######## parity_frame_tx ########
## src/rtl/parity_frame_tx.sv

```systemverilog
// Parity-protected serial frame transmitter: start, data LSB-first, parity, stop.
// Optional PARITY_SELF_CHECK_EN flags words whose supplied parity disagrees with the data.
module parity_frame_tx #(
  parameter int DATA_W       = 3,
  parameter int CLKS_PER_BIT = 4
) (
  input  logic              clk,
  input  logic              rst,
  input  logic [DATA_W-1:0] data_in,
  input  logic              parity_in,
  input  logic              start,
  output logic              ready,
  output logic              busy,
  output logic              tx,
  output logic              done,
  output logic              parity_err
);

  localparam int CW = (CLKS_PER_BIT > 1) ? $clog2(CLKS_PER_BIT) : 1;
  localparam int IW = (DATA_W > 1) ? $clog2(DATA_W) : 1;
  localparam logic [CW-1:0] CNT_LAST = CW'(CLKS_PER_BIT - 1);
  localparam logic [IW-1:0] IDX_LAST = IW'(DATA_W - 1);

  localparam logic [2:0] IDLE   = 3'd0;
  localparam logic [2:0] START  = 3'd1;
  localparam logic [2:0] DATA   = 3'd2;
  localparam logic [2:0] PARITY = 3'd3;
  localparam logic [2:0] STOP   = 3'd4;

  logic [2:0]        state_q, state_d;
  logic [CW-1:0]     cnt_q, cnt_d;
  logic [IW-1:0]     idx_q, idx_d;
  logic [DATA_W-1:0] sh_q, sh_d;
  logic              par_q, par_d;
  logic              done_q, done_d;
  logic              bit_end;
  logic              accept;

  assign bit_end = (cnt_q == CNT_LAST);
  assign accept  = (state_q == IDLE) && start;

  always_comb begin
    state_d = state_q;
    cnt_d   = cnt_q;
    idx_d   = idx_q;
    sh_d    = sh_q;
    par_d   = par_q;
    if (state_q != IDLE) begin
      cnt_d = bit_end ? '0 : cnt_q + 1'b1;
    end
    unique case (state_q)
      IDLE: begin
        if (start) begin
          state_d = START;
          sh_d    = data_in;
          par_d   = parity_in;
          cnt_d   = '0;
          idx_d   = '0;
        end
      end
      START: begin
        if (bit_end) begin
          state_d = DATA;
          idx_d   = '0;
        end
      end
      DATA: begin
        if (bit_end) begin
          sh_d = sh_q >> 1;
          if (idx_q == IDX_LAST) begin
            state_d = PARITY;
            idx_d   = '0;
          end else begin
            idx_d = idx_q + 1'b1;
          end
        end
      end
      PARITY: begin
        if (bit_end) state_d = STOP;
      end
      STOP: begin
        if (bit_end) state_d = IDLE;
      end
      default: begin
        state_d = IDLE;
        cnt_d   = '0;
        idx_d   = '0;
      end
    endcase
    // Registered pulse lands on the final stop-bit cycle.
    done_d = (state_d == STOP) && (cnt_d == CNT_LAST);
  end

  always_ff @(posedge clk or posedge rst) begin
    if (rst) begin
      state_q <= IDLE;
      cnt_q   <= '0;
      idx_q   <= '0;
      sh_q    <= '0;
      par_q   <= 1'b0;
      done_q  <= 1'b0;
    end else begin
      state_q <= state_d;
      cnt_q   <= cnt_d;
      idx_q   <= idx_d;
      sh_q    <= sh_d;
      par_q   <= par_d;
      done_q  <= done_d;
    end
  end

  always_comb begin
    tx = 1'b1;
    unique case (state_q)
      START:   tx = 1'b0;
      DATA:    tx = sh_q[0];
      PARITY:  tx = par_q;
      default: tx = 1'b1;
    endcase
  end

  assign ready = (state_q == IDLE);
  assign busy  = (state_q != IDLE);
  assign done  = done_q;

`ifdef PARITY_SELF_CHECK_EN
  logic perr_q, perr_d;

  always_comb begin
    perr_d = perr_q;
    if (accept) perr_d = (^data_in) != parity_in;
  end

  always_ff @(posedge clk or posedge rst) begin
    if (rst) perr_q <= 1'b0;
    else     perr_q <= perr_d;
  end

  assign parity_err = perr_q;
`else
  logic unused_accept;
  assign unused_accept = accept;
  assign parity_err    = 1'b0;
`endif

endmodule

```

## config.mk

```make
export PLATFORM = sky130hd
export DESIGN_NAME = parity_frame_tx
export DESIGN_NICKNAME = d
export VERILOG_FILES = /design/src/rtl/parity_frame_tx.sv
export SDC_FILE = /design/constraint.sdc
export NUM_CORES = 1
export LEC_CHECK = 0
export ABC_AREA = 1
export ABC_CLOCK_PERIOD_IN_PS = 1900
export CAP_MARGIN = 20
export CORE_MARGIN = 2
export CORE_UTILIZATION = 26
export CTS_CLUSTER_SIZE = 30
export DETAILED_ROUTE_END_ITERATION = 10
export PLACE_DENSITY_LB_ADDON = 0.3
export REMOVE_ABC_BUFFERS = 1
export SETUP_SLACK_MARGIN = 0.5
export SLEW_MARGIN = 25
export SYNTH_ARGS = -nofsm -noshare
export SYNTH_HDL_FRONTEND = slang
export SYNTH_SLANG_ARGS = --single-unit
```

## constraint.sdc

```tcl
create_clock -name clk -period 1.9 [get_ports clk]
set_clock_uncertainty 0.1 [all_clocks]
set_input_delay 0.38 -clock clk [delete_from_list [all_inputs] [get_ports clk]]
set_output_delay 0.38 -clock clk [all_outputs]
set_load 0.01 [all_outputs]
```

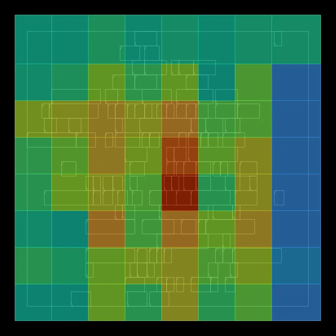
**Above:** parity_frame_tx (routing congestion map).
final core utilization: 38.5%
met1 Use GR: 13.7%
wire per inst: 10.5 um
grt peak-use layer: met2

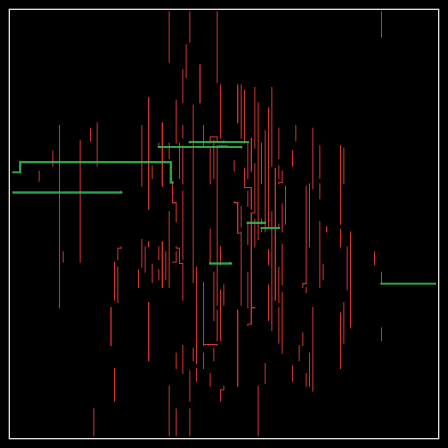
**Above:** parity_frame_tx (metal layers overlaid).
Two of the layers only.
| layer | colour | wire length |
|---|---|---|
| metal 3 | green | 73.4 um |
| metal 2 | red | 789 um |

==> impl_metrics.tcl <==
# flow metrics
set metrics [dict create \
    finalPower_mw 1.53 \
    logic_family "simple AND/OR/NAND/NOR gates" \
    nonClkBufAreaFrac_pct 19.2 \
    power_frac_clock_pct 9.7 \
    ys_types 21 \
    io_buffers 10 \
    status "complete, no violations" \
    top_cell "nand2_1" \
    finalNonFillerCells 151 \
    chipArea_um2 3310 \
    seq_share_pct 28.7 \
    cp_data_required_time_ns 1.42 \
    cts_tree "done" \
    grt.total_usage_pct 11.2 \
    yosysTopAreaCell "dfrtp_1" \
    worstSkewPairLatency_ns 0.26 \
    critical-path-max-stage-delay_ns 0.44 \
    gp_routability_congestion 0.787 \
    io_pins 12 \
    min_period_ns 1.67 \
    ir_drop_mv 0.647 \
    seq_area_frac_synth_pct 40.3 \
    critPathMaxFanout 4 \
    powerDensity_nw_per_um2 1450 \
    grt_pass1_wl_um 2890 \
    nMultiInputCombCells 66 \
    clock_path_buffers 2 \
    r2r-start "state_q[2]" \
    overflow 0 \
]

######## fetch_stage ########
**fetch_stage: metal layers overlaid**

Two of the layers only.
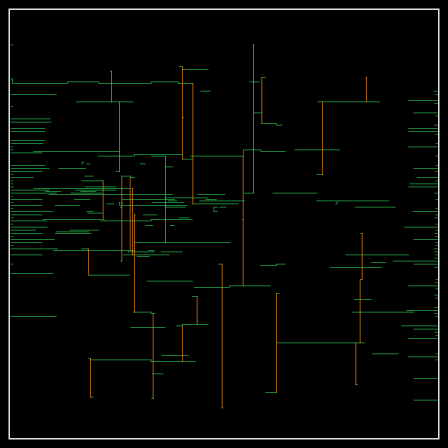
`src/rtl/fetch_pkg.sv`:
```
// fetch_pkg: shared constants and types for the instruction fetch stage.
//   NOP_INSTR_C  - bubble instruction (addi x0,x0,0)
//   RESET_PC_C   - default first fetch address
//   FETCH_DEPTH  - depth of the pending-PC queue and of the response buffer;
//                  also the credit limit on outstanding + buffered fetches
//   fetch_entry_t - {pc, instr} pair carried through the fetch buffers
package fetch_pkg;

  localparam logic [31:0] NOP_INSTR_C = 32'h0000_0013;
  localparam logic [31:0] RESET_PC_C  = 32'h0000_0000;
  localparam int          FETCH_DEPTH = 2;

  typedef struct packed {
    logic [31:0] pc;
    logic [31:0] instr;
  } fetch_entry_t;

  // Clears the byte-offset bits so every fetch address is word aligned.
  function automatic logic [31:0] word_align(input logic [31:0] addr);
    return addr & ~32'h0000_0003;
  endfunction

endpackage

```
`src/rtl/fetch_buffer.sv`:
```
// fetch_buffer: 2-entry FIFO of fetch_entry_t.
// Used twice by fetch_stage: as the pending-PC queue of issued fetches and
// as the response buffer that absorbs returned words while ID is stalled.
// Ports:
//   clk_i, rst_i   clock, asynchronous active-high reset
//   push_i         write push_data_i at the tail
//   push_data_i    entry to write
//   pop_i          drop the head entry
//   flush_i        empty the FIFO (wins over push/pop)
//   head_o         oldest entry (valid when count_o != 0)
//   count_o        number of stored entries, 0..2
// Push and pop in the same cycle are allowed, including when full.
module fetch_buffer
  import fetch_pkg::*;
(
  input  logic         clk_i,
  input  logic         rst_i,
  input  logic         push_i,
  input  fetch_entry_t push_data_i,
  input  logic         pop_i,
  input  logic         flush_i,
  output fetch_entry_t head_o,
  output logic [1:0]   count_o
);

  fetch_entry_t r_mem [FETCH_DEPTH];
  logic         r_rd_ptr;
  logic         r_wr_ptr;
  logic [1:0]   r_count;

  always_ff @(posedge clk_i or posedge rst_i) begin
    if (rst_i) begin
      r_rd_ptr <= 1'b0;
      r_wr_ptr <= 1'b0;
      r_count  <= 2'd0;
      for (int i = 0; i < FETCH_DEPTH; i++) begin
        r_mem[i] <= '0;
      end
    end else if (flush_i) begin
      r_rd_ptr <= 1'b0;
      r_wr_ptr <= 1'b0;
      r_count  <= 2'd0;
    end else begin
      if (push_i) begin
        r_mem[r_wr_ptr] <= push_data_i;
        r_wr_ptr        <= ~r_wr_ptr;
      end
      if (pop_i) begin
        r_rd_ptr <= ~r_rd_ptr;
      end
      case ({push_i, pop_i})
        2'b10:   r_count <= r_count + 2'd1;
        2'b01:   r_count <= r_count - 2'd1;
        default: r_count <= r_count;
      endcase
    end
  end

  assign head_o  = r_mem[r_rd_ptr];
  assign count_o = r_count;

  // The credit rule upstream must keep these from ever happening.
  a_no_overflow: assert property (@(posedge clk_i) disable iff (rst_i)
    !(push_i && !pop_i && !flush_i && (r_count == 2'd2)));
  a_no_underflow: assert property (@(posedge clk_i) disable iff (rst_i)
    !(pop_i && !flush_i && (r_count == 2'd0)));

endmodule

```
`src/rtl/fetch_stage.sv`:
```
// fetch_stage: RV32I instruction fetch stage feeding ID.
// Owns the PC, issues word fetches on a req/gnt/rvalid memory port, buffers
// up to two returned words across ID stalls and squashes wrong-path fetches
// on a redirect from ID.
// Ports:
//   clk_i, rst_i        clock, asynchronous active-high reset
//   ID_stall_i          hold the IF/ID register
//   PCSrc_i             redirect to Branch_target_i (wins over ID_stall_i)
//   Branch_target_i     redirect address, low two bits ignored
//   Imem_req_o/addr_o   fetch request and word address
//   Imem_gnt_i          request accepted this cycle
//   Imem_rvalid_i/rdata_i  in-order response
//   IF_Instruction_o/IF_PC_o/IF_valid_o  IF/ID register contents
// Note: PCSrc_i reaches Imem_req_o combinationally.
module fetch_stage
  import fetch_pkg::*;
#(
  parameter logic [31:0] RESET_PC  = RESET_PC_C,
  parameter logic [31:0] NOP_INSTR = NOP_INSTR_C
) (
  input  logic        clk_i,
  input  logic        rst_i,
  input  logic        ID_stall_i,
  input  logic        PCSrc_i,
  input  logic [31:0] Branch_target_i,
  output logic        Imem_req_o,
  output logic [31:0] Imem_addr_o,
  input  logic        Imem_gnt_i,
  input  logic        Imem_rvalid_i,
  input  logic [31:0] Imem_rdata_i,
  output logic [31:0] IF_Instruction_o,
  output logic [31:0] IF_PC_o,
  output logic        IF_valid_o
);

  logic [31:0]  r_pc;
  logic [1:0]   r_drop;
  logic [31:0]  r_if_instr;
  logic [31:0]  r_if_pc;
  logic         r_if_valid;

  fetch_entry_t w_pend_push;
  fetch_entry_t w_pend_head;
  fetch_entry_t w_buf_head;
  fetch_entry_t w_resp;
  logic [1:0]   w_outstanding;
  logic [1:0]   w_buffered;
  logic [2:0]   w_credit_used;
  logic [1:0]   w_out_after;
  logic         w_issue;
  logic         w_dropping;
  logic         w_resp_keep;
  logic         w_advance;
  logic         w_buf_pop;
  logic         w_buf_push;
  logic         w_bypass;
  logic         w_unused_instr;

  // Every fetch that is in flight or sitting in the buffer holds a slot,
  // so the response buffer can never overflow.
  assign w_credit_used = {1'b0, w_outstanding} + {1'b0, w_buffered};
  assign Imem_req_o    = !rst_i && !PCSrc_i && (w_credit_used < 3'(FETCH_DEPTH));
  assign Imem_addr_o   = r_pc;
  assign w_issue       = Imem_req_o && Imem_gnt_i;

  // A response is kept only when no wrong-path words are still owed and no
  // redirect is squashing the current one.
  assign w_dropping  = (r_drop != 2'd0);
  assign w_resp_keep = Imem_rvalid_i && !w_dropping && !PCSrc_i;
  assign w_resp      = '{pc: w_pend_head.pc, instr: Imem_rdata_i};

  assign w_advance  = !PCSrc_i && !ID_stall_i;
  assign w_buf_pop  = w_advance && (w_buffered != 2'd0);
  assign w_bypass   = w_advance && (w_buffered == 2'd0) && w_resp_keep;
  assign w_buf_push = w_resp_keep && !w_bypass;

  // No request is issued during a redirect, so only the response can
  // change the outstanding count in that cycle.
  assign w_out_after = w_outstanding - {1'b0, Imem_rvalid_i};

  assign w_pend_push    = '{pc: r_pc, instr: 32'h0};
  assign w_unused_instr = ^w_pend_head.instr;

  // Pending-PC queue: one entry per issued, unreturned fetch. Every
  // response pops it, whether kept or dropped.
  fetch_buffer u_pending (
    .clk_i       (clk_i),
    .rst_i       (rst_i),
    .push_i      (w_issue),
    .push_data_i (w_pend_push),
    .pop_i       (Imem_rvalid_i),
    .flush_i     (1'b0),
    .head_o      (w_pend_head),
    .count_o     (w_outstanding)
  );

  // Response buffer: kept {pc, instr} pairs waiting for ID.
  fetch_buffer u_resp_buf (
    .clk_i       (clk_i),
    .rst_i       (rst_i),
    .push_i      (w_buf_push),
    .push_data_i (w_resp),
    .pop_i       (w_buf_pop),
    .flush_i     (PCSrc_i),
    .head_o      (w_buf_head),
    .count_o     (w_buffered)
  );

  always_ff @(posedge clk_i or posedge rst_i) begin
    if (rst_i) begin
      r_pc <= RESET_PC;
    end else if (PCSrc_i) begin
      r_pc <= word_align(Branch_target_i);
    end else if (w_issue) begin
      r_pc <= r_pc + 32'd4;
    end
  end

  // Drop count: words still in flight at a redirect are wrong-path.
  always_ff @(posedge clk_i or posedge rst_i) begin
    if (rst_i) begin
      r_drop <= 2'd0;
    end else if (PCSrc_i) begin
      r_drop <= w_out_after;
    end else if (Imem_rvalid_i && w_dropping) begin
      r_drop <= r_drop - 2'd1;
    end
  end

  // IF/ID register. On a bubble the PC is left alone; only valid and the
  // instruction word change.
  always_ff @(posedge clk_i or posedge rst_i) begin
    if (rst_i) begin
      r_if_instr <= NOP_INSTR;
      r_if_pc    <= 32'h0;
      r_if_valid <= 1'b0;
    end else if (PCSrc_i) begin
      r_if_instr <= NOP_INSTR;
      r_if_valid <= 1'b0;
    end else if (!ID_stall_i) begin
      if (w_buf_pop) begin
        r_if_instr <= w_buf_head.instr;
        r_if_pc    <= w_buf_head.pc;
        r_if_valid <= 1'b1;
      end else if (w_bypass) begin
        r_if_instr <= w_resp.instr;
        r_if_pc    <= w_resp.pc;
        r_if_valid <= 1'b1;
      end else begin
        r_if_instr <= NOP_INSTR;
        r_if_valid <= 1'b0;
      end
    end
  end

  assign IF_Instruction_o = r_if_instr;
  assign IF_PC_o          = r_if_pc;
  assign IF_valid_o       = r_if_valid;

endmodule

```
`config.mk`:
```
export PLATFORM = sky130hd
export DESIGN_NAME = fetch_stage
export DESIGN_NICKNAME = d
export VERILOG_FILES = /design/src/rtl/fetch_pkg.sv /design/src/rtl/fetch_buffer.sv /design/src/rtl/fetch_stage.sv
export SDC_FILE = /design/constraint.sdc
export NUM_CORES = 1
export LEC_CHECK = 0
export CAP_MARGIN = 20
export CORE_MARGIN = 10
export CORE_UTILIZATION = 45
export CTS_BUF_LIST = sky130_fd_sc_hd__clkbuf_8
export DETAILED_ROUTE_END_ITERATION = 6
export PLACE_DENSITY_LB_ADDON = 0.3
export REMOVE_ABC_BUFFERS = 1
export SLEW_MARGIN = 20
export SYNTH_ARGS = -nofsm -noshare
export SYNTH_HDL_FRONTEND = slang
export SYNTH_SLANG_ARGS = --single-unit
```
`constraint.sdc`:
```
create_clock -name clk_i -period 14.29 [get_ports clk_i]
set_clock_uncertainty 0.1 [all_clocks]
set_input_delay 2.858 -clock clk_i [delete_from_list [all_inputs] [get_ports clk_i]]
set_output_delay 2.858 -clock clk_i [all_outputs]
set_load 0.05 [all_outputs]
```
==> impl_metrics.tcl <==
# flow metrics
set metrics [dict create \
    status "complete, no violations" \
    drt_wl_total_um 32800 \
    yosys-top-cells-count "dfrtp_1, mux2_2, nor2_1, mux2i_1, nand2_1" \
    fp-row-count 61 \
    finalSetupTns_ns 0 \
    wl_per_cell_um 20.0 \
    tightest_slew_ns 1.07 \
    power_leader "registers" \
    die_w_um 188 \
    postLayoutCoreUtil_pct 56.0 \
    top_cell "dfrtp_1" \
    io_buffers 161 \
    ys_types 59 \
    critPathMaxFanout 50 \
    lay_top_count "dfrtp_1" \
    timing.rr.end "u_pending.r_mem[53]" \
    hold_violations 0 \
    ys.warnings.count 0 \
    top_layer "met4" \
    drc_errors 0 \
    path_buffers 4 \
    warning_count 28 \
    powerClk_mw 0.714 \
]
## Picture notes: 'metal layers overlaid' of fetch_stage
| layer | colour | wire length |
|---|---|---|
| metal 3 | green | 2150 um |
| metal 4 | orange | 788 um |


######## mem_stage_flat ########
**mem_stage_flat: metal layers overlaid**

Two of the layers only.
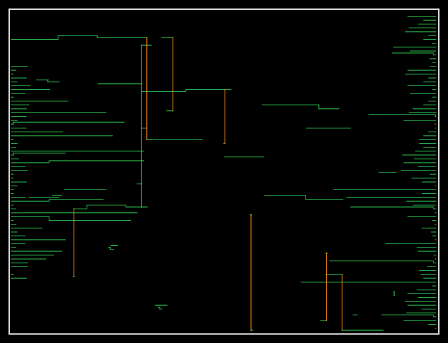
**mem_stage_flat: placed cells, one colour a class**

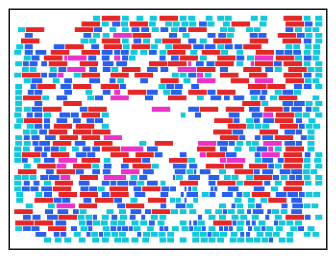
File: config.mk
export PLATFORM = sky130hd
export DESIGN_NAME = mem_stage_flat
export DESIGN_NICKNAME = d
export VERILOG_FILES = /design/src/rtl/mem_stage_pkg.sv /design/src/rtl/mem_stage_if.sv /design/src/rtl/mem_wb_reg.sv /design/src/rtl/mem_stage.sv /design/src/flat_wrapper.sv
export SDC_FILE = /design/constraint.sdc
export NUM_CORES = 1
export LEC_CHECK = 0
export CAP_MARGIN = 20
export CORE_ASPECT_RATIO = 0.75
export CORE_MARGIN = 1.5
export CORE_UTILIZATION = 43
export DETAILED_ROUTE_END_ITERATION = 7
export PLACE_DENSITY_LB_ADDON = 0.25
export SLEW_MARGIN = 15
export SYNTH_ARGS = -nofsm -noshare
export SYNTH_HDL_FRONTEND = slang
export SYNTH_SLANG_ARGS = --single-unit
File: constraint.sdc
create_clock -name clk -period 6 [get_ports clk]
set_input_delay 1.2 -clock clk [delete_from_list [all_inputs] [get_ports clk]]
set_output_delay 1.2 -clock clk [all_outputs]
set_load 0.03 [all_outputs]
File: src/rtl/mem_stage_pkg.sv
// Shared types and constants for the MEM pipeline stage.
// Optional feature macro: MEM_STAGE_STALLCNT_EN (adds a saturating stall-cycle counter).
package mem_stage_pkg;

    localparam int unsigned DATA_W     = 32;
    localparam int unsigned REG_W      = 5;
    localparam int unsigned STALLCNT_W = 16;

    typedef enum logic {
        IDLE = 1'b0,
        WAIT = 1'b1
    } state_t;

    // Control values written into MEM/WB when no instruction retires this cycle
    localparam logic BUBBLE_REG_WRITE = 1'b0;
    localparam logic BUBBLE_MEMTO_REG = 1'b0;

    typedef struct packed {
        logic              reg_write;
        logic              memto_reg;
        logic [DATA_W-1:0] read_data;
        logic [DATA_W-1:0] alu_out;
        logic [REG_W-1:0]  write_reg;
    } memwb_t;

endpackage

File: src/rtl/mem_stage_if.sv
// EX/MEM inputs, data-memory handshake, branch redirect and MEM/WB outputs of the MEM stage.
// Optional feature macro: MEM_STAGE_STALLCNT_EN (adds stall_cycles).
interface mem_stage_if;
    import mem_stage_pkg::*;

    logic              in_RegWrite;
    logic              in_MemtoReg;
    logic              in_MemWrite;
    logic              in_Branch;
    logic              in_zero;
    logic [DATA_W-1:0] in_ALUOut;
    logic [DATA_W-1:0] in_WriteData;
    logic [DATA_W-1:0] in_PCBranch;
    logic [REG_W-1:0]  in_WriteReg;

    logic              mem_req;
    logic              mem_we;
    logic [DATA_W-1:0] mem_addr;
    logic [DATA_W-1:0] mem_wdata;
    logic              mem_ready;
    logic [DATA_W-1:0] mem_rdata;

    logic              PCSrc;
    logic [DATA_W-1:0] PCTarget;
    logic              stall;

    logic              RegWrite;
    logic              MemtoReg;
    logic [DATA_W-1:0] ReadData;
    logic [DATA_W-1:0] ALUOut;
    logic [REG_W-1:0]  WriteReg;
`ifdef MEM_STAGE_STALLCNT_EN
    logic [STALLCNT_W-1:0] stall_cycles;
`endif

    // Pipeline/memory side driving the stage
    modport master (
        output in_RegWrite, in_MemtoReg, in_MemWrite, in_Branch, in_zero,
        output in_ALUOut, in_WriteData, in_PCBranch, in_WriteReg,
        output mem_ready, mem_rdata,
        input  mem_req, mem_we, mem_addr, mem_wdata,
        input  PCSrc, PCTarget, stall,
        input  RegWrite, MemtoReg, ReadData, ALUOut, WriteReg
`ifdef MEM_STAGE_STALLCNT_EN
        , input stall_cycles
`endif
    );

    // The MEM stage itself
    modport slave (
        input  in_RegWrite, in_MemtoReg, in_MemWrite, in_Branch, in_zero,
        input  in_ALUOut, in_WriteData, in_PCBranch, in_WriteReg,
        input  mem_ready, mem_rdata,
        output mem_req, mem_we, mem_addr, mem_wdata,
        output PCSrc, PCTarget, stall,
        output RegWrite, MemtoReg, ReadData, ALUOut, WriteReg
`ifdef MEM_STAGE_STALLCNT_EN
        , output stall_cycles
`endif
    );

endinterface

File: src/rtl/mem_wb_reg.sv
// MEM/WB pipeline register: loads a retiring instruction or inserts a bubble.
// Bubbles clear only the controls; data fields hold their last values.
module mem_wb_reg
    import mem_stage_pkg::*;
(
    input  logic   clk,
    input  logic   rst,
    input  logic   load,
    input  logic   keep_rdata,
    input  memwb_t d,
    output memwb_t q
);

    always_ff @(posedge clk or posedge rst) begin
        if (rst) begin
            q <= '0;
        end else if (load) begin
            q.reg_write <= d.reg_write;
            q.memto_reg <= d.memto_reg;
            q.alu_out   <= d.alu_out;
            q.write_reg <= d.write_reg;
            // Non-memory instructions leave the last load data in place
            if (!keep_rdata) begin
                q.read_data <= d.read_data;
            end
        end else begin
            q.reg_write <= BUBBLE_REG_WRITE;
            q.memto_reg <= BUBBLE_MEMTO_REG;
        end
    end

endmodule

File: src/rtl/mem_stage.sv
// MEM stage: data-memory access with wait-state handshake, branch resolve, MEM/WB output.
// Optional feature macro: MEM_STAGE_STALLCNT_EN (saturating 16-bit stall_cycles output).
module mem_stage
    import mem_stage_pkg::*;
(
    input logic        clk,
    input logic        rst,
    mem_stage_if.slave bus
);

    state_t            state;
    logic              access;
    logic              lat_we;
    logic              lat_reg_write;
    logic              lat_memto_reg;
    logic [DATA_W-1:0] lat_addr;
    logic [DATA_W-1:0] lat_wdata;
    logic [REG_W-1:0]  lat_write_reg;

    logic              wb_load;
    logic              wb_keep_rdata;
    memwb_t            wb_d;
    memwb_t            wb_q;

    assign access = bus.in_MemtoReg | bus.in_MemWrite;

    // State and request latch; the latch freezes a request that could not complete at once
    always_ff @(posedge clk or posedge rst) begin
        if (rst) begin
            state         <= IDLE;
            lat_we        <= 1'b0;
            lat_reg_write <= 1'b0;
            lat_memto_reg <= 1'b0;
            lat_addr      <= '0;
            lat_wdata     <= '0;
            lat_write_reg <= '0;
        end else begin
            case (state)
                IDLE: begin
                    if (access && !bus.mem_ready) begin
                        state         <= WAIT;
                        lat_we        <= bus.in_MemWrite;
                        lat_reg_write <= bus.in_RegWrite;
                        lat_memto_reg <= bus.in_MemtoReg;
                        lat_addr      <= bus.in_ALUOut;
                        lat_wdata     <= bus.in_WriteData;
                        lat_write_reg <= bus.in_WriteReg;
                    end
                end
                WAIT: begin
                    if (bus.mem_ready) begin
                        state <= IDLE;
                    end
                end
                default: state <= IDLE;
            endcase
        end
    end

    // Request, stall, branch and MEM/WB select; everything is forced quiet while reset is held
    always_comb begin
        bus.mem_req       = 1'b0;
        bus.mem_we        = 1'b0;
        bus.mem_addr      = '0;
        bus.mem_wdata     = '0;
        bus.stall         = 1'b0;
        bus.PCSrc         = 1'b0;
        bus.PCTarget      = '0;
        wb_load           = 1'b0;
        wb_keep_rdata     = 1'b0;
        wb_d.reg_write    = bus.in_RegWrite;
        wb_d.memto_reg    = bus.in_MemtoReg;
        wb_d.read_data    = bus.mem_rdata;
        wb_d.alu_out      = bus.in_ALUOut;
        wb_d.write_reg    = bus.in_WriteReg;

        if (!rst) begin
            bus.PCTarget = bus.in_PCBranch;
            case (state)
                IDLE: begin
                    bus.PCSrc = bus.in_Branch & bus.in_zero;
                    if (access) begin
                        bus.mem_req   = 1'b1;
                        bus.mem_we    = bus.in_MemWrite;
                        bus.mem_addr  = bus.in_ALUOut;
                        bus.mem_wdata = bus.in_WriteData;
                        if (bus.mem_ready) begin
                            wb_load = 1'b1;
                        end else begin
                            bus.stall = 1'b1;
                        end
                    end else begin
                        wb_load       = 1'b1;
                        wb_keep_rdata = 1'b1;
                    end
                end
                WAIT: begin
                    bus.mem_req    = 1'b1;
                    bus.mem_we     = lat_we;
                    bus.mem_addr   = lat_addr;
                    bus.mem_wdata  = lat_wdata;
                    wb_d.reg_write = lat_reg_write;
                    wb_d.memto_reg = lat_memto_reg;
                    wb_d.alu_out   = lat_addr;
                    wb_d.write_reg = lat_write_reg;
                    if (bus.mem_ready) begin
                        wb_load = 1'b1;
                    end else begin
                        bus.stall = 1'b1;
                    end
                end
                default: ;
            endcase
        end
    end

    mem_wb_reg u_mem_wb_reg (
        .clk        (clk),
        .rst        (rst),
        .load       (wb_load),
        .keep_rdata (wb_keep_rdata),
        .d          (wb_d),
        .q          (wb_q)
    );

    assign bus.RegWrite = wb_q.reg_write;
    assign bus.MemtoReg = wb_q.memto_reg;
    assign bus.ReadData = wb_q.read_data;
    assign bus.ALUOut   = wb_q.alu_out;
    assign bus.WriteReg = wb_q.write_reg;

`ifdef MEM_STAGE_STALLCNT_EN
    logic [STALLCNT_W-1:0] stall_cnt;

    // Saturating count of stalled cycles
    always_ff @(posedge clk or posedge rst) begin
        if (rst) begin
            stall_cnt <= '0;
        end else if (bus.stall && (stall_cnt != {STALLCNT_W{1'b1}})) begin
            stall_cnt <= stall_cnt + STALLCNT_W'(1);
        end
    end

    assign bus.stall_cycles = stall_cnt;
`endif

endmodule

File: src/flat_wrapper.sv
// flat-port wrapper written by rule: the top's interface ports become plain ports
module mem_stage_flat import mem_stage_pkg::*;
  (clk, rst, bus_in_RegWrite, bus_in_MemtoReg, bus_in_MemWrite, bus_in_Branch, bus_in_zero, bus_in_ALUOut, bus_in_WriteData, bus_in_PCBranch, bus_in_WriteReg, bus_mem_ready, bus_mem_rdata, bus_mem_req, bus_mem_we, bus_mem_addr, bus_mem_wdata, bus_PCSrc, bus_PCTarget, bus_stall, bus_RegWrite, bus_MemtoReg, bus_ReadData, bus_ALUOut, bus_WriteReg);
  mem_stage_if bus_i ();
  input logic clk;
  input logic rst;
  input wire logic [$bits(bus_i.in_RegWrite)-1:0] bus_in_RegWrite;
  input wire logic [$bits(bus_i.in_MemtoReg)-1:0] bus_in_MemtoReg;
  input wire logic [$bits(bus_i.in_MemWrite)-1:0] bus_in_MemWrite;
  input wire logic [$bits(bus_i.in_Branch)-1:0] bus_in_Branch;
  input wire logic [$bits(bus_i.in_zero)-1:0] bus_in_zero;
  input wire logic [$bits(bus_i.in_ALUOut)-1:0] bus_in_ALUOut;
  input wire logic [$bits(bus_i.in_WriteData)-1:0] bus_in_WriteData;
  input wire logic [$bits(bus_i.in_PCBranch)-1:0] bus_in_PCBranch;
  input wire logic [$bits(bus_i.in_WriteReg)-1:0] bus_in_WriteReg;
  input wire logic [$bits(bus_i.mem_ready)-1:0] bus_mem_ready;
  input wire logic [$bits(bus_i.mem_rdata)-1:0] bus_mem_rdata;
  output wire logic [$bits(bus_i.mem_req)-1:0] bus_mem_req;
  output wire logic [$bits(bus_i.mem_we)-1:0] bus_mem_we;
  output wire logic [$bits(bus_i.mem_addr)-1:0] bus_mem_addr;
  output wire logic [$bits(bus_i.mem_wdata)-1:0] bus_mem_wdata;
  output wire logic [$bits(bus_i.PCSrc)-1:0] bus_PCSrc;
  output wire logic [$bits(bus_i.PCTarget)-1:0] bus_PCTarget;
  output wire logic [$bits(bus_i.stall)-1:0] bus_stall;
  output wire logic [$bits(bus_i.RegWrite)-1:0] bus_RegWrite;
  output wire logic [$bits(bus_i.MemtoReg)-1:0] bus_MemtoReg;
  output wire logic [$bits(bus_i.ReadData)-1:0] bus_ReadData;
  output wire logic [$bits(bus_i.ALUOut)-1:0] bus_ALUOut;
  output wire logic [$bits(bus_i.WriteReg)-1:0] bus_WriteReg;
  assign bus_i.in_RegWrite = bus_in_RegWrite;
  assign bus_i.in_MemtoReg = bus_in_MemtoReg;
  assign bus_i.in_MemWrite = bus_in_MemWrite;
  assign bus_i.in_Branch = bus_in_Branch;
  assign bus_i.in_zero = bus_in_zero;
  assign bus_i.in_ALUOut = bus_in_ALUOut;
  assign bus_i.in_WriteData = bus_in_WriteData;
  assign bus_i.in_PCBranch = bus_in_PCBranch;
  assign bus_i.in_WriteReg = bus_in_WriteReg;
  assign bus_i.mem_ready = bus_mem_ready;
  assign bus_i.mem_rdata = bus_mem_rdata;
  assign bus_mem_req = bus_i.mem_req;
  assign bus_mem_we = bus_i.mem_we;
  assign bus_mem_addr = bus_i.mem_addr;
  assign bus_mem_wdata = bus_i.mem_wdata;
  assign bus_PCSrc = bus_i.PCSrc;
  assign bus_PCTarget = bus_i.PCTarget;
  assign bus_stall = bus_i.stall;
  assign bus_RegWrite = bus_i.RegWrite;
  assign bus_MemtoReg = bus_i.MemtoReg;
  assign bus_ReadData = bus_i.ReadData;
  assign bus_ALUOut = bus_i.ALUOut;
  assign bus_WriteReg = bus_i.WriteReg;
  mem_stage u_core (.clk(clk), .rst(rst), .bus(bus_i));
endmodule
==> impl_metrics.tcl <==
# flow metrics
set metrics [dict create \
    diodes 0 \
    worstSkewPairLatency_ns 0.41 \
    yosys-top-cells-count "dfrtp_1, mux2_2, mux2_4, a22o_1, nor2b_1" \
    ys.flops 144 \
    reg_top3 "u_core.u_mem_wb_reg.q x71, u_core.lat_addr x32, u_core.lat_wdata x32" \
    maxCapViolCount 0 \
    drt_iter0_drc 173 \
    largest_reg_flops 71 \
    use_met3_pct 7.45 \
    r2r_cells 3 \
    wl_met3_um 1580 \
    status "complete, no violations" \
    critPathMaxFanout 49 \
    finalSetupTns_ns 0 \
    fmax_mhz 192 \
    rsz0062_at_grt "no" \
    clock_area_share_pct 5.55 \
    top_cell "dfrtp_1" \
    max_slew_margin_pct 25.5 \
    yosys.area_share.aoi_pct 8.03 \
]
## Picture notes: 'metal layers overlaid' of mem_stage_flat
| layer | colour | wire length |
|---|---|---|
| metal 4 | orange | 246 um |
| metal 3 | green | 1580 um |

## Picture notes: 'placed cells, one colour a class' of mem_stage_flat
| class | colour | cells |
|---|---|---|
| other buffers and delay cells | cyan | 319 |
| flops | red | 144 |
| clock drivers and dummy loads | magenta | 32 |
| combinational and other logic | blue | 293 |


######## mem_fifo_drainer ########
**mem_fifo_drainer: pin placement**

Pins as bars across the die edge, other pins in grey.
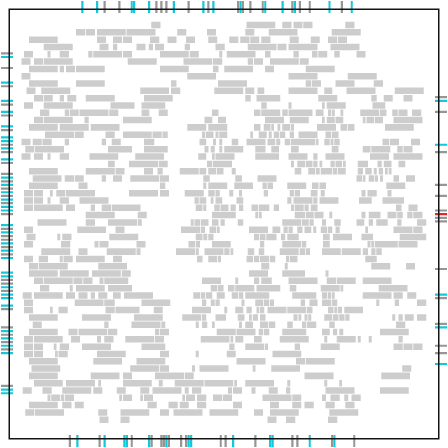
**mem_fifo_drainer: metal layers overlaid**

Two of the layers only.
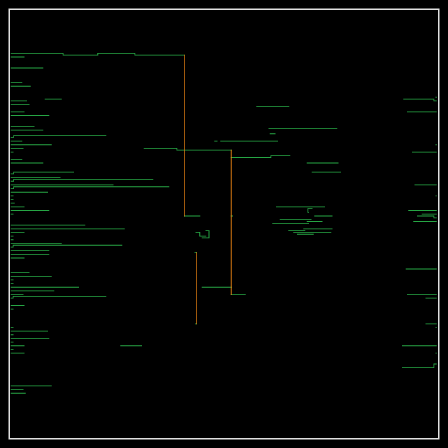
==> src/rtl/mem_fifo_drainer.sv <==
// ----------------------------------------------------------------------------
// mem_fifo_drainer
//
// Drains an external MEM_FIFO while the data-valid gate is high and frames
// the payload as a burst: header word, payload words in FIFO order, trailer
// word. A 2-entry skid buffer absorbs the one-cycle FIFO read latency, so the
// block streams one word per cycle while downstream is ready and never drops
// or duplicates a word when downstream stalls.
//
// Header  : {HDR_TAG, 32'h0, burst_id[15:0]}        with out_sof_o = 1
// Trailer : {TRL_TAG, 16'h0, word_count[31:0]}      with out_eof_o = 1
//
// Ports
//   clk_i         in   single clock, rising edge
//   reset_i       in   synchronous, active-high reset
//   data_valid_i  in   burst gate; a rising edge in IDLE starts a burst
//   fifo_empty_i  in   MEM_FIFO empty flag
//   fifo_rdata_i  in   MEM_FIFO read data, valid one cycle after fifo_re_o
//   fifo_re_o     out  MEM_FIFO read strobe, one word per high cycle
//   out_data_o    out  output word (header, payload or trailer)
//   out_valid_o   out  out_data_o holds a valid word
//   out_ready_i   in   downstream ready; transfer on valid & ready
//   out_sof_o     out  high while the header word is presented
//   out_eof_o     out  high while the trailer word is presented
//   busy_o        out  high whenever the FSM is not IDLE
// ----------------------------------------------------------------------------
module mem_fifo_drainer #(
    parameter int unsigned DATA_W  = 64,
    parameter logic [15:0] HDR_TAG = 16'hA5A5,
    parameter logic [15:0] TRL_TAG = 16'h5A5A
) (
    input  logic              clk_i,
    input  logic              reset_i,
    input  logic              data_valid_i,
    input  logic              fifo_empty_i,
    input  logic [DATA_W-1:0] fifo_rdata_i,
    output logic              fifo_re_o,
    output logic [DATA_W-1:0] out_data_o,
    output logic              out_valid_o,
    input  logic              out_ready_i,
    output logic              out_sof_o,
    output logic              out_eof_o,
    output logic              busy_o
);

    localparam logic [2:0] S_IDLE    = 3'd0;
    localparam logic [2:0] S_HEADER  = 3'd1;
    localparam logic [2:0] S_STREAM  = 3'd2;
    localparam logic [2:0] S_DRAIN   = 3'd3;
    localparam logic [2:0] S_TRAILER = 3'd4;

    logic [2:0]        r_state;
    logic [2:0]        w_state_nxt;
    logic              r_dv_q;
    logic              r_inflight;
    logic [1:0]        r_occ;
    logic              r_head;
    logic              r_tail;
    logic [DATA_W-1:0] r_buf [2];
    logic [31:0]       r_word_count;
    logic [15:0]       r_burst_id;

    logic              w_rise;
    logic              w_xfer;
    logic              w_pop;
    logic              w_room;
    logic [1:0]        w_occ_nxt;
    logic [DATA_W-1:0] w_hdr_word;
    logic [DATA_W-1:0] w_trl_word;

    assign w_rise     = data_valid_i & ~r_dv_q;
    assign w_xfer     = out_valid_o & out_ready_i;
    assign w_pop      = w_xfer & ((r_state == S_STREAM) | (r_state == S_DRAIN));
    assign w_occ_nxt  = r_occ + {1'b0, r_inflight} - {1'b0, w_pop};

    // A read may issue only if the word it returns next cycle is guaranteed a
    // free slot: occ + inflight - pop < 2, rearranged to avoid underflow.
    assign w_room     = ({1'b0, r_occ} + {2'b00, r_inflight}) < (3'd2 + {2'b00, w_pop});

    assign fifo_re_o  = (r_state == S_STREAM) & data_valid_i & ~fifo_empty_i & w_room;
    assign busy_o     = (r_state != S_IDLE);

    assign w_hdr_word = {HDR_TAG, 32'h0, r_burst_id};
    assign w_trl_word = {TRL_TAG, 16'h0, r_word_count};

    // NOTE: every output gets a default before the case, so no path leaves a
    // signal unassigned and no latch is inferred.
    always_comb begin
        out_valid_o = 1'b0;
        out_data_o  = '0;
        out_sof_o   = 1'b0;
        out_eof_o   = 1'b0;
        case (r_state)
            S_HEADER: begin
                out_valid_o = 1'b1;
                out_data_o  = w_hdr_word;
                out_sof_o   = 1'b1;
            end
            S_STREAM, S_DRAIN: begin
                out_valid_o = (r_occ != 2'd0);
                out_data_o  = r_buf[r_head];
            end
            S_TRAILER: begin
                out_valid_o = 1'b1;
                out_data_o  = w_trl_word;
                out_eof_o   = 1'b1;
            end
            default: ;
        endcase
    end

    always_comb begin
        w_state_nxt = r_state;
        case (r_state)
            S_IDLE:    if (w_rise)        w_state_nxt = S_HEADER;
            S_HEADER:  if (w_xfer)        w_state_nxt = S_STREAM;
            // A falling gate blocks the read in this same cycle (fifo_re_o
            // includes data_valid_i) and moves to DRAIN.
            S_STREAM:  if (!data_valid_i) w_state_nxt = S_DRAIN;
            // Leave once nothing is in flight and the buffer is empty after
            // any pop happening this cycle.
            S_DRAIN:   if (!r_inflight && (w_occ_nxt == 2'd0)) w_state_nxt = S_TRAILER;
            S_TRAILER: if (w_xfer)        w_state_nxt = S_IDLE;
            default:                      w_state_nxt = S_IDLE;
        endcase
    end

    // NOTE: sequential state uses non-blocking assignments so every register
    // samples pre-edge values regardless of statement order.
    always_ff @(posedge clk_i) begin
        if (reset_i) begin
            r_state      <= S_IDLE;
            r_dv_q       <= 1'b0;
            r_inflight   <= 1'b0;
            r_occ        <= 2'd0;
            r_head       <= 1'b0;
            r_tail       <= 1'b0;
            r_word_count <= 32'd0;
            r_burst_id   <= 16'd0;
        end else begin
            r_state    <= w_state_nxt;
            r_dv_q     <= data_valid_i;
            r_inflight <= fifo_re_o;
            r_occ      <= w_occ_nxt;
            if (r_inflight) begin
                r_tail <= ~r_tail;
            end
            if (w_pop) begin
                r_head <= ~r_head;
            end
            if ((r_state == S_HEADER) && w_xfer) begin
                r_word_count <= 32'd0;
            end else if (w_pop && (r_word_count != 32'hFFFF_FFFF)) begin
                r_word_count <= r_word_count + 32'd1;
            end
            if ((r_state == S_TRAILER) && w_xfer) begin
                r_burst_id <= r_burst_id + 16'd1;
            end
        end
    end

    // NOTE: the skid buffer storage is not reset; occupancy and pointers are,
    // so stale contents are never presented as valid.
    always_ff @(posedge clk_i) begin
        if (r_inflight) begin
            r_buf[r_tail] <= fifo_rdata_i;
        end
    end

endmodule

==> config.mk <==
export PLATFORM = sky130hd
export DESIGN_NAME = mem_fifo_drainer
export DESIGN_NICKNAME = d
export VERILOG_FILES = /design/src/rtl/mem_fifo_drainer.sv
export SDC_FILE = /design/constraint.sdc
export NUM_CORES = 1
export LEC_CHECK = 0
export CAP_MARGIN = 20
export CORE_MARGIN = 4
export CORE_UTILIZATION = 35
export CTS_CLUSTER_DIAMETER = 50
export DETAILED_ROUTE_END_ITERATION = 8
export PLACE_DENSITY_LB_ADDON = 0.1
export REMOVE_ABC_BUFFERS = 1
export SLEW_MARGIN = 10
export SYNTH_ARGS = -nofsm -noshare
export SYNTH_HDL_FRONTEND = slang
export SYNTH_SLANG_ARGS = --single-unit
==> constraint.sdc <==
create_clock -name clk_i -period 11.9 [get_ports clk_i]
set_clock_uncertainty 0.15 [all_clocks]
set_input_delay 2.38 -clock clk_i [delete_from_list [all_inputs] [get_ports clk_i]]
set_output_delay 2.38 -clock clk_i [all_outputs]
set_load 0.05 [all_outputs]
==> impl_metrics.tcl <==
# flow metrics
set metrics [dict create \
    yosysTopAreaCell "edfxtp_1" \
    hpwl_um 12300 \
    fp-row-count 55 \
    gr-usage-met2_pct 25.8 \
    wl_met3_um 1200 \
    worstPathArrival_ns 4.87 \
    crit_path_start "out_ready_i" \
    top_layer "met4" \
    status "complete, no violations" \
    hold_ws_ns 0.308 \
    clock_area_share_pct 5.98 \
    drc_errors 0 \
    fin_crit_sh_pct 62.2 \
    ys_chip_area_um2 8010 \
    ys.warnings.count 0 \
    overflow 0 \
    antenna_found_initial 0 \
    postCtsHoldBufs 0 \
    pre_cts_slack_ns 4.53 \
    min_period_ns 7.40 \
    critPathMostFrequentCell "clkdlybuf4s50_1" \
    diodes 0 \
    powerClk_mw 0.593 \
    initCoreUtil_pct 35.5 \
    grt_max_degree 66 \
]
Notes on 'pin placement' of mem_fifo_drainer above:
| port | colour | pins | direction | edge |
|---|---|---|---|---|
| fifo_re_o | red | 1 | output | right |
| fifo_rdata_i | cyan | 64 | input | 32 left, 14 top, 13 bottom, 5 right |
all pins by edge: 61 left, 29 top, 29 bottom, 19 right
Die Span Y: 159 um
die width: 159 um
Port Buffers: 137

Notes on 'metal layers overlaid' of mem_fifo_drainer above:
| layer | colour | wire length |
|---|---|---|
| metal 4 | orange | 140 um |
| metal 3 | green | 1200 um |
GRT Resource Usage Total: 15.0%
final WL: 19300 um
Vias: 5544


######## pipe_reg_chain ########
**pipe_reg_chain: placed cells, one colour a class**

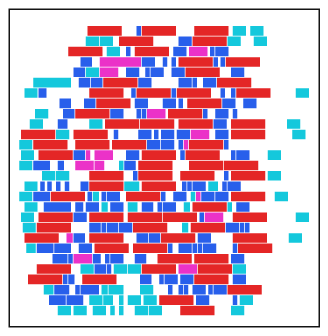
`src/rtl/pipe_reg_chain.sv`:
```
// Fixed-depth register pipeline with per-stage valid bits, global stall, per-stage flush,
// and a RUN/DRAIN/HALTED controller that stops intake and reports when the pipe has emptied.
module pipe_reg_chain #(
    parameter int WIDTH = 16,
    parameter int DEPTH = 4,
    parameter int OCC_W = $clog2(DEPTH + 1)
) (
    input  logic             clk,
    input  logic             rst,
    input  logic             in_valid,
    input  logic [WIDTH-1:0] in_data,
    output logic             in_ready,
    input  logic             stall,
    input  logic [DEPTH-1:0] flush_mask,
    input  logic             halt_req,
    output logic             out_valid,
    output logic [WIDTH-1:0] out_data,
    output logic [DEPTH-1:0] stage_valid,
    output logic [OCC_W-1:0] occupancy,
    output logic             halted
);

    typedef enum logic [1:0] {
        RUN    = 2'd0,
        DRAIN  = 2'd1,
        HALTED = 2'd2
    } state_t;

    state_t                        state_q, state_d;
    logic [DEPTH-1:0]              valid_q, valid_d;
    logic [DEPTH-1:0][WIDTH-1:0]   data_q, data_d;
    logic [OCC_W-1:0]              occ_q, occ_d;

    logic                          accept;
    logic [DEPTH-1:0]              adv_valid;
    logic [DEPTH-1:0][WIDTH-1:0]   adv_data;

    assign in_ready = (state_q == RUN) && !stall;
    assign accept   = in_valid && in_ready;

    // Contents each stage would take on an advancing edge; stage 0 takes a bubble unless accepting.
    assign adv_valid[0] = accept;
    assign adv_data[0]  = accept ? in_data : '0;

    genvar gi;
    generate
        for (gi = 1; gi < DEPTH; gi++) begin : g_shift
            assign adv_valid[gi] = valid_q[gi-1];
            assign adv_data[gi]  = data_q[gi-1];
        end
    endgenerate

    // Flush is applied last so it overrides both the shift-in and a stall hold.
    always_comb begin
        valid_d = stall ? valid_q : adv_valid;
        data_d  = stall ? data_q  : adv_data;
        for (int i = 0; i < DEPTH; i++) begin
            if (flush_mask[i]) begin
                valid_d[i] = 1'b0;
                data_d[i]  = '0;
            end
        end
    end

    always_comb begin
        occ_d = '0;
        for (int i = 0; i < DEPTH; i++) begin
            occ_d = occ_d + OCC_W'(valid_d[i]);
        end
    end

    // DRAIN exits on the pre-edge view of the stages, so HALTED lands one edge after they read empty.
    always_comb begin
        state_d = state_q;
        case (state_q)
            RUN:     if (halt_req) state_d = DRAIN;
            DRAIN:   if (valid_q == '0) state_d = HALTED;
            HALTED:  state_d = HALTED;
            default: state_d = RUN;
        endcase
    end

    always_ff @(posedge clk or posedge rst) begin
        if (rst) begin
            state_q <= RUN;
            valid_q <= '0;
            data_q  <= '0;
            occ_q   <= '0;
        end else begin
            state_q <= state_d;
            valid_q <= valid_d;
            data_q  <= data_d;
            occ_q   <= occ_d;
        end
    end

    assign out_valid   = valid_q[DEPTH-1];
    assign out_data    = data_q[DEPTH-1];
    assign stage_valid = valid_q;
    assign occupancy   = occ_q;
    assign halted      = (state_q == HALTED);

endmodule

```
`config.mk`:
```
export PLATFORM = sky130hd
export DESIGN_NAME = pipe_reg_chain
export DESIGN_NICKNAME = d
export VERILOG_FILES = /design/src/rtl/pipe_reg_chain.sv
export SDC_FILE = /design/constraint.sdc
export NUM_CORES = 1
export LEC_CHECK = 0
export CAP_MARGIN = 5
export CORE_AREA = 2 2 79 81
export DETAILED_ROUTE_END_ITERATION = 16
export DIE_AREA = 0 0 81 83
export GPL_TIMING_DRIVEN = 0
export PLACE_DENSITY = 0.87
export SLEW_MARGIN = 20
export SYNTH_ARGS = -nofsm -noshare
export SYNTH_HDL_FRONTEND = slang
export SYNTH_SLANG_ARGS = --single-unit
```
`constraint.sdc`:
```
create_clock -name clk -period 2.7 [get_ports clk]
set_clock_uncertainty 0.05 [all_clocks]
set_input_delay 0.54 -clock clk [delete_from_list [all_inputs] [get_ports clk]]
set_output_delay 0.54 -clock clk [all_outputs]
set_load 0.005 [all_outputs]
```
==> impl_metrics.tcl <==
# flow metrics
set metrics [dict create \
    final_layout_size_suffix_gt1_share_pct 11.2 \
    nNonClkInverters 8 \
    p_switching_mw 0.537 \
    seq_cells 73 \
    fin_area_um2 3750 \
    finalSetupTns_ns 0 \
    critical-path-max-stage-delay_ns 0.55 \
    adder_share_pct 3.20 \
    htreeDepth 3 \
    holdPathEnd "adv_data[22]" \
    antenna_left 0 \
    timing.rr.end "occupancy[1]" \
    yosys-top-cells-count "dfrtp_1, mux2i_1, nor2_1, a22o_1, inv_1" \
    status "complete, no violations" \
    fmax_mhz 397 \
    area_delta_synth_final_pct 26.1 \
    n_tap_cell 75 \
    r2r-start "state_q[0]" \
    logic_family "multiplexers" \
    finalPower_mw 2.26 \
    fill_cells 442 \
    hold_violations 0 \
    path_buffers 4 \
]
## Picture notes: 'placed cells, one colour a class' of pipe_reg_chain
| class | colour | cells |
|---|---|---|
| flops | red | 73 |
| combinational and other logic | blue | 142 |
| clock drivers and dummy loads | magenta | 15 |
| other buffers and delay cells | cyan | 65 |
row count: 28
area of the core: 5820 um^2


######## vend_fsm_param ########
File: src/rtl/vend_fsm_param.sv
// Parametrised coin vending controller: credit accumulation, vend pulse, greedy change/refund stream.
// Define VM_SALES_CNT_EN to add a saturating 16-bit vend_count output.
module vend_fsm_param #(
    parameter int CREDIT_W   = 8,
    parameter int VAL_A      = 5,
    parameter int VAL_B      = 10,
    parameter int VAL_C      = 25,
    parameter int PRICE      = 15,
    parameter int MAX_CREDIT = 100
) (
    input  logic                clk,
    input  logic                rst,
    input  logic [1:0]          coin,
    input  logic                cancel,
    output logic                vend,
    output logic                coin_reject,
    output logic [CREDIT_W-1:0] credit,
    output logic                busy,
    output logic                chg_valid,
    output logic [1:0]          chg_coin,
    input  logic                chg_ready
`ifdef VM_SALES_CNT_EN
    ,
    output logic [15:0]         vend_count
`endif
);

    if (VAL_A <= 0 || VAL_B <= VAL_A || VAL_C <= VAL_B ||
        (VAL_B % VAL_A) != 0 || (VAL_C % VAL_A) != 0 ||
        PRICE <= 0 || (PRICE % VAL_A) != 0 || PRICE > MAX_CREDIT ||
        MAX_CREDIT >= 2**CREDIT_W) begin : g_param_err
        $error("vend_fsm_param: illegal parameter set");
    end

    localparam logic [CREDIT_W-1:0] A_V     = CREDIT_W'(VAL_A);
    localparam logic [CREDIT_W-1:0] B_V     = CREDIT_W'(VAL_B);
    localparam logic [CREDIT_W-1:0] C_V     = CREDIT_W'(VAL_C);
    localparam logic [CREDIT_W-1:0] PRICE_V = CREDIT_W'(PRICE);
    localparam logic [CREDIT_W:0]   PRICE_W = (CREDIT_W+1)'(PRICE);
    localparam logic [CREDIT_W:0]   MAX_W   = (CREDIT_W+1)'(MAX_CREDIT);

    typedef enum logic [1:0] {
        S_IDLE,
        S_VEND,
        S_CHANGE,
        S_REFUND
    } state_t;

    function automatic logic [CREDIT_W-1:0] coin_value(input logic [1:0] c);
        case (c)
            2'b01:   return A_V;
            2'b10:   return B_V;
            2'b11:   return C_V;
            default: return '0;
        endcase
    endfunction

    // Credit is always a multiple of VAL_A, so the smallest coin always fits.
    function automatic logic [1:0] greedy_coin(input logic [CREDIT_W-1:0] amt);
        if (amt >= C_V)      return 2'b11;
        else if (amt >= B_V) return 2'b10;
        else                 return 2'b01;
    endfunction

    state_t                state_q, state_d;
    logic [CREDIT_W-1:0]   credit_q, credit_d;
    logic                  vend_q, vend_d;
    logic                  coin_reject_q, coin_reject_d;
    logic                  busy_q, busy_d;
    logic                  chg_valid_q, chg_valid_d;
    logic [1:0]            chg_coin_q, chg_coin_d;
    logic [CREDIT_W:0]     sum;
    logic [CREDIT_W-1:0]   remain;
    logic [CREDIT_W-1:0]   paid;

    always_comb begin
        state_d       = state_q;
        credit_d      = credit_q;
        chg_valid_d   = chg_valid_q;
        chg_coin_d    = chg_coin_q;
        coin_reject_d = (coin != 2'b00);
        sum           = {1'b0, credit_q} + {1'b0, coin_value(coin)};
        remain        = credit_q - PRICE_V;
        paid          = credit_q - coin_value(chg_coin_q);

        case (state_q)
            S_IDLE: begin
                if (cancel) begin
                    if (credit_q != '0) begin
                        state_d     = S_REFUND;
                        chg_valid_d = 1'b1;
                        chg_coin_d  = greedy_coin(credit_q);
                    end
                end else if (coin != 2'b00 && sum <= MAX_W) begin
                    coin_reject_d = 1'b0;
                    credit_d      = sum[CREDIT_W-1:0];
                    if (sum >= PRICE_W) state_d = S_VEND;
                end
            end
            S_VEND: begin
                credit_d = remain;
                if (remain != '0) begin
                    state_d     = S_CHANGE;
                    chg_valid_d = 1'b1;
                    chg_coin_d  = greedy_coin(remain);
                end else begin
                    state_d = S_IDLE;
                end
            end
            S_CHANGE, S_REFUND: begin
                if (chg_ready) begin
                    credit_d = paid;
                    if (paid == '0) begin
                        state_d     = S_IDLE;
                        chg_valid_d = 1'b0;
                    end else begin
                        chg_coin_d = greedy_coin(paid);
                    end
                end
            end
            default: state_d = S_IDLE;
        endcase

        vend_d = (state_d == S_VEND);
        busy_d = (state_d != S_IDLE);
    end

    always_ff @(posedge clk or negedge rst) begin
        if (!rst) begin
            state_q       <= S_IDLE;
            credit_q      <= '0;
            vend_q        <= 1'b0;
            coin_reject_q <= 1'b0;
            busy_q        <= 1'b0;
            chg_valid_q   <= 1'b0;
            chg_coin_q    <= 2'b00;
        end else begin
            state_q       <= state_d;
            credit_q      <= credit_d;
            vend_q        <= vend_d;
            coin_reject_q <= coin_reject_d;
            busy_q        <= busy_d;
            chg_valid_q   <= chg_valid_d;
            chg_coin_q    <= chg_coin_d;
        end
    end

    assign vend        = vend_q;
    assign coin_reject = coin_reject_q;
    assign credit      = credit_q;
    assign busy        = busy_q;
    assign chg_valid   = chg_valid_q;
    assign chg_coin    = chg_coin_q;

`ifdef VM_SALES_CNT_EN
    logic [15:0] vend_count_q, vend_count_d;

    assign vend_count_d = (vend_q && vend_count_q != 16'hFFFF) ? vend_count_q + 16'd1 : vend_count_q;

    always_ff @(posedge clk or negedge rst) begin
        if (!rst) vend_count_q <= 16'd0;
        else      vend_count_q <= vend_count_d;
    end

    assign vend_count = vend_count_q;
`endif

endmodule

File: config.mk
export PLATFORM = sky130hd
export DESIGN_NAME = vend_fsm_param
export DESIGN_NICKNAME = d
export VERILOG_FILES = /design/src/rtl/vend_fsm_param.sv
export SDC_FILE = /design/constraint.sdc
export NUM_CORES = 1
export LEC_CHECK = 0
export ABC_AREA = 0
export CORE_MARGIN = 2
export CORE_UTILIZATION = 59
export CTS_CLUSTER_DIAMETER = 120
export DETAILED_ROUTE_END_ITERATION = 6
export HOLD_SLACK_MARGIN = 0.15
export PLACE_DENSITY_LB_ADDON = 0.2
export SYNTH_ARGS = -nofsm -noshare
export SYNTH_HDL_FRONTEND = slang
export SYNTH_SLANG_ARGS = --single-unit
export TNS_END_PERCENT = 100
File: constraint.sdc
create_clock -name clk -period 3.2 [get_ports clk]
set_input_delay 0.64 -clock clk [delete_from_list [all_inputs] [get_ports clk]]
set_output_delay 0.64 -clock clk [all_outputs]
set_load 0.005 [all_outputs]
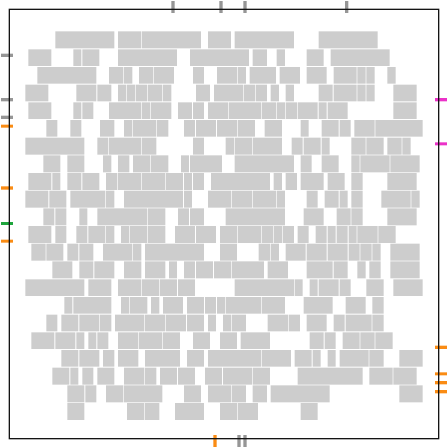
**Above:** vend_fsm_param (pin placement).
Pins as bars across the die edge, other pins in grey.
| port | colour | pins | direction | edge |
|---|---|---|---|---|
| chg_coin | magenta | 2 | output | right |
| credit | orange | 8 | output | 4 right, 3 left, 1 bottom |
| cancel | green | 1 | input | left |
Die Span Y: 65.8 um
die width: 65.8 um

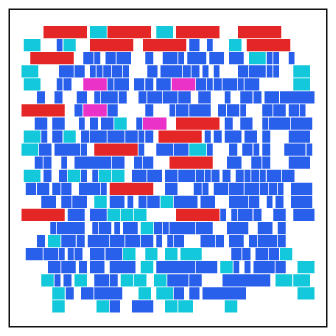
**Above:** vend_fsm_param (placed cells, one colour a class).
| class | colour | cells |
|---|---|---|
| other buffers and delay cells | cyan | 50 |
| combinational and other logic | blue | 246 |
| clock drivers and dummy loads | magenta | 4 |
| flops | red | 16 |
final core utilization: 73.7%
area of the core: 3660 um^2
flop share of the area: 14.8%

==> impl_metrics.tcl <==
# flow metrics
set metrics [dict create \
    clock_path_buffers 2 \
    cts_tree "done" \
    fin_skew_ns 0.00162 \
    antenna_left 0 \
    ys_sh_mux_pct 2.28 \
    drc_errors 0 \
    reg2reg_setup_slack_ns 0.40 \
    grt_pass1_vias 2121 \
    num-clock-buffers 4 \
    warning_count 32 \
    signal_buffers 50 \
    seqCellArea_um2 400 \
    yosysTopAreaCellShare_pct 17.8 \
    drt_iter0_drc 273 \
    wl_met3_um 534 \
    hp-class "flop to flop" \
    place_area_um2 2560 \
    numCtsBuffers 3 \
    finalPower_mw 2.99 \
    cp-end-kind "flop" \
    cts-resized-gates 5 \
    layout.nets 342 \
    nonClkBufAreaFrac_pct 15.7 \
    adder_share_pct 11.2 \
    logic_area_um2 1720 \
    holdPathEnd "chg_valid" \
    largest_reg_flops 8 \
    status "complete, no violations" \
    worstPathArrival_ns 3.20 \
]
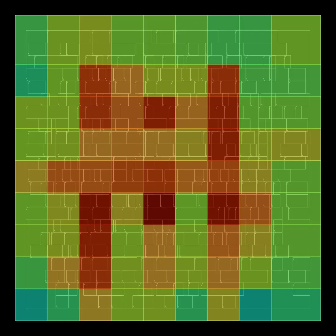
**Above:** vend_fsm_param (routing congestion map).
grt met2 use: 49.2%
wire per inst: 17.6 um
met3 Usage GRT: 4.94%


######## rf_wb_arbiter_flat ########
**rf_wb_arbiter_flat: metal layers overlaid**

Two of the layers only.
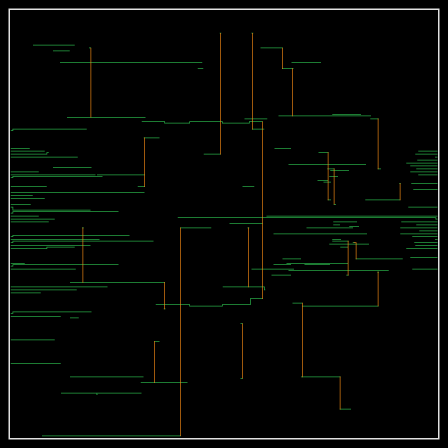
File: config.mk
export PLATFORM = sky130hd
export DESIGN_NAME = rf_wb_arbiter_flat
export DESIGN_NICKNAME = d
export VERILOG_FILES = /design/src/rtl/rf_wb_arbiter_pkg.sv /design/src/rtl/rf_wb_arbiter_if.sv /design/src/rtl/rf_wb_arbiter_wb_fifo.sv /design/src/rtl/rf_wb_arbiter.sv /design/src/flat_wrapper.sv
export SDC_FILE = /design/constraint.sdc
export NUM_CORES = 1
export LEC_CHECK = 0
export CAP_MARGIN = 20
export CORE_MARGIN = 5
export CORE_UTILIZATION = 45
export CTS_CLUSTER_DIAMETER = 50
export CTS_CLUSTER_SIZE = 14
export DETAILED_ROUTE_END_ITERATION = 8
export DONT_BUFFER_PORTS = 1
export HOLD_SLACK_MARGIN = 0.06
export SLEW_MARGIN = 25
export SYNTH_ARGS = -nofsm -noshare
export SYNTH_HDL_FRONTEND = slang
export SYNTH_SLANG_ARGS = --single-unit
File: constraint.sdc
create_clock -name clk -period 3.6 [get_ports clk]
set_clock_uncertainty 0.1 [all_clocks]
set_input_delay 0.72 -clock clk [delete_from_list [all_inputs] [get_ports clk]]
set_output_delay 0.72 -clock clk [all_outputs]
set_load 0.005 [all_outputs]
File: src/rtl/rf_wb_arbiter_pkg.sv
// Shared types and defaults for the register-file write-back arbiter.
// The queue entry layout is one destination register plus its data.
package rf_wb_arbiter_pkg;

    localparam int WB_AWIDTH = 5;
    localparam int WB_DWIDTH = 32;
    localparam int WB_QDEPTH = 4;

    localparam logic [WB_AWIDTH-1:0] X0_ADDR = '0;

    typedef struct packed {
        logic [WB_AWIDTH-1:0] addr;
        logic [WB_DWIDTH-1:0] data;
    } wb_entry_t;

endpackage

File: src/rtl/rf_wb_arbiter_if.sv
// Producer-side handshake bundle for the ALU (a_*) and LSU (l_*) sources.
// The producer side is the master; the arbiter is the slave.
interface rf_wb_arbiter_if
    import rf_wb_arbiter_pkg::*;
#(
    parameter int AWIDTH = WB_AWIDTH,
    parameter int DWIDTH = WB_DWIDTH
) ();

    logic              a_valid;
    logic              a_ready;
    logic [AWIDTH-1:0] a_addr;
    logic [DWIDTH-1:0] a_data;
    logic              l_valid;
    logic              l_ready;
    logic [AWIDTH-1:0] l_addr;
    logic [DWIDTH-1:0] l_data;

    modport master (
        output a_valid, a_addr, a_data,
        output l_valid, l_addr, l_data,
        input  a_ready, l_ready
    );

    modport slave (
        input  a_valid, a_addr, a_data,
        input  l_valid, l_addr, l_data,
        output a_ready, l_ready
    );

endinterface

File: src/rtl/rf_wb_arbiter_wb_fifo.sv
// Per-source write-back queue; exposes per-slot valid/address so the
// arbiter can match pending writes against decode source registers.
module wb_fifo
    import rf_wb_arbiter_pkg::*;
#(
    parameter int AWIDTH = WB_AWIDTH,
    parameter int DWIDTH = WB_DWIDTH,
    parameter int DEPTH  = WB_QDEPTH
) (
    input  logic                          clk,
    input  logic                          rst_n,
    input  logic                          push,
    input  logic [AWIDTH-1:0]             in_addr,
    input  logic [DWIDTH-1:0]             in_data,
    output logic                          full,
    input  logic                          pop,
    output logic                          empty,
    output logic [AWIDTH-1:0]             head_addr,
    output logic [DWIDTH-1:0]             head_data,
    output logic [DEPTH-1:0]              ent_valid,
    output logic [DEPTH-1:0][AWIDTH-1:0]  ent_addr
);

    localparam int PW = $clog2(DEPTH);
    localparam logic [PW:0] ONE = 1;

    logic [PW:0]       wr_ptr;
    logic [PW:0]       rd_ptr;
    logic [PW:0]       count;
    logic [AWIDTH-1:0] mem_addr [DEPTH];
    logic [DWIDTH-1:0] mem_data [DEPTH];

    assign count     = wr_ptr - rd_ptr;
    assign empty     = (wr_ptr == rd_ptr);
    assign full      = (wr_ptr[PW] != rd_ptr[PW]) &&
                       (wr_ptr[PW-1:0] == rd_ptr[PW-1:0]);
    assign head_addr = mem_addr[rd_ptr[PW-1:0]];
    assign head_data = mem_data[rd_ptr[PW-1:0]];

    always_ff @(posedge clk or negedge rst_n) begin
        if (!rst_n) begin
            wr_ptr <= '0;
            rd_ptr <= '0;
        end else begin
            if (push && !full)
                wr_ptr <= wr_ptr + ONE;
            if (pop && !empty)
                rd_ptr <= rd_ptr + ONE;
        end
    end

    always_ff @(posedge clk) begin
        if (push && !full) begin
            mem_addr[wr_ptr[PW-1:0]] <= in_addr;
            mem_data[wr_ptr[PW-1:0]] <= in_data;
        end
    end

    // A slot is live when its distance from the read pointer is below count.
    for (genvar i = 0; i < DEPTH; i++) begin : g_ent
        logic [PW-1:0] off;
        assign off          = PW'(i) - rd_ptr[PW-1:0];
        assign ent_valid[i] = ({1'b0, off} < count);
        assign ent_addr[i]  = mem_addr[i];
    end

endmodule

File: src/rtl/rf_wb_arbiter.sv
// Drains the ALU and LSU queues onto register-file ports A and B and
// reports pending writes to decode for hazard detection.
module rf_wb_arbiter
    import rf_wb_arbiter_pkg::*;
#(
    parameter int AWIDTH = WB_AWIDTH,
    parameter int DWIDTH = WB_DWIDTH,
    parameter int QDEPTH = WB_QDEPTH
) (
    input  logic              clk,
    input  logic              rst,
    rf_wb_arbiter_if.slave    bus,
    output logic [AWIDTH-1:0] wa,
    output logic              wea,
    output logic [DWIDTH-1:0] wa_data,
    output logic [AWIDTH-1:0] wb,
    output logic              web,
    output logic [DWIDTH-1:0] wb_data,
    input  logic [AWIDTH-1:0] chk_addr0,
    input  logic [AWIDTH-1:0] chk_addr1,
    output logic              pend0,
    output logic              pend1
);

    localparam logic [AWIDTH-1:0] X0 = AWIDTH'(X0_ADDR);

    logic                          a_full, a_empty, a_push, a_pop;
    logic                          l_full, l_empty, l_push, l_pop;
    logic [AWIDTH-1:0]             a_hd_addr, l_hd_addr;
    logic [DWIDTH-1:0]             a_hd_data, l_hd_data;
    logic [QDEPTH-1:0]             a_ev, l_ev;
    logic [QDEPTH-1:0][AWIDTH-1:0] a_ea, l_ea;
    logic                          conflict;
    logic                          hit0, hit1;

    assign bus.a_ready = rst && !a_full;
    assign bus.l_ready = rst && !l_full;
    assign a_push      = bus.a_valid && bus.a_ready;
    assign l_push      = bus.l_valid && bus.l_ready;

    // Same destination at both heads: A goes first so L's value lands last.
    assign conflict = !a_empty && !l_empty && (a_hd_addr == l_hd_addr);
    assign a_pop    = !a_empty;
    assign l_pop    = !l_empty && !conflict;

    wb_fifo #(.AWIDTH(AWIDTH), .DWIDTH(DWIDTH), .DEPTH(QDEPTH)) u_a_q (
        .clk(clk), .rst_n(rst),
        .push(a_push), .in_addr(bus.a_addr), .in_data(bus.a_data),
        .full(a_full), .pop(a_pop), .empty(a_empty),
        .head_addr(a_hd_addr), .head_data(a_hd_data),
        .ent_valid(a_ev), .ent_addr(a_ea)
    );

    wb_fifo #(.AWIDTH(AWIDTH), .DWIDTH(DWIDTH), .DEPTH(QDEPTH)) u_l_q (
        .clk(clk), .rst_n(rst),
        .push(l_push), .in_addr(bus.l_addr), .in_data(bus.l_data),
        .full(l_full), .pop(l_pop), .empty(l_empty),
        .head_addr(l_hd_addr), .head_data(l_hd_data),
        .ent_valid(l_ev), .ent_addr(l_ea)
    );

    always_ff @(posedge clk or negedge rst) begin
        if (!rst) begin
            wea     <= 1'b0;
            web     <= 1'b0;
            wa      <= '0;
            wb      <= '0;
            wa_data <= '0;
            wb_data <= '0;
        end else begin
            wea <= a_pop && (a_hd_addr != X0);
            web <= l_pop && (l_hd_addr != X0);
            if (a_pop) begin
                wa      <= a_hd_addr;
                wa_data <= a_hd_data;
            end
            if (l_pop) begin
                wb      <= l_hd_addr;
                wb_data <= l_hd_data;
            end
        end
    end

    always_comb begin
        hit0 = (wea && wa == chk_addr0) || (web && wb == chk_addr0);
        hit1 = (wea && wa == chk_addr1) || (web && wb == chk_addr1);
        for (int i = 0; i < QDEPTH; i++) begin
            if (a_ev[i] && a_ea[i] == chk_addr0) hit0 = 1'b1;
            if (l_ev[i] && l_ea[i] == chk_addr0) hit0 = 1'b1;
            if (a_ev[i] && a_ea[i] == chk_addr1) hit1 = 1'b1;
            if (l_ev[i] && l_ea[i] == chk_addr1) hit1 = 1'b1;
        end
    end

    assign pend0 = (chk_addr0 != X0) && hit0;
    assign pend1 = (chk_addr1 != X0) && hit1;

endmodule
File: src/flat_wrapper.sv
// flat-port wrapper written by rule: the top's interface ports become plain ports
module rf_wb_arbiter_flat import rf_wb_arbiter_pkg::*;
#(
    parameter int AWIDTH = WB_AWIDTH,
    parameter int DWIDTH = WB_DWIDTH,
    parameter int QDEPTH = WB_QDEPTH
)
  (clk, rst, wa, wea, wa_data, wb, web, wb_data, chk_addr0, chk_addr1, pend0, pend1, bus_a_valid, bus_a_addr, bus_a_data, bus_l_valid, bus_l_addr, bus_l_data, bus_a_ready, bus_l_ready);
  rf_wb_arbiter_if #(.AWIDTH(AWIDTH), .DWIDTH(DWIDTH)) bus_i ();
  input  logic clk;
  input  logic rst;
  output logic [AWIDTH-1:0] wa;
  output logic wea;
  output logic [DWIDTH-1:0] wa_data;
  output logic [AWIDTH-1:0] wb;
  output logic web;
  output logic [DWIDTH-1:0] wb_data;
  input  logic [AWIDTH-1:0] chk_addr0;
  input  logic [AWIDTH-1:0] chk_addr1;
  output logic pend0;
  output logic pend1;
  input wire logic [$bits(bus_i.a_valid)-1:0] bus_a_valid;
  input wire logic [$bits(bus_i.a_addr)-1:0] bus_a_addr;
  input wire logic [$bits(bus_i.a_data)-1:0] bus_a_data;
  input wire logic [$bits(bus_i.l_valid)-1:0] bus_l_valid;
  input wire logic [$bits(bus_i.l_addr)-1:0] bus_l_addr;
  input wire logic [$bits(bus_i.l_data)-1:0] bus_l_data;
  output wire logic [$bits(bus_i.a_ready)-1:0] bus_a_ready;
  output wire logic [$bits(bus_i.l_ready)-1:0] bus_l_ready;
  assign bus_i.a_valid = bus_a_valid;
  assign bus_i.a_addr = bus_a_addr;
  assign bus_i.a_data = bus_a_data;
  assign bus_i.l_valid = bus_l_valid;
  assign bus_i.l_addr = bus_l_addr;
  assign bus_i.l_data = bus_l_data;
  assign bus_a_ready = bus_i.a_ready;
  assign bus_l_ready = bus_i.l_ready;
  rf_wb_arbiter #(.AWIDTH(AWIDTH), .DWIDTH(DWIDTH), .QDEPTH(QDEPTH)) u_core (.clk(clk), .rst(rst), .bus(bus_i), .wa(wa), .wea(wea), .wa_data(wa_data), .wb(wb), .web(web), .wb_data(wb_data), .chk_addr0(chk_addr0), .chk_addr1(chk_addr1), .pend0(pend0), .pend1(pend1));
endmodule
==> impl_metrics.tcl <==
# flow metrics
set metrics [dict create \
    postCtsSetupBuffers 6 \
    min_period_ns 3.69 \
    setup_viol 2 \
    cts_root_buf "clkbuf_16" \
    hp-class "input pin to flop" \
    holdPathEnd "u_core.u_l_q.mem_data[2][28]" \
    warning_count 40 \
    grt_busiest_layer "met2" \
    grt_max_degree 89 \
    status "complete, but fails checks" \
    lay_top_count "edfxtp_1" \
    worst_slack_ns -0.0863 \
    violations "negative setup slack" \
    vias 7463 \
    htreeDepth 2 \
    nMultiInputCombCells 392 \
    fin_area_um2 18000 \
]
Notes on 'metal layers overlaid' of rf_wb_arbiter_flat above:
| layer | colour | wire length |
|---|---|---|
| metal 3 | green | 2500 um |
| metal 4 | orange | 629 um |


######## uart_peripheral ########
**uart_peripheral: metal layers overlaid**

Two of the layers only.
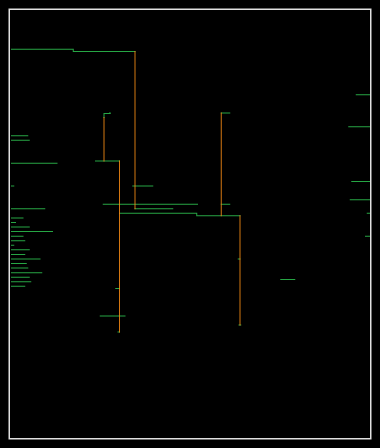
$ cat config.mk
export PLATFORM = sky130hd
export DESIGN_NAME = uart_peripheral
export DESIGN_NICKNAME = d
export VERILOG_FILES = /design/src/rtl/uart_pkg.sv /design/src/rtl/uart_rx_core.sv /design/src/rtl/uart_peripheral.sv
export SDC_FILE = /design/constraint.sdc
export NUM_CORES = 1
export LEC_CHECK = 0
export CELL_PAD_IN_SITES_DETAIL_PLACEMENT = 1
export CELL_PAD_IN_SITES_GLOBAL_PLACEMENT = 2
export CORE_ASPECT_RATIO = 1.2
export CORE_MARGIN = 3
export CORE_UTILIZATION = 30
export DETAILED_ROUTE_END_ITERATION = 7
export PLACE_DENSITY_LB_ADDON = 0.1
export SETUP_SLACK_MARGIN = 0.05
export SLEW_MARGIN = 20
export SYNTH_ARGS = -nofsm -noshare
export SYNTH_HDL_FRONTEND = slang
export SYNTH_SLANG_ARGS = --single-unit
$ cat constraint.sdc
create_clock -name clk -period 8.6 [get_ports clk]
set_clock_uncertainty 0.1 [all_clocks]
set_input_delay 2.15 -clock clk [delete_from_list [all_inputs] [get_ports clk]]
set_output_delay 2.15 -clock clk [all_outputs]
set_load 0.005 [all_outputs]
$ cat src/rtl/uart_pkg.sv
// ---------------------------------------------------------------------------
// uart_pkg
// Definitions shared by the memory-mapped UART: default register addresses,
// control/status bit positions, FSM state encodings and the baud divider.
// ---------------------------------------------------------------------------
package uart_pkg;

  // Default word addresses of the three UART registers.
  localparam logic [31:0] ADDR_TXD_DEFAULT = 32'h4000_0018;
  localparam logic [31:0] ADDR_RXD_DEFAULT = 32'h4000_001C;
  localparam logic [31:0] ADDR_CON_DEFAULT = 32'h4000_0020;

  // Bit positions inside the control/status register.
  localparam int CON_TX_BUSY  = 0;
  localparam int CON_RX_VALID = 1;
  localparam int CON_RX_OVR   = 2;
  localparam int CON_TX_OVR   = 3;
  localparam int CON_FRM_ERR  = 4;

  // Transmitter states.
  typedef logic [1:0] tx_state_t;
  localparam tx_state_t TX_IDLE  = 2'd0;
  localparam tx_state_t TX_START = 2'd1;
  localparam tx_state_t TX_DATA  = 2'd2;
  localparam tx_state_t TX_STOP  = 2'd3;

  // Receiver states.
  typedef logic [1:0] rx_state_t;
  localparam rx_state_t RX_IDLE  = 2'd0;
  localparam rx_state_t RX_START = 2'd1;
  localparam rx_state_t RX_DATA  = 2'd2;
  localparam rx_state_t RX_STOP  = 2'd3;

  // Clock cycles per bit, truncated. Callers must keep the result >= 4.
  function automatic int calc_div(input int clk_freq, input int baud);
    return clk_freq / baud;
  endfunction

endpackage

$ cat src/rtl/uart_rx_core.sv
// ---------------------------------------------------------------------------
// uart_rx_core
// 8N1 receiver: 2-flop synchronizer, start-bit qualification at half a bit,
// mid-bit sampling of 8 data bits (LSB first) and one stop-bit sample.
// Ports:
//   clk, rst          system clock, synchronous active-high reset
//   rx                asynchronous serial input, idle high
//   byte_out[7:0]     assembled byte, valid while byte_strobe is high
//   byte_strobe       one-cycle pulse: stop bit sampled high
//   frame_err_strobe  one-cycle pulse: stop bit sampled low
// ---------------------------------------------------------------------------
module uart_rx_core
  import uart_pkg::*;
#(
  parameter int DIV = 16
) (
  input  logic       clk,
  input  logic       rst,
  input  logic       rx,
  output logic [7:0] byte_out,
  output logic       byte_strobe,
  output logic       frame_err_strobe
);

  localparam int CW = $clog2(DIV);
  localparam logic [CW-1:0] CNT_LAST = CW'(DIV - 1);
  localparam logic [CW-1:0] CNT_HALF = CW'(DIV / 2 - 1);
  localparam logic [CW-1:0] CNT_ONE  = CW'(1);

  logic          sync_meta;
  logic          sync_q;
  logic          sync_prev;
  rx_state_t     state;
  logic [CW-1:0] cnt;
  logic [2:0]    idx;
  logic [7:0]    shift;
  logic          stop_sample;

  // NOTE: sequential state uses non-blocking assignments only, so every flop
  // samples the pre-edge value of its neighbours regardless of block order.
  // The synchronizer resets to the idle level; resetting it low would look
  // like a start-bit edge once rst is released.
  always_ff @(posedge clk) begin
    if (rst) begin
      sync_meta <= 1'b1;
      sync_q    <= 1'b1;
      sync_prev <= 1'b1;
    end else begin
      sync_meta <= rx;
      sync_q    <= sync_meta;
      sync_prev <= sync_q;
    end
  end

  always_ff @(posedge clk) begin
    if (rst) begin
      state <= RX_IDLE;
      cnt   <= '0;
      idx   <= '0;
      shift <= '0;
    end else begin
      case (state)
        RX_IDLE: begin
          cnt <= '0;
          if (sync_prev && !sync_q) state <= RX_START;
        end
        RX_START: begin
          // Half a bit in: a line that is high again was only a glitch.
          if (cnt == CNT_HALF) begin
            cnt   <= '0;
            idx   <= '0;
            state <= sync_q ? RX_IDLE : RX_DATA;
          end else begin
            cnt <= cnt + CNT_ONE;
          end
        end
        RX_DATA: begin
          if (cnt == CNT_LAST) begin
            cnt   <= '0;
            shift <= {sync_q, shift[7:1]};
            idx   <= idx + 3'd1;
            if (idx == 3'd7) state <= RX_STOP;
          end else begin
            cnt <= cnt + CNT_ONE;
          end
        end
        default: begin  // RX_STOP
          if (cnt == CNT_LAST) begin
            cnt   <= '0;
            state <= RX_IDLE;
          end else begin
            cnt <= cnt + CNT_ONE;
          end
        end
      endcase
    end
  end

  // The stop sample happens on the cycle the STOP bit counter expires; the
  // strobes are combinational so the register file reacts at that same edge.
  assign stop_sample      = (state == RX_STOP) && (cnt == CNT_LAST);
  assign byte_strobe      = stop_sample && sync_q;
  assign frame_err_strobe = stop_sample && !sync_q;
  assign byte_out         = shift;

endmodule

$ cat src/rtl/uart_peripheral.sv
// ---------------------------------------------------------------------------
// uart_peripheral
// Memory-mapped 8N1 UART on the CPU data bus. Decodes its own TXD, RXD and
// CON addresses; Read_data is zero unless one of them is read, so it can be
// OR-ed with other peripherals' read data.
// Ports:
//   clk, rst          system clock, synchronous active-high reset
//   MemRead/MemWrite  bus read / write strobes
//   Address[31:0]     byte address
//   Write_data[31:0]  write data
//   Read_data[31:0]   combinational read data
//   uart_rx           asynchronous serial input, idle high
//   uart_tx           serial output, idle high
// ---------------------------------------------------------------------------
module uart_peripheral
  import uart_pkg::*;
#(
  parameter int          CLK_FREQ = 100_000_000,
  parameter int          BAUD     = 9600,
  parameter logic [31:0] ADDR_TXD = ADDR_TXD_DEFAULT,
  parameter logic [31:0] ADDR_RXD = ADDR_RXD_DEFAULT,
  parameter logic [31:0] ADDR_CON = ADDR_CON_DEFAULT
) (
  input  logic        clk,
  input  logic        rst,
  input  logic        MemRead,
  input  logic        MemWrite,
  input  logic [31:0] Address,
  input  logic [31:0] Write_data,
  output logic [31:0] Read_data,
  input  logic        uart_rx,
  output logic        uart_tx
);

  localparam int DIV = calc_div(CLK_FREQ, BAUD);
  localparam int CW  = $clog2(DIV);
  localparam logic [CW-1:0] CNT_LAST = CW'(DIV - 1);
  localparam logic [CW-1:0] CNT_ONE  = CW'(1);

  // Bus decode.
  logic txd_wr, con_wr, rxd_rd;
  assign txd_wr = MemWrite && (Address == ADDR_TXD);
  assign con_wr = MemWrite && (Address == ADDR_CON);
  assign rxd_rd = MemRead  && (Address == ADDR_RXD);

  // Only the flag-clear bits of a CON write and the byte of a TXD write matter.
  logic unused_wdata;
  assign unused_wdata = ^{Write_data[31:8], Write_data[1:0]};

  // ---------------- Transmitter ----------------
  tx_state_t     tx_state;
  logic [CW-1:0] tx_cnt;
  logic [2:0]    tx_idx;
  logic [7:0]    tx_shift;
  logic          tx_line;
  logic          tx_busy;

  assign tx_busy = (tx_state != TX_IDLE);
  assign uart_tx = tx_line;

  // The line is registered and updated on the same edge as the state, so the
  // start bit appears right after the accepting edge and reset forces it high.
  always_ff @(posedge clk) begin
    if (rst) begin
      tx_state <= TX_IDLE;
      tx_cnt   <= '0;
      tx_idx   <= '0;
      tx_shift <= '0;
      tx_line  <= 1'b1;
    end else begin
      case (tx_state)
        TX_IDLE: begin
          if (txd_wr) begin
            tx_state <= TX_START;
            tx_cnt   <= '0;
            tx_shift <= Write_data[7:0];
            tx_line  <= 1'b0;
          end
        end
        TX_START: begin
          if (tx_cnt == CNT_LAST) begin
            tx_cnt   <= '0;
            tx_idx   <= '0;
            tx_state <= TX_DATA;
            tx_line  <= tx_shift[0];
          end else begin
            tx_cnt <= tx_cnt + CNT_ONE;
          end
        end
        TX_DATA: begin
          if (tx_cnt == CNT_LAST) begin
            tx_cnt <= '0;
            if (tx_idx == 3'd7) begin
              tx_state <= TX_STOP;
              tx_line  <= 1'b1;
            end else begin
              tx_idx   <= tx_idx + 3'd1;
              tx_shift <= {1'b0, tx_shift[7:1]};
              tx_line  <= tx_shift[1];
            end
          end else begin
            tx_cnt <= tx_cnt + CNT_ONE;
          end
        end
        default: begin  // TX_STOP
          if (tx_cnt == CNT_LAST) begin
            tx_cnt   <= '0;
            tx_state <= TX_IDLE;
          end else begin
            tx_cnt <= tx_cnt + CNT_ONE;
          end
        end
      endcase
    end
  end

  // ---------------- Receiver ----------------
  logic [7:0] rx_byte;
  logic       rx_byte_stb;
  logic       rx_ferr_stb;

  uart_rx_core #(
    .DIV(DIV)
  ) u_rx_core (
    .clk             (clk),
    .rst             (rst),
    .rx              (uart_rx),
    .byte_out        (rx_byte),
    .byte_strobe     (rx_byte_stb),
    .frame_err_strobe(rx_ferr_stb)
  );

  // ---------------- Data register and flags ----------------
  logic [7:0] rx_data;
  logic       rx_valid, rx_ovr, tx_ovr, frm_err;

  // Every flag follows "set wins": a set event in the same cycle as a clear
  // (CON write or RXD read) leaves the flag at 1.
  always_ff @(posedge clk) begin
    if (rst) begin
      rx_data  <= '0;
      rx_valid <= 1'b0;
      rx_ovr   <= 1'b0;
      tx_ovr   <= 1'b0;
      frm_err  <= 1'b0;
    end else begin
      if (rx_byte_stb) rx_data <= rx_byte;
      rx_valid <= rx_byte_stb || (rx_valid && !rxd_rd);
      // A byte landing while software reads the previous one is not an overrun.
      rx_ovr   <= (rx_byte_stb && rx_valid && !rxd_rd) ||
                  (rx_ovr && !(con_wr && Write_data[CON_RX_OVR]));
      tx_ovr   <= (txd_wr && tx_busy) ||
                  (tx_ovr && !(con_wr && Write_data[CON_TX_OVR]));
      frm_err  <= rx_ferr_stb ||
                  (frm_err && !(con_wr && Write_data[CON_FRM_ERR]));
    end
  end

  // NOTE: the default assignment at the top keeps this block free of
  // inferred latches for every address that falls through.
  always_comb begin
    Read_data = '0;
    if (MemRead) begin
      if (Address == ADDR_RXD) begin
        Read_data = {24'b0, rx_data};
      end else if (Address == ADDR_CON) begin
        Read_data = {27'b0, frm_err, tx_ovr, rx_ovr, rx_valid, tx_busy};
      end
    end
  end

endmodule
==> impl_metrics.tcl <==
# flow metrics
set metrics [dict create \
    status "complete, no violations" \
    ir_drop_mv 0.0970 \
    nonClkBufAreaFrac_pct 11.9 \
    dr.pass1.iters 4 \
    critical-path-max-stage-delay_ns 0.67 \
    yosysTopAreaCell "dfxtp_1" \
    ys_types 52 \
    clock_path_buffers 2 \
    htreeDepth 3 \
    rsz0062_at_grt "no" \
    logic_area_um2 2080 \
    cts_root_buf "clkbuf_16" \
    seq_area_frac_synth_pct 37.9 \
    chipArea_um2 13700 \
    grt_pass1_wl_um 16000 \
    yosysTopAreaCellShare_pct 37.9 \
    seqCellArea_um2 1400 \
    p_switching_mw 0.248 \
    worst_slack_ns 1.22 \
    fp-row-count 43 \
    hp-start "u_rx_core.sync_meta" \
    fmax_mhz 136 \
    diodes 0 \
    p_int_mw 0.642 \
    xor_share_pct 2.84 \
    syn_area_um2 3700 \
    clock_area_share_pct 6.43 \
]
## Picture notes: 'metal layers overlaid' of uart_peripheral
| layer | colour | wire length |
|---|---|---|
| metal 4 | orange | 174 um |
| metal 3 | green | 287 um |
final WL: 9610 um
wire per inst: 15.3 um
Vias: 3151


######## fml_memtest ########
**fml_memtest: metal layers overlaid**

Two of the layers only.
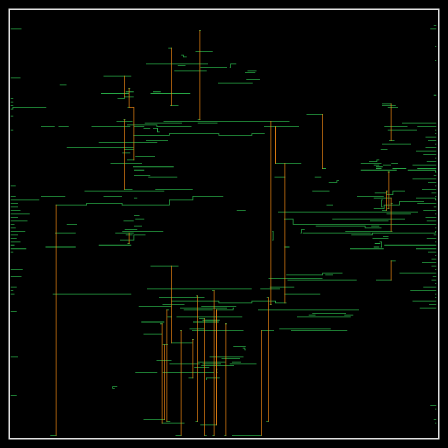
**fml_memtest: routed clock nets over the placement**

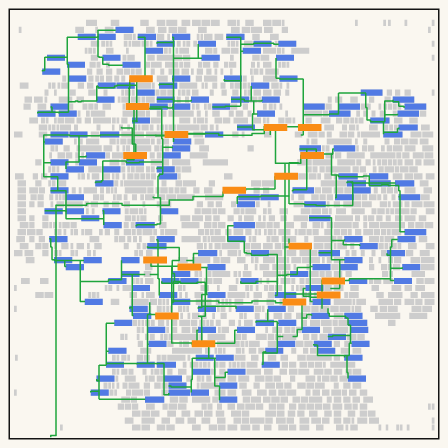
`src/rtl/fml_memtest_pkg.sv`:
```
// Shared definitions for the FML memory tester: FSM encoding, burst geometry
// and the pattern-generator polynomial.
package fml_memtest_pkg;

    typedef enum logic [2:0] {
        IDLE,
        WR_REQ,
        WR_DATA,
        RD_REQ,
        RD_DATA,
        FINISH
    } state_t;

    localparam int          BURST_BEATS = 4;
    localparam int          BURST_BYTES = 16;
    localparam logic [31:0] LFSR_MASK   = 32'h80200003;

    // One step of the right-shifting Galois LFSR, x^32+x^22+x^2+x+1.
    function automatic logic [31:0] lfsr_step(input logic [31:0] cur);
        return {1'b0, cur[31:1]} ^ (cur[0] ? LFSR_MASK : 32'h0);
    endfunction

endpackage

```
`src/rtl/fml_memtest_lfsr.sv`:
```
// 32-bit Galois LFSR pattern source. A zero seed would lock the register at
// zero, so it is replaced with 1 on load. Load wins over advance.
module fml_memtest_lfsr
    import fml_memtest_pkg::*;
(
    input  logic        sys_clk,
    input  logic        sys_rst,
    input  logic        load,
    input  logic [31:0] seed,
    input  logic        advance,
    output logic [31:0] q
);

    // Pattern register: reload on load, step once per advance.
    always_ff @(posedge sys_clk) begin
        // NOTE: sequential state uses non-blocking assignments so every
        // register samples the pre-edge value of its neighbours.
        if (sys_rst) begin
            q <= 32'h00000001;
        end else if (load) begin
            q <= (seed == 32'h0) ? 32'h00000001 : seed;
        end else if (advance) begin
            q <= lfsr_step(q);
        end
    end

endmodule

```
`src/rtl/fml_memtest.sv`:
```
// FML memory tester: writes an LFSR pattern over a range of 16-byte bursts,
// reads it back, and counts mismatching 32-bit beats.
// Optional feature macro: FML_MEMTEST_FIRST_ERR_EN -- when defined, the byte
// address of the first mismatching beat is captured on first_err_adr;
// otherwise first_err_adr is tied to 0.
module fml_memtest
    import fml_memtest_pkg::*;
#(
    parameter int sdram_depth = 26,
    parameter int len_width   = 16
) (
    input  logic                   sys_clk,
    input  logic                   sys_rst,
    input  logic                   start,
    input  logic [sdram_depth-1:0] base_adr,
    input  logic [len_width-1:0]   bursts,
    input  logic [31:0]            seed,
    output logic                   busy,
    output logic                   done,
    output logic [31:0]            err_count,
    output logic [sdram_depth-1:0] first_err_adr,
    output logic [sdram_depth-1:0] fml_adr,
    output logic                   fml_stb,
    output logic                   fml_we,
    input  logic                   fml_ack,
    output logic [3:0]             fml_sel,
    output logic [31:0]            fml_do,
    input  logic [31:0]            fml_di
);

    state_t                 state;
    state_t                 state_next;
    logic [sdram_depth-1:0] base;
    logic [sdram_depth-1:0] adr;
    logic [len_width-1:0]   bursts_r;
    logic [len_width-1:0]   remaining;
    logic [1:0]             beat;
    logic [31:0]            seed_r;
    logic [31:0]            err_cnt;

    logic                   lfsr_load;
    logic                   lfsr_advance;
    logic [31:0]            lfsr_seed;
    logic [31:0]            lfsr_q;

    logic [sdram_depth-1:0] base_aligned;
    logic                   last_beat;
    logic                   last_burst;
    logic                   mismatch;
    logic                   write_phase;

    assign base_aligned = base_adr & ~sdram_depth'(BURST_BYTES - 1);
    assign last_beat    = (beat == 2'(BURST_BEATS - 1));
    assign last_burst   = (remaining == len_width'(1));
    assign mismatch     = (state == RD_DATA) && (fml_di != lfsr_q);
    assign write_phase  = (state == WR_REQ) || (state == WR_DATA);
    assign lfsr_seed    = (state == IDLE) ? seed : seed_r;

    fml_memtest_lfsr u_lfsr (
        .sys_clk (sys_clk),
        .sys_rst (sys_rst),
        .load    (lfsr_load),
        .seed    (lfsr_seed),
        .advance (lfsr_advance),
        .q       (lfsr_q)
    );

    // FSM state register.
    always_ff @(posedge sys_clk) begin
        if (sys_rst) begin
            state <= IDLE;
        end else begin
            state <= state_next;
        end
    end

    // Next-state logic and LFSR control.
    always_comb begin
        // NOTE: every output of this block gets a default first, so no path
        // leaves it unassigned and no latch is inferred.
        state_next   = state;
        lfsr_load    = 1'b0;
        lfsr_advance = 1'b0;
        unique case (state)
            IDLE: begin
                if (start) begin
                    if (bursts != '0) begin
                        state_next = WR_REQ;
                        lfsr_load  = 1'b1;
                    end else begin
                        state_next = FINISH;
                    end
                end
            end
            WR_REQ: begin
                if (fml_ack) begin
                    state_next   = WR_DATA;
                    lfsr_advance = 1'b1;
                end
            end
            WR_DATA: begin
                lfsr_advance = 1'b1;
                if (last_beat) begin
                    if (last_burst) begin
                        state_next = RD_REQ;
                        lfsr_load  = 1'b1;
                    end else begin
                        state_next = WR_REQ;
                    end
                end
            end
            RD_REQ: begin
                if (fml_ack) begin
                    state_next = RD_DATA;
                end
            end
            RD_DATA: begin
                lfsr_advance = 1'b1;
                if (last_beat) begin
                    state_next = last_burst ? FINISH : RD_REQ;
                end
            end
            FINISH: begin
                state_next = IDLE;
            end
            default: begin
                state_next = IDLE;
            end
        endcase
    end

    // Operand latches, burst address/counters, beat counter and error count.
    always_ff @(posedge sys_clk) begin
        if (sys_rst) begin
            base      <= '0;
            adr       <= '0;
            bursts_r  <= '0;
            remaining <= '0;
            beat      <= '0;
            seed_r    <= '0;
            err_cnt   <= '0;
        end else begin
            unique case (state)
                IDLE: begin
                    if (start) begin
                        base      <= base_aligned;
                        adr       <= base_aligned;
                        bursts_r  <= bursts;
                        remaining <= bursts;
                        seed_r    <= seed;
                        err_cnt   <= '0;
                    end
                end
                WR_REQ: begin
                    // Beat 0 goes out in the ack cycle itself.
                    if (fml_ack) begin
                        beat <= 2'd1;
                    end
                end
                WR_DATA: begin
                    beat <= beat + 2'd1;
                    if (last_beat) begin
                        if (last_burst) begin
                            adr       <= base;
                            remaining <= bursts_r;
                        end else begin
                            adr       <= adr + sdram_depth'(BURST_BYTES);
                            remaining <= remaining - len_width'(1);
                        end
                    end
                end
                RD_REQ: begin
                    // Read data starts the cycle after ack.
                    if (fml_ack) begin
                        beat <= 2'd0;
                    end
                end
                RD_DATA: begin
                    beat <= beat + 2'd1;
                    if (mismatch && (err_cnt != 32'hFFFFFFFF)) begin
                        err_cnt <= err_cnt + 32'd1;
                    end
                    if (last_beat && !last_burst) begin
                        adr       <= adr + sdram_depth'(BURST_BYTES);
                        remaining <= remaining - len_width'(1);
                    end
                end
                default: ;
            endcase
        end
    end

`ifdef FML_MEMTEST_FIRST_ERR_EN
    logic [sdram_depth-1:0] first_err_r;
    logic [sdram_depth-1:0] beat_adr;

    assign beat_adr = adr + sdram_depth'({beat, 2'b00});

    // Capture the byte address of the first mismatching beat of a test.
    always_ff @(posedge sys_clk) begin
        if (sys_rst) begin
            first_err_r <= '0;
        end else if ((state == IDLE) && start) begin
            first_err_r <= '0;
        end else if (mismatch && (err_cnt == 32'h0)) begin
            first_err_r <= beat_adr;
        end
    end

    assign first_err_adr = first_err_r;
`else
    assign first_err_adr = '0;
`endif

    assign busy      = (state != IDLE);
    assign done      = (state == FINISH);
    assign err_count = err_cnt;
    assign fml_adr   = adr;
    assign fml_stb   = (state == WR_REQ) || (state == RD_REQ);
    assign fml_we    = (state == WR_REQ);
    assign fml_sel   = write_phase ? 4'hF : 4'h0;
    assign fml_do    = write_phase ? lfsr_q : 32'h0;

endmodule
```
`config.mk`:
```
export PLATFORM = sky130hd
export DESIGN_NAME = fml_memtest
export DESIGN_NICKNAME = d
export VERILOG_FILES = /design/src/rtl/fml_memtest_pkg.sv /design/src/rtl/fml_memtest_lfsr.sv /design/src/rtl/fml_memtest.sv
export SDC_FILE = /design/constraint.sdc
export NUM_CORES = 1
export LEC_CHECK = 0
export CAP_MARGIN = 10
export CORE_UTILIZATION = 35
export DETAILED_ROUTE_END_ITERATION = 8
export PLACE_DENSITY = 0.69
export SETUP_SLACK_MARGIN = 0.5
export SKIP_LAST_GASP = 1
export SLEW_MARGIN = 20
export SYNTH_ARGS = -nofsm -noshare
export SYNTH_HDL_FRONTEND = slang
export SYNTH_SLANG_ARGS = --single-unit
```
`constraint.sdc`:
```
create_clock -name sys_clk -period 2.71 [get_ports sys_clk]
set_clock_uncertainty 0.15 [all_clocks]
set_input_delay 0.542 -clock sys_clk [delete_from_list [all_inputs] [get_ports sys_clk]]
set_output_delay 0.542 -clock sys_clk [all_outputs]
set_load 0.02 [all_outputs]
```
==> impl_metrics.tcl <==
# flow metrics
set metrics [dict create \
    status "complete, but fails checks" \
    violations "negative setup slack" \
    place_area_um2 12400 \
    crit_path_start "remaining[11]" \
    gr-usage-met2_pct 37.3 \
    fin_area_um2 15200 \
    setup_viol 19 \
    hold_ws_ns 0.306 \
    largest_cell_class "logic gates" \
    worstHoldPathCells 2 \
    grt_pass1_vias 9664 \
    clock_area_share_pct 3.86 \
    hpwl_um 21100 \
    finalPower_mw 9.65 \
    seq_area_frac_synth_pct 37.3 \
    slew_viol_final 0 \
    r2r-start "remaining[11]" \
    postLayoutCoreUtil_pct 57.5 \
    cp_cell_sequence "or4_4 > or4b_4 > nor2_4 > buf_6 > a221o_1 > buf_6 > buf_6 > buf_6 > a21oi_1 > o32ai_1" \
    htreeDepth 4 \
    holdPathEnd "seed_r[19]" \
    seqCellArea_um2 3640 \
    postCtsHoldBufs 0 \
    dr.pass1.iters 7 \
    worst_slack_ns -0.0571 \
]
About 'metal layers overlaid' of fml_memtest:
| layer | colour | wire length |
|---|---|---|
| metal 4 | orange | 959 um |
| metal 3 | green | 2230 um |
GRT Resource Usage Total: 22.9%
Vias: 10400
wire per inst: 18.0 um

About 'routed clock nets over the placement' of fml_memtest:
[clock wires] green | length: 2360 um
[flip-flops] blue | count: 177
[clock drivers] orange | count: 17
routed clock nets: 18


######## alu_result_writeback ########
**alu_result_writeback: routed clock nets over the placement**

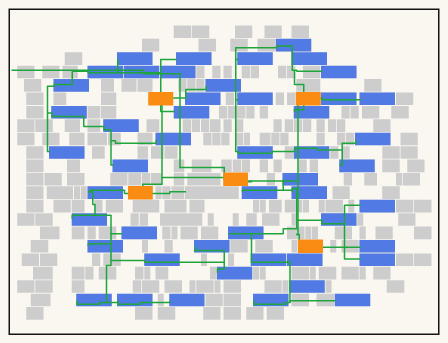
**alu_result_writeback: routing congestion map**

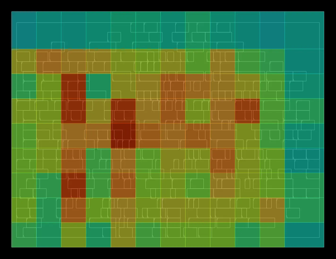
**alu_result_writeback: metal layers overlaid**

Two of the layers only.
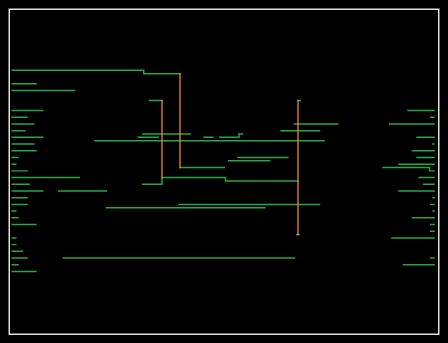
### config.mk
export PLATFORM = sky130hd
export DESIGN_NAME = alu_result_writeback
export DESIGN_NICKNAME = d
export VERILOG_FILES = /design/src/rtl/alu_result_writeback_pkg.sv /design/src/rtl/alu_result_writeback_flag.sv /design/src/rtl/alu_result_writeback.sv
export SDC_FILE = /design/constraint.sdc
export NUM_CORES = 1
export LEC_CHECK = 0
export CAP_MARGIN = 20
export CORE_ASPECT_RATIO = 0.75
export CORE_MARGIN = 1
export CORE_UTILIZATION = 40
export DETAILED_ROUTE_END_ITERATION = 16
export PLACE_DENSITY = 0.74
export SYNTH_ARGS = -nofsm -noshare
export SYNTH_HDL_FRONTEND = slang
export SYNTH_HIERARCHICAL = 1
export SYNTH_SLANG_ARGS = --single-unit
export TNS_END_PERCENT = 50
### constraint.sdc
create_clock -name i_clk -period 3.61 [get_ports i_clk]
set_input_delay 0.5415 -clock i_clk [delete_from_list [all_inputs] [get_ports i_clk]]
set_output_delay 0.5415 -clock i_clk [all_outputs]
set_load 0.01 [all_outputs]
### src/rtl/alu_result_writeback_pkg.sv
// Shared codes for the ALU writeback path: destination encodings (aligned with the
// ALU input-mux select codes), status-register bit positions, FSM states and reset defaults.
package alu_result_writeback_pkg;

    localparam logic [2:0] WB_DEST_A     = 3'd0;
    localparam logic [2:0] WB_DEST_X     = 3'd1;
    localparam logic [2:0] WB_DEST_Y     = 3'd2;
    localparam logic [2:0] WB_DEST_DATA  = 3'd3;
    localparam logic [2:0] WB_DEST_SP    = 3'd4;
    localparam logic [2:0] WB_DEST_FLAGS = 3'd5;
    localparam logic [2:0] WB_DEST_P     = 3'd6;
    localparam logic [2:0] WB_DEST_NOP   = 3'd7;

    localparam int P_BIT_C = 0;
    localparam int P_BIT_Z = 1;
    localparam int P_BIT_I = 2;
    localparam int P_BIT_D = 3;
    localparam int P_BIT_B = 4;
    localparam int P_BIT_U = 5;
    localparam int P_BIT_V = 6;
    localparam int P_BIT_N = 7;

    // flag_mask bit order is {N,V,Z,C}
    localparam int MASK_C = 0;
    localparam int MASK_Z = 1;
    localparam int MASK_V = 2;
    localparam int MASK_N = 3;

    localparam logic [7:0] P_RESET_DEF  = 8'h24;
    localparam logic [7:0] SP_RESET_DEF = 8'hFF;

    typedef enum logic {
        ST_IDLE   = 1'b0,
        ST_MEM_WR = 1'b1
    } wb_state_e;

endpackage

### src/rtl/alu_result_writeback_flag.sv
// Combinational status-flag merge: applies N/V/Z/C from the ALU result under the mask.
// Unmasked bits pass through; bit5 always reads 1.
module alu_flag_unit
    import alu_result_writeback_pkg::*;
(
    input  logic [7:0] i_result,
    input  logic       i_cout,
    input  logic       i_vout,
    input  logic [3:0] i_mask,
    input  logic [7:0] i_p,
    output logic [7:0] o_p
);

    always_comb begin
        o_p = i_p;
        if (i_mask[MASK_N]) o_p[P_BIT_N] = i_result[7];
        if (i_mask[MASK_V]) o_p[P_BIT_V] = i_vout;
        if (i_mask[MASK_Z]) o_p[P_BIT_Z] = (i_result == 8'h00);
        if (i_mask[MASK_C]) o_p[P_BIT_C] = i_cout;
        o_p[P_BIT_U] = 1'b1;
    end

endmodule

### src/rtl/alu_result_writeback.sv
// ALU result writeback: owns A/X/Y/SP/P, 1-cycle register writes, full throughput.
// Memory writes hold mem_wr/mem_data_out until mem_ack; wb_ready drops meanwhile.
module alu_result_writeback
    import alu_result_writeback_pkg::*;
#(
    parameter logic [7:0] SP_RESET = SP_RESET_DEF,
    parameter logic [7:0] P_RESET  = P_RESET_DEF
) (
    input  logic       i_clk,
    input  logic       i_rst,
    input  logic       i_wb_valid,
    output logic       o_wb_ready,
    input  logic [2:0] i_wb_dest,
    input  logic [7:0] i_wb_result,
    input  logic       i_wb_cout,
    input  logic       i_wb_vout,
    input  logic [3:0] i_flag_mask,
    output logic       o_mem_wr,
    output logic [7:0] o_mem_data_out,
    input  logic       i_mem_ack,
    output logic [7:0] o_a_reg,
    output logic [7:0] o_x_reg,
    output logic [7:0] o_y_reg,
    output logic [7:0] o_sp,
    output logic [7:0] o_p_reg
);

    wb_state_e  r_state;
    wb_state_e  w_state_nxt;
    logic [7:0] r_a, r_x, r_y, r_sp, r_p, r_mem_data;
    logic       w_accept;
    logic       w_flag_en;
    logic [7:0] w_p_flags;
    logic [7:0] w_p_plp;

    always_comb begin
        w_state_nxt = r_state;
        o_wb_ready  = 1'b0;
        o_mem_wr    = 1'b0;
        w_accept    = 1'b0;
        case (r_state)
            ST_IDLE: begin
                o_wb_ready = 1'b1;
                w_accept   = i_wb_valid;
                if (i_wb_valid && (i_wb_dest == WB_DEST_DATA))
                    w_state_nxt = ST_MEM_WR;
            end
            ST_MEM_WR: begin
                o_mem_wr = 1'b1;
                if (i_mem_ack)
                    w_state_nxt = ST_IDLE;
            end
            default: w_state_nxt = ST_IDLE;
        endcase
    end

    assign w_flag_en = w_accept && (i_wb_dest != WB_DEST_P) && (i_wb_dest != WB_DEST_NOP);

    // PLP-style load: B reads back 0 and the unused bit stays 1
    always_comb begin
        w_p_plp          = i_wb_result;
        w_p_plp[P_BIT_U] = 1'b1;
        w_p_plp[P_BIT_B] = 1'b0;
    end

    alu_flag_unit u_flag (
        .i_result (i_wb_result),
        .i_cout   (i_wb_cout),
        .i_vout   (i_wb_vout),
        .i_mask   (i_flag_mask),
        .i_p      (r_p),
        .o_p      (w_p_flags)
    );

    always_ff @(posedge i_clk) begin
        if (i_rst) begin
            r_state    <= ST_IDLE;
            r_a        <= 8'h00;
            r_x        <= 8'h00;
            r_y        <= 8'h00;
            r_sp       <= SP_RESET;
            r_p        <= P_RESET;
            r_mem_data <= 8'h00;
        end else begin
            r_state <= w_state_nxt;
            if (w_accept) begin
                case (i_wb_dest)
                    WB_DEST_A:    r_a        <= i_wb_result;
                    WB_DEST_X:    r_x        <= i_wb_result;
                    WB_DEST_Y:    r_y        <= i_wb_result;
                    WB_DEST_DATA: r_mem_data <= i_wb_result;
                    WB_DEST_SP:   r_sp       <= i_wb_result;
                    WB_DEST_P:    r_p        <= w_p_plp;
                    default: ;
                endcase
            end
            if (w_flag_en)
                r_p <= w_p_flags;
        end
    end

    assign o_mem_data_out = r_mem_data;
    assign o_a_reg        = r_a;
    assign o_x_reg        = r_x;
    assign o_y_reg        = r_y;
    assign o_sp           = r_sp;
    assign o_p_reg        = r_p;

endmodule

==> impl_metrics.tcl <==
# flow metrics
set metrics [dict create \
    status "complete, no violations" \
    criticalPathCategory "input pin to flop" \
    critical-path-max-stage-delay_ns 0.61 \
    chipArea_um2 5700 \
    grt_pass1_wl_um 8620 \
    p_int_mw 0.860 \
    place_area_um2 2840 \
    power_leader "registers" \
    ys.flops 49 \
    worst_path_max_delay_cell "nor3b_4" \
    layout.nets 310 \
    min_period_ns 2.31 \
    r2r_cells 3 \
    max_slew_margin_pct 44.8 \
    cts_tree "done" \
    maxCapViolCount 0 \
    ys_cells 233 \
    lay_top_count "clkdlybuf4s50_1" \
    ys_chip_area_um2 2160 \
    hpwl_um 3820 \
    path_buffers 1 \
    seqPwrFrac_pct 50.2 \
    io_buffers 70 \
]
## Picture notes: 'routed clock nets over the placement' of alu_result_writeback
[flip-flops] blue | count: 49
[clock drivers] orange | count: 5
[clock wires] green | length: 590 um
flops lie: spread over the die
Power Clock: 0.409 mW
Clk pwr share: 36.1%
Clock Latency Late Sink: 0.30 ns
Layout Skew: 0.00238 ns

## Picture notes: 'routing congestion map' of alu_result_writeback
final core utilization: 58.7%
grt met2 use: 27.9%
grt peak-use layer: met1
wire per inst: 15.0 um

## Picture notes: 'metal layers overlaid' of alu_result_writeback
| layer | colour | wire length |
|---|---|---|
| metal 3 | green | 481 um |
| metal 4 | orange | 61.9 um |
Vias: 1906
final WL: 5440 um
GRT Resource Usage Total: 19.9%


######## register_unit_mp ########
`src/rtl/regfile_pkg.sv`:
```
// Shared defaults and index/data types for the integer register file.
package regfile_pkg;
  localparam int RF_XLEN  = 32;
  localparam int RF_NREGS = 32;
  localparam int RF_AW    = $clog2(RF_NREGS);

  typedef logic [RF_XLEN-1:0] xlen_t;
  typedef logic [RF_AW-1:0]   reg_idx_t;
endpackage

```
`src/rtl/rf_scoreboard.sv`:
```
// Pending-write scoreboard: one busy bit per register plus a registered popcount.
module rf_scoreboard #(
  parameter int NREGS = 32,
  parameter int NWR   = 2,
  localparam int AW   = $clog2(NREGS)
) (
  input  logic              clk,
  input  logic              rst,
  input  logic [NWR-1:0]    wr_en,
  input  logic [NWR*AW-1:0] wr_addr,
  input  logic              issue_en,
  input  logic [AW-1:0]     issue_rd,
  output logic [NREGS-1:0]  busy,
  output logic [AW:0]       busy_cnt
);

  logic [NREGS-1:0] busy_d, busy_q;
  logic [AW:0]      cnt_d, cnt_q;

  // Write-back clears first so that a same-cycle issue to the same register re-arms it.
  always_comb begin
    busy_d = busy_q;
    for (int p = 0; p < NWR; p++) begin
      if (wr_en[p] && wr_addr[p*AW +: AW] != '0) begin
        busy_d[wr_addr[p*AW +: AW]] = 1'b0;
      end
    end
    if (issue_en && issue_rd != '0) begin
      busy_d[issue_rd] = 1'b1;
    end
    if (rst) begin
      busy_d = '0;
    end
    cnt_d = '0;
    for (int r = 0; r < NREGS; r++) begin
      cnt_d = cnt_d + {{AW{1'b0}}, busy_d[r]};
    end
  end

  always_ff @(posedge clk) begin
    busy_q <= busy_d;
    cnt_q  <= cnt_d;
  end

  assign busy     = busy_q;
  assign busy_cnt = cnt_q;

endmodule

```
`src/rtl/register_unit_mp.sv`:
```
// Multi-port integer register file with optional same-cycle write bypass and
// a pending-write scoreboard for decode hazard detection.
module register_unit_mp
  import regfile_pkg::*;
#(
  parameter int XLEN   = RF_XLEN,
  parameter int NREGS  = RF_NREGS,
  parameter int NRD    = 2,
  parameter int NWR    = 2,
  parameter int BYPASS = 1,
  localparam int AW    = $clog2(NREGS)
) (
  input  logic                Clk,
  input  logic                Rst,
  input  logic [NRD*AW-1:0]   RuRdAddr,
  output logic [NRD*XLEN-1:0] RuRdData,
  output logic [NRD-1:0]      RuRdBusy,
  input  logic [NWR-1:0]      RuWrEn,
  input  logic [NWR*AW-1:0]   RuWrAddr,
  input  logic [NWR*XLEN-1:0] RuWrData,
  input  logic                RuIssueEn,
  input  logic [AW-1:0]       RuIssueRd,
  output logic [AW:0]         RuBusyCnt
);

  logic [XLEN-1:0]  regs_d [NREGS];
  logic [XLEN-1:0]  regs_q [NREGS];
  logic [NREGS-1:0] busy_vec;

  // Ports are applied in ascending order so the highest-indexed writer wins.
  always_comb begin
    regs_d = regs_q;
    for (int p = 0; p < NWR; p++) begin
      if (RuWrEn[p] && RuWrAddr[p*AW +: AW] != '0) begin
        regs_d[RuWrAddr[p*AW +: AW]] = RuWrData[p*XLEN +: XLEN];
      end
    end
    if (Rst) begin
      for (int r = 0; r < NREGS; r++) begin
        regs_d[r] = '0;
      end
    end
  end

  always_ff @(posedge Clk) begin
    regs_q <= regs_d;
  end

  rf_scoreboard #(
    .NREGS (NREGS),
    .NWR   (NWR)
  ) u_scoreboard (
    .clk      (Clk),
    .rst      (Rst),
    .wr_en    (RuWrEn),
    .wr_addr  (RuWrAddr),
    .issue_en (RuIssueEn),
    .issue_rd (RuIssueRd),
    .busy     (busy_vec),
    .busy_cnt (RuBusyCnt)
  );

  for (genvar i = 0; i < NRD; i++) begin : g_rd
    logic [AW-1:0]   idx;
    logic            hit;
    logic [XLEN-1:0] byp_data;
    logic [XLEN-1:0] data;
    logic            busy;

    assign idx = RuRdAddr[i*AW +: AW];

    // A forwarded write retires the producer, so busy only survives a same-cycle re-issue.
    always_comb begin
      hit      = 1'b0;
      byp_data = '0;
      for (int p = 0; p < NWR; p++) begin
        if (RuWrEn[p] && RuWrAddr[p*AW +: AW] == idx) begin
          hit      = 1'b1;
          byp_data = RuWrData[p*XLEN +: XLEN];
        end
      end
      data = regs_q[idx];
      busy = busy_vec[idx];
      if (idx == '0) begin
        data = '0;
        busy = 1'b0;
      end else if (BYPASS != 0 && !Rst && hit) begin
        data = byp_data;
        busy = RuIssueEn && (RuIssueRd == idx);
      end
    end

    assign RuRdData[i*XLEN +: XLEN] = data;
    assign RuRdBusy[i]              = busy;
  end

endmodule

```
`config.mk`:
```
export PLATFORM = sky130hd
export DESIGN_NAME = register_unit_mp
export DESIGN_NICKNAME = d
export VERILOG_FILES = /design/src/rtl/regfile_pkg.sv /design/src/rtl/rf_scoreboard.sv /design/src/rtl/register_unit_mp.sv
export SDC_FILE = /design/constraint.sdc
export NUM_CORES = 2
export LEC_CHECK = 0
export CAP_MARGIN = 10
export CORE_MARGIN = 5
export CORE_UTILIZATION = 50
export DETAILED_ROUTE_END_ITERATION = 6
export PLACE_DENSITY_LB_ADDON = 0.3
export SYNTH_ARGS = -nofsm -noshare
export SYNTH_HDL_FRONTEND = slang
export SYNTH_SLANG_ARGS = --single-unit
```
`constraint.sdc`:
```
create_clock -name Clk -period 6.5 [get_ports Clk]
set_input_delay 0.975 -clock Clk [delete_from_list [all_inputs] [get_ports Clk]]
set_output_delay 0.975 -clock Clk [all_outputs]
set_load 0.01 [all_outputs]
```
==> impl_metrics.tcl <==
# flow metrics
set metrics [dict create \
    yosysTopAreaCellShare_pct 32.1 \
    postLayoutCoreUtil_pct 56.0 \
    status "complete, no violations" \
    worst_slack_ns 0.285 \
    top_layer "met5" \
    comb_power_share_pct 13.2 \
    crit_end "RuRdData[18]" \
    wl_per_cell_um 33.9 \
    signal_buffers 537 \
    cts.sinks 1062 \
    r2r-start "u_scoreboard.busy[1]" \
    critPathMostFrequentCell "clkdlybuf4s50_1" \
    worst_path_max_delay_cell "o21ai_4" \
    wl_met3_um 40000 \
    worstHoldPathCells 1 \
    ys_cells 7065 \
    postCtsSetupBuffers 0 \
    postCtsHoldBufs 0 \
    cp_cell_sequence "clkdlybuf4s50_1 > xor2_1 > nor3_1 > nand3_1 > o21ai_4 > buf_4 > nor4_1 > nor2_1 > clkdlybuf4s50_1" \
    vias_per_cell 7.29 \
    final_layout_size_suffix_gt1_share_pct 21.1 \
    min_period_ns 6.22 \
    ys.flops 1062 \
    critPathMaxFanout 17 \
    grt_pass1_wl_um 412000 \
    n_tap_cell 1755 \
    hold_ws_ns 0.483 \
]
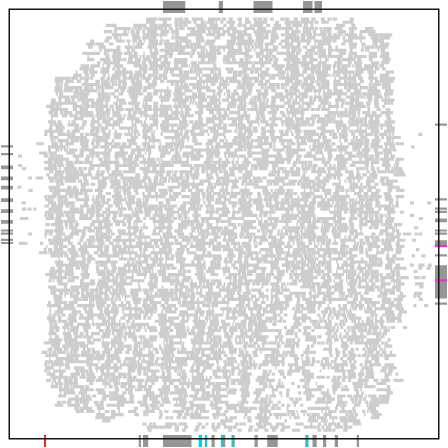
**Above:** register_unit_mp (pin placement).
Pins as bars across the die edge, other pins in grey.
| port | colour | pins | direction | edge |
|---|---|---|---|---|
| Clk | red | 1 | input | bottom |
| RuWrEn | magenta | 2 | input | right |
| RuBusyCnt | cyan | 6 | output | bottom |
all pins by edge: 61 bottom, 52 top, 35 right, 18 left

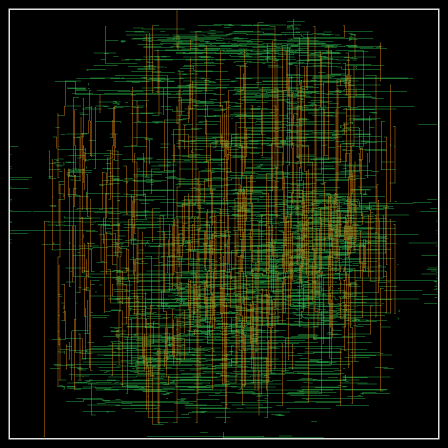
**Above:** register_unit_mp (metal layers overlaid).
Two of the layers only.
| layer | colour | wire length |
|---|---|---|
| metal 3 | green | 40.0 mm |
| metal 4 | orange | 23.9 mm |


######## password_lock_top ########
`src/rtl/password_lock_top.sv`:
```
`default_nettype none
// ------------------------------------------------------------------------
// password_lock_top : 3-digit keypad lock, 4x4 scanner, 8-digit 7-seg, LEDs
// Optional macro PASSWORD_LOCKOUT_EN (lock after 3 failures). Rev 1.0
// ------------------------------------------------------------------------
module password_lock_top #(
  parameter int DEBOUNCE_CYCLES = 8,
  parameter int DISP_DIV        = 4
) (
  input  logic       clk,
  input  logic       rst,
  input  logic       set_password,
  input  logic       enter,
  input  logic       test,
  input  logic [3:0] row,
  output logic [3:0] col,
  output logic [7:0] led_en,
  output logic       led_ca,
  output logic       led_cb,
  output logic       led_cc,
  output logic       led_cd,
  output logic       led_ce,
  output logic       led_cf,
  output logic       led_cg,
  output logic       led_dp,
  output logic       gled0,
  output logic       gled1,
  output logic       rled0,
  output logic       rled1,
  output logic       rled2
);

  localparam int DB_W = $clog2(DEBOUNCE_CYCLES + 1);
  localparam int DV_W = (DISP_DIV > 1) ? $clog2(DISP_DIV) : 1;

  typedef enum logic [2:0] {
    S_IDLE   = 3'd0,
    S_SET    = 3'd1,
    S_ARMED  = 3'd2,
    S_TEST   = 3'd3,
    S_OPEN   = 3'd4,
    S_LOCKED = 3'd5
  } state_t;

  // ---------------- buttons ----------------
  logic [2:0] btn_q;
  logic [2:0] btn_qq;
  logic       set_rise;
  logic       test_rise;
  logic       enter_rise;

  always_ff @(posedge clk or negedge rst) begin
    if (!rst) begin
      btn_q  <= 3'b000;
      btn_qq <= 3'b000;
    end else begin
      btn_q  <= {set_password, test, enter};
      btn_qq <= btn_q;
    end
  end

  assign set_rise   = btn_q[2] & ~btn_qq[2];
  assign test_rise  = btn_q[1] & ~btn_qq[1];
  assign enter_rise = btn_q[0] & ~btn_qq[0];

  // ---------------- keypad scanner ----------------
  logic [3:0]      row_q;
  logic [DB_W-1:0] db_cnt;
  logic            key_held;
  logic            key_valid;
  logic [3:0]      key_code;
  logic [1:0]      row_idx;
  logic [1:0]      col_idx;
  logic            row_idle;
  logic            row_stable;

  assign row_idle   = (row == 4'hF);
  assign row_stable = (row == row_q);

  always_comb begin
    row_idx = 2'd3;
    if (!row[0])      row_idx = 2'd0;
    else if (!row[1]) row_idx = 2'd1;
    else if (!row[2]) row_idx = 2'd2;
  end

  always_comb begin
    col_idx = 2'd3;
    if (!col[0])      col_idx = 2'd0;
    else if (!col[1]) col_idx = 2'd1;
    else if (!col[2]) col_idx = 2'd2;
  end

  // key_held covers the window from the issued event until the release has debounced
  always_ff @(posedge clk or negedge rst) begin
    if (!rst) begin
      col       <= 4'b1110;
      row_q     <= 4'hF;
      db_cnt    <= '0;
      key_held  <= 1'b0;
      key_valid <= 1'b0;
      key_code  <= 4'h0;
    end else begin
      row_q     <= row;
      key_valid <= 1'b0;
      if (!key_held) begin
        if (row_idle) begin
          col    <= {col[2:0], col[3]};
          db_cnt <= '0;
        end else if (!row_stable) begin
          db_cnt <= '0;
        end else if (db_cnt == DB_W'(DEBOUNCE_CYCLES - 1)) begin
          key_valid <= 1'b1;
          key_code  <= {row_idx, col_idx};
          key_held  <= 1'b1;
          db_cnt    <= '0;
        end else begin
          db_cnt <= db_cnt + DB_W'(1);
        end
      end else begin
        if (!row_idle || !row_stable) begin
          db_cnt <= '0;
        end else if (db_cnt == DB_W'(DEBOUNCE_CYCLES - 1)) begin
          key_held <= 1'b0;
          db_cnt   <= '0;
        end else begin
          db_cnt <= db_cnt + DB_W'(1);
        end
      end
    end
  end

  // ---------------- lock FSM ----------------
  state_t      state;
  logic [11:0] entry;
  logic [1:0]  entry_cnt;
  logic [11:0] password;
  logic [1:0]  fail_cnt;
  logic [1:0]  fail_inc;
  logic [2:0]  rled_q;

  assign fail_inc = (fail_cnt == 2'd3) ? 2'd3 : fail_cnt + 2'd1;

  function automatic logic [2:0] thermo(input logic [1:0] n);
    return {n == 2'd3, n >= 2'd2, n != 2'd0};
  endfunction

  always_ff @(posedge clk or negedge rst) begin
    if (!rst) begin
      state     <= S_IDLE;
      entry     <= 12'h000;
      entry_cnt <= 2'd0;
      password  <= 12'h000;
      fail_cnt  <= 2'd0;
      rled_q    <= 3'b000;
      gled0     <= 1'b0;
      gled1     <= 1'b0;
    end else if (set_rise && state != S_LOCKED) begin
      state     <= S_SET;
      entry     <= 12'h000;
      entry_cnt <= 2'd0;
      gled0     <= 1'b0;
      gled1     <= 1'b0;
    end else if (test_rise && (state == S_ARMED || state == S_OPEN)) begin
      state     <= S_TEST;
      entry     <= 12'h000;
      entry_cnt <= 2'd0;
      gled0     <= 1'b1;
      gled1     <= 1'b0;
    end else if (enter_rise && entry_cnt == 2'd3 && state == S_SET) begin
      password <= entry;
      fail_cnt <= 2'd0;
      rled_q   <= 3'b000;
      state    <= S_ARMED;
      gled0    <= 1'b1;
      gled1    <= 1'b0;
    end else if (enter_rise && entry_cnt == 2'd3 && state == S_TEST) begin
      if (entry == password) begin
        state    <= S_OPEN;
        fail_cnt <= 2'd0;
        rled_q   <= 3'b000;
        gled0    <= 1'b1;
        gled1    <= 1'b1;
      end else begin
        fail_cnt <= fail_inc;
        rled_q   <= thermo(fail_inc);
`ifdef PASSWORD_LOCKOUT_EN
        if (fail_inc == 2'd3) begin
          state <= S_LOCKED;
          gled0 <= 1'b0;
          gled1 <= 1'b0;
        end else begin
          state <= S_ARMED;
          gled0 <= 1'b1;
          gled1 <= 1'b0;
        end
`else
        state <= S_ARMED;
        gled0 <= 1'b1;
        gled1 <= 1'b0;
`endif
      end
    end else if (key_valid && entry_cnt != 2'd3 && (state == S_SET || state == S_TEST)) begin
      entry     <= {entry[7:0], key_code};
      entry_cnt <= entry_cnt + 2'd1;
    end
  end

  assign rled0 = rled_q[0];
  assign rled1 = rled_q[1];
  assign rled2 = rled_q[2];

  // ---------------- display ----------------
  logic [DV_W-1:0] div_cnt;
  logic [2:0]      digit;
  logic [4:0]      disp_val;  // bit 4 set means blank
  logic [6:0]      seg_q;     // {g,f,e,d,c,b,a}, active-low

  function automatic logic [6:0] seg_font(input logic [4:0] v);
    logic [6:0] s;
    if (v[4]) return 7'h00;
    case (v[3:0])
      4'h0: s = 7'h3F;  4'h1: s = 7'h06;  4'h2: s = 7'h5B;  4'h3: s = 7'h4F;
      4'h4: s = 7'h66;  4'h5: s = 7'h6D;  4'h6: s = 7'h7D;  4'h7: s = 7'h07;
      4'h8: s = 7'h7F;  4'h9: s = 7'h6F;  4'hA: s = 7'h77;  4'hB: s = 7'h7C;
      4'hC: s = 7'h39;  4'hD: s = 7'h5E;  4'hE: s = 7'h79;  default: s = 7'h71;
    endcase
    return s;
  endfunction

  always_comb begin
    disp_val = 5'h10;
    case (digit)
      3'd0:    if (entry_cnt > 2'd0) disp_val = {1'b0, entry[3:0]};
      3'd1:    if (entry_cnt > 2'd1) disp_val = {1'b0, entry[7:4]};
      3'd2:    if (entry_cnt > 2'd2) disp_val = {1'b0, entry[11:8]};
      3'd7:    disp_val = {2'b00, state};
      default: disp_val = 5'h10;
    endcase
  end

  always_ff @(posedge clk or negedge rst) begin
    if (!rst) begin
      div_cnt <= '0;
      digit   <= 3'd0;
      led_en  <= 8'hFE;
      seg_q   <= 7'h7F;
    end else begin
      if (div_cnt == DV_W'(DISP_DIV - 1)) begin
        div_cnt <= '0;
        digit   <= digit + 3'd1;
      end else begin
        div_cnt <= div_cnt + DV_W'(1);
      end
      led_en <= ~(8'b0000_0001 << digit);
      seg_q  <= ~seg_font(disp_val);
    end
  end

  assign led_ca = seg_q[0];
  assign led_cb = seg_q[1];
  assign led_cc = seg_q[2];
  assign led_cd = seg_q[3];
  assign led_ce = seg_q[4];
  assign led_cf = seg_q[5];
  assign led_cg = seg_q[6];
  assign led_dp = 1'b1;

endmodule
`default_nettype wire

```
`config.mk`:
```
export PLATFORM = sky130hd
export DESIGN_NAME = password_lock_top
export DESIGN_NICKNAME = d
export VERILOG_FILES = /design/src/rtl/password_lock_top.sv
export SDC_FILE = /design/constraint.sdc
export NUM_CORES = 1
export LEC_CHECK = 0
export CAP_MARGIN = 10
export CELL_PAD_IN_SITES_DETAIL_PLACEMENT = 0
export CELL_PAD_IN_SITES_GLOBAL_PLACEMENT = 1
export CORE_UTILIZATION = 32
export CTS_CLUSTER_SIZE = 28
export DETAILED_ROUTE_END_ITERATION = 7
export GPL_TIMING_DRIVEN = 0
export PLACE_DENSITY_LB_ADDON = 0.1
export SYNTH_ARGS = -nofsm -noshare
export SYNTH_HDL_FRONTEND = slang
export SYNTH_SLANG_ARGS = --single-unit
```
`constraint.sdc`:
```
create_clock -name clk -period 2.5 [get_ports clk]
set_input_delay 0.375 -clock clk [delete_from_list [all_inputs] [get_ports clk]]
set_output_delay 0.375 -clock clk [all_outputs]
set_load 0.02 [all_outputs]
```
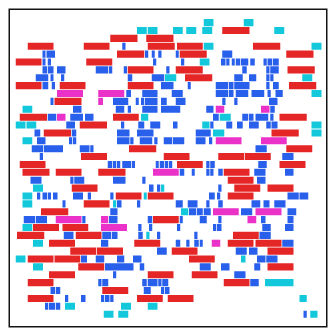
**Above:** password_lock_top (placed cells, one colour a class).
| class | colour | cells |
|---|---|---|
| other buffers and delay cells | cyan | 45 |
| combinational and other logic | blue | 239 |
| clock drivers and dummy loads | magenta | 16 |
| flops | red | 78 |

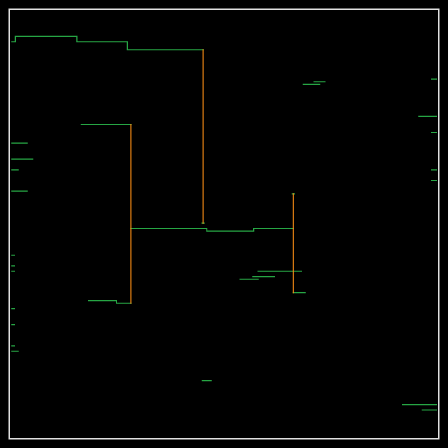
**Above:** password_lock_top (metal layers overlaid).
Two of the layers only.
| layer | colour | wire length |
|---|---|---|
| metal 3 | green | 196 um |
| metal 4 | orange | 115 um |
final WL: 7380 um
wire per inst: 14.2 um
GRT Resource Usage Total: 14.2%
Vias: 2457

==> impl_metrics.tcl <==
# flow metrics
set metrics [dict create \
    max_slew_margin_pct 57.4 \
    dr.pass1.iters 4 \
    p_int_mw 2.09 \
    clock_area_share_pct 6.23 \
    powerComb_mw 0.191 \
    ff_type "dfrtp_1" \
    violations "negative hold slack" \
    fin_crit_sh_pct 93.3 \
    yosysTopAreaCell "dfrtp_1" \
    critPathMaxFanout 5 \
    hold_ws_ns -0.00454 \
    hold_violations 5 \
    status "complete, but fails checks" \
    postLayoutCoreUtil_pct 41.2 \
    die_h_um 109 \
    ys_chip_area_um2 3670 \
]


==> notes/layouts.md <==
Pictures saved along the way, in no particular order.

Placed cells, one colour a class.
image #1
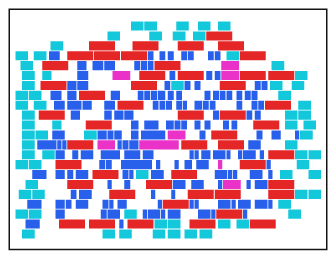
image #2
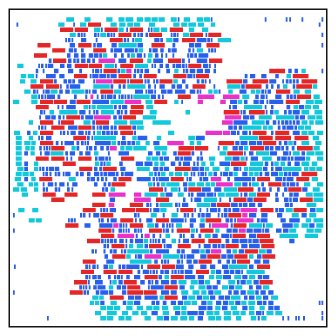
image #3
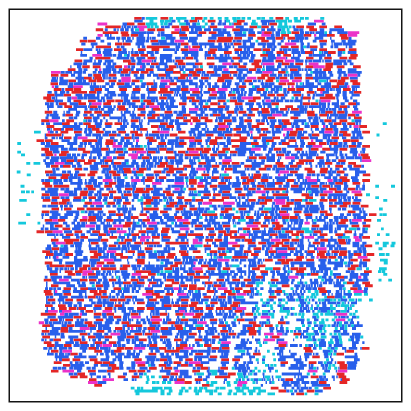
image #4
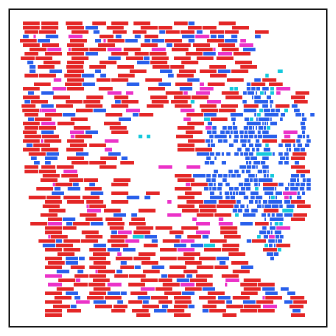
image #5
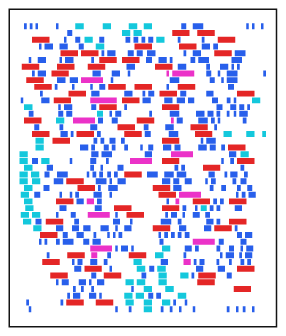
image #6
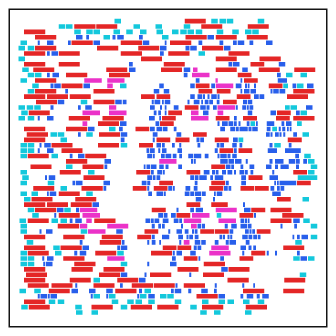
The one with the most cells is image #3.
The one with the most sequential cells is image #3.
image #1: alu_result_writeback
image #5: uart_peripheral
image #6: mem_fifo_drainer
image #2: fml_memtest
image #3: register_unit_mp
image #4: rf_wb_arbiter_flat


## Gallery

Routed clock nets over the placement.
(a)
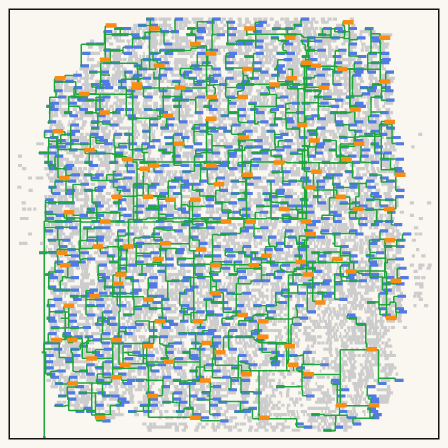
(b)
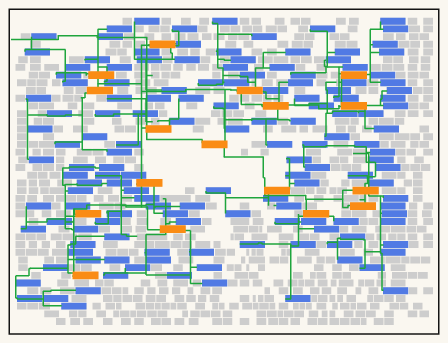
(c)
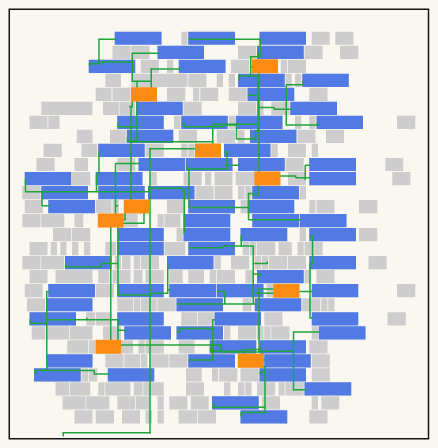
(d)
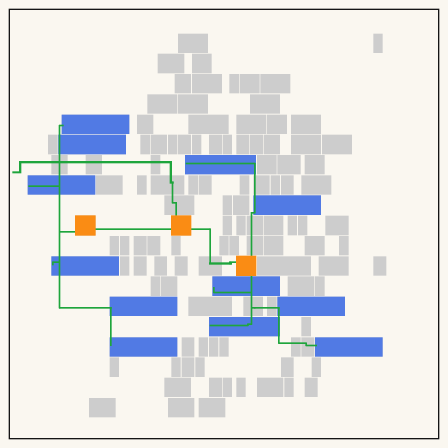
(e)
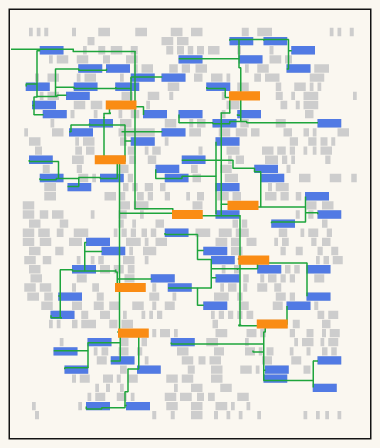
(f)
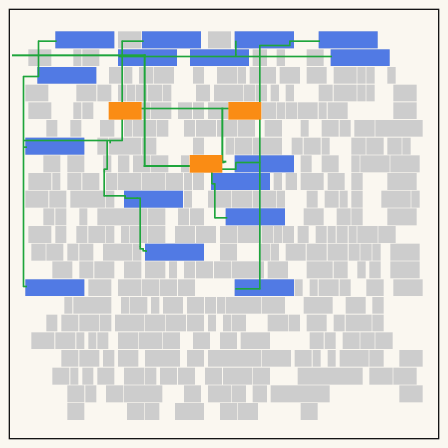
uart_peripheral: (e)
vend_fsm_param: (f)
register_unit_mp: (a)
parity_frame_tx: (d)
pipe_reg_chain: (c)
mem_stage_flat: (b)
Of these, most sequential cells: (a)
Of these, fewest sequential cells: (d)

Power figures rest on the tool's default switching activity, not on a simulated workload.
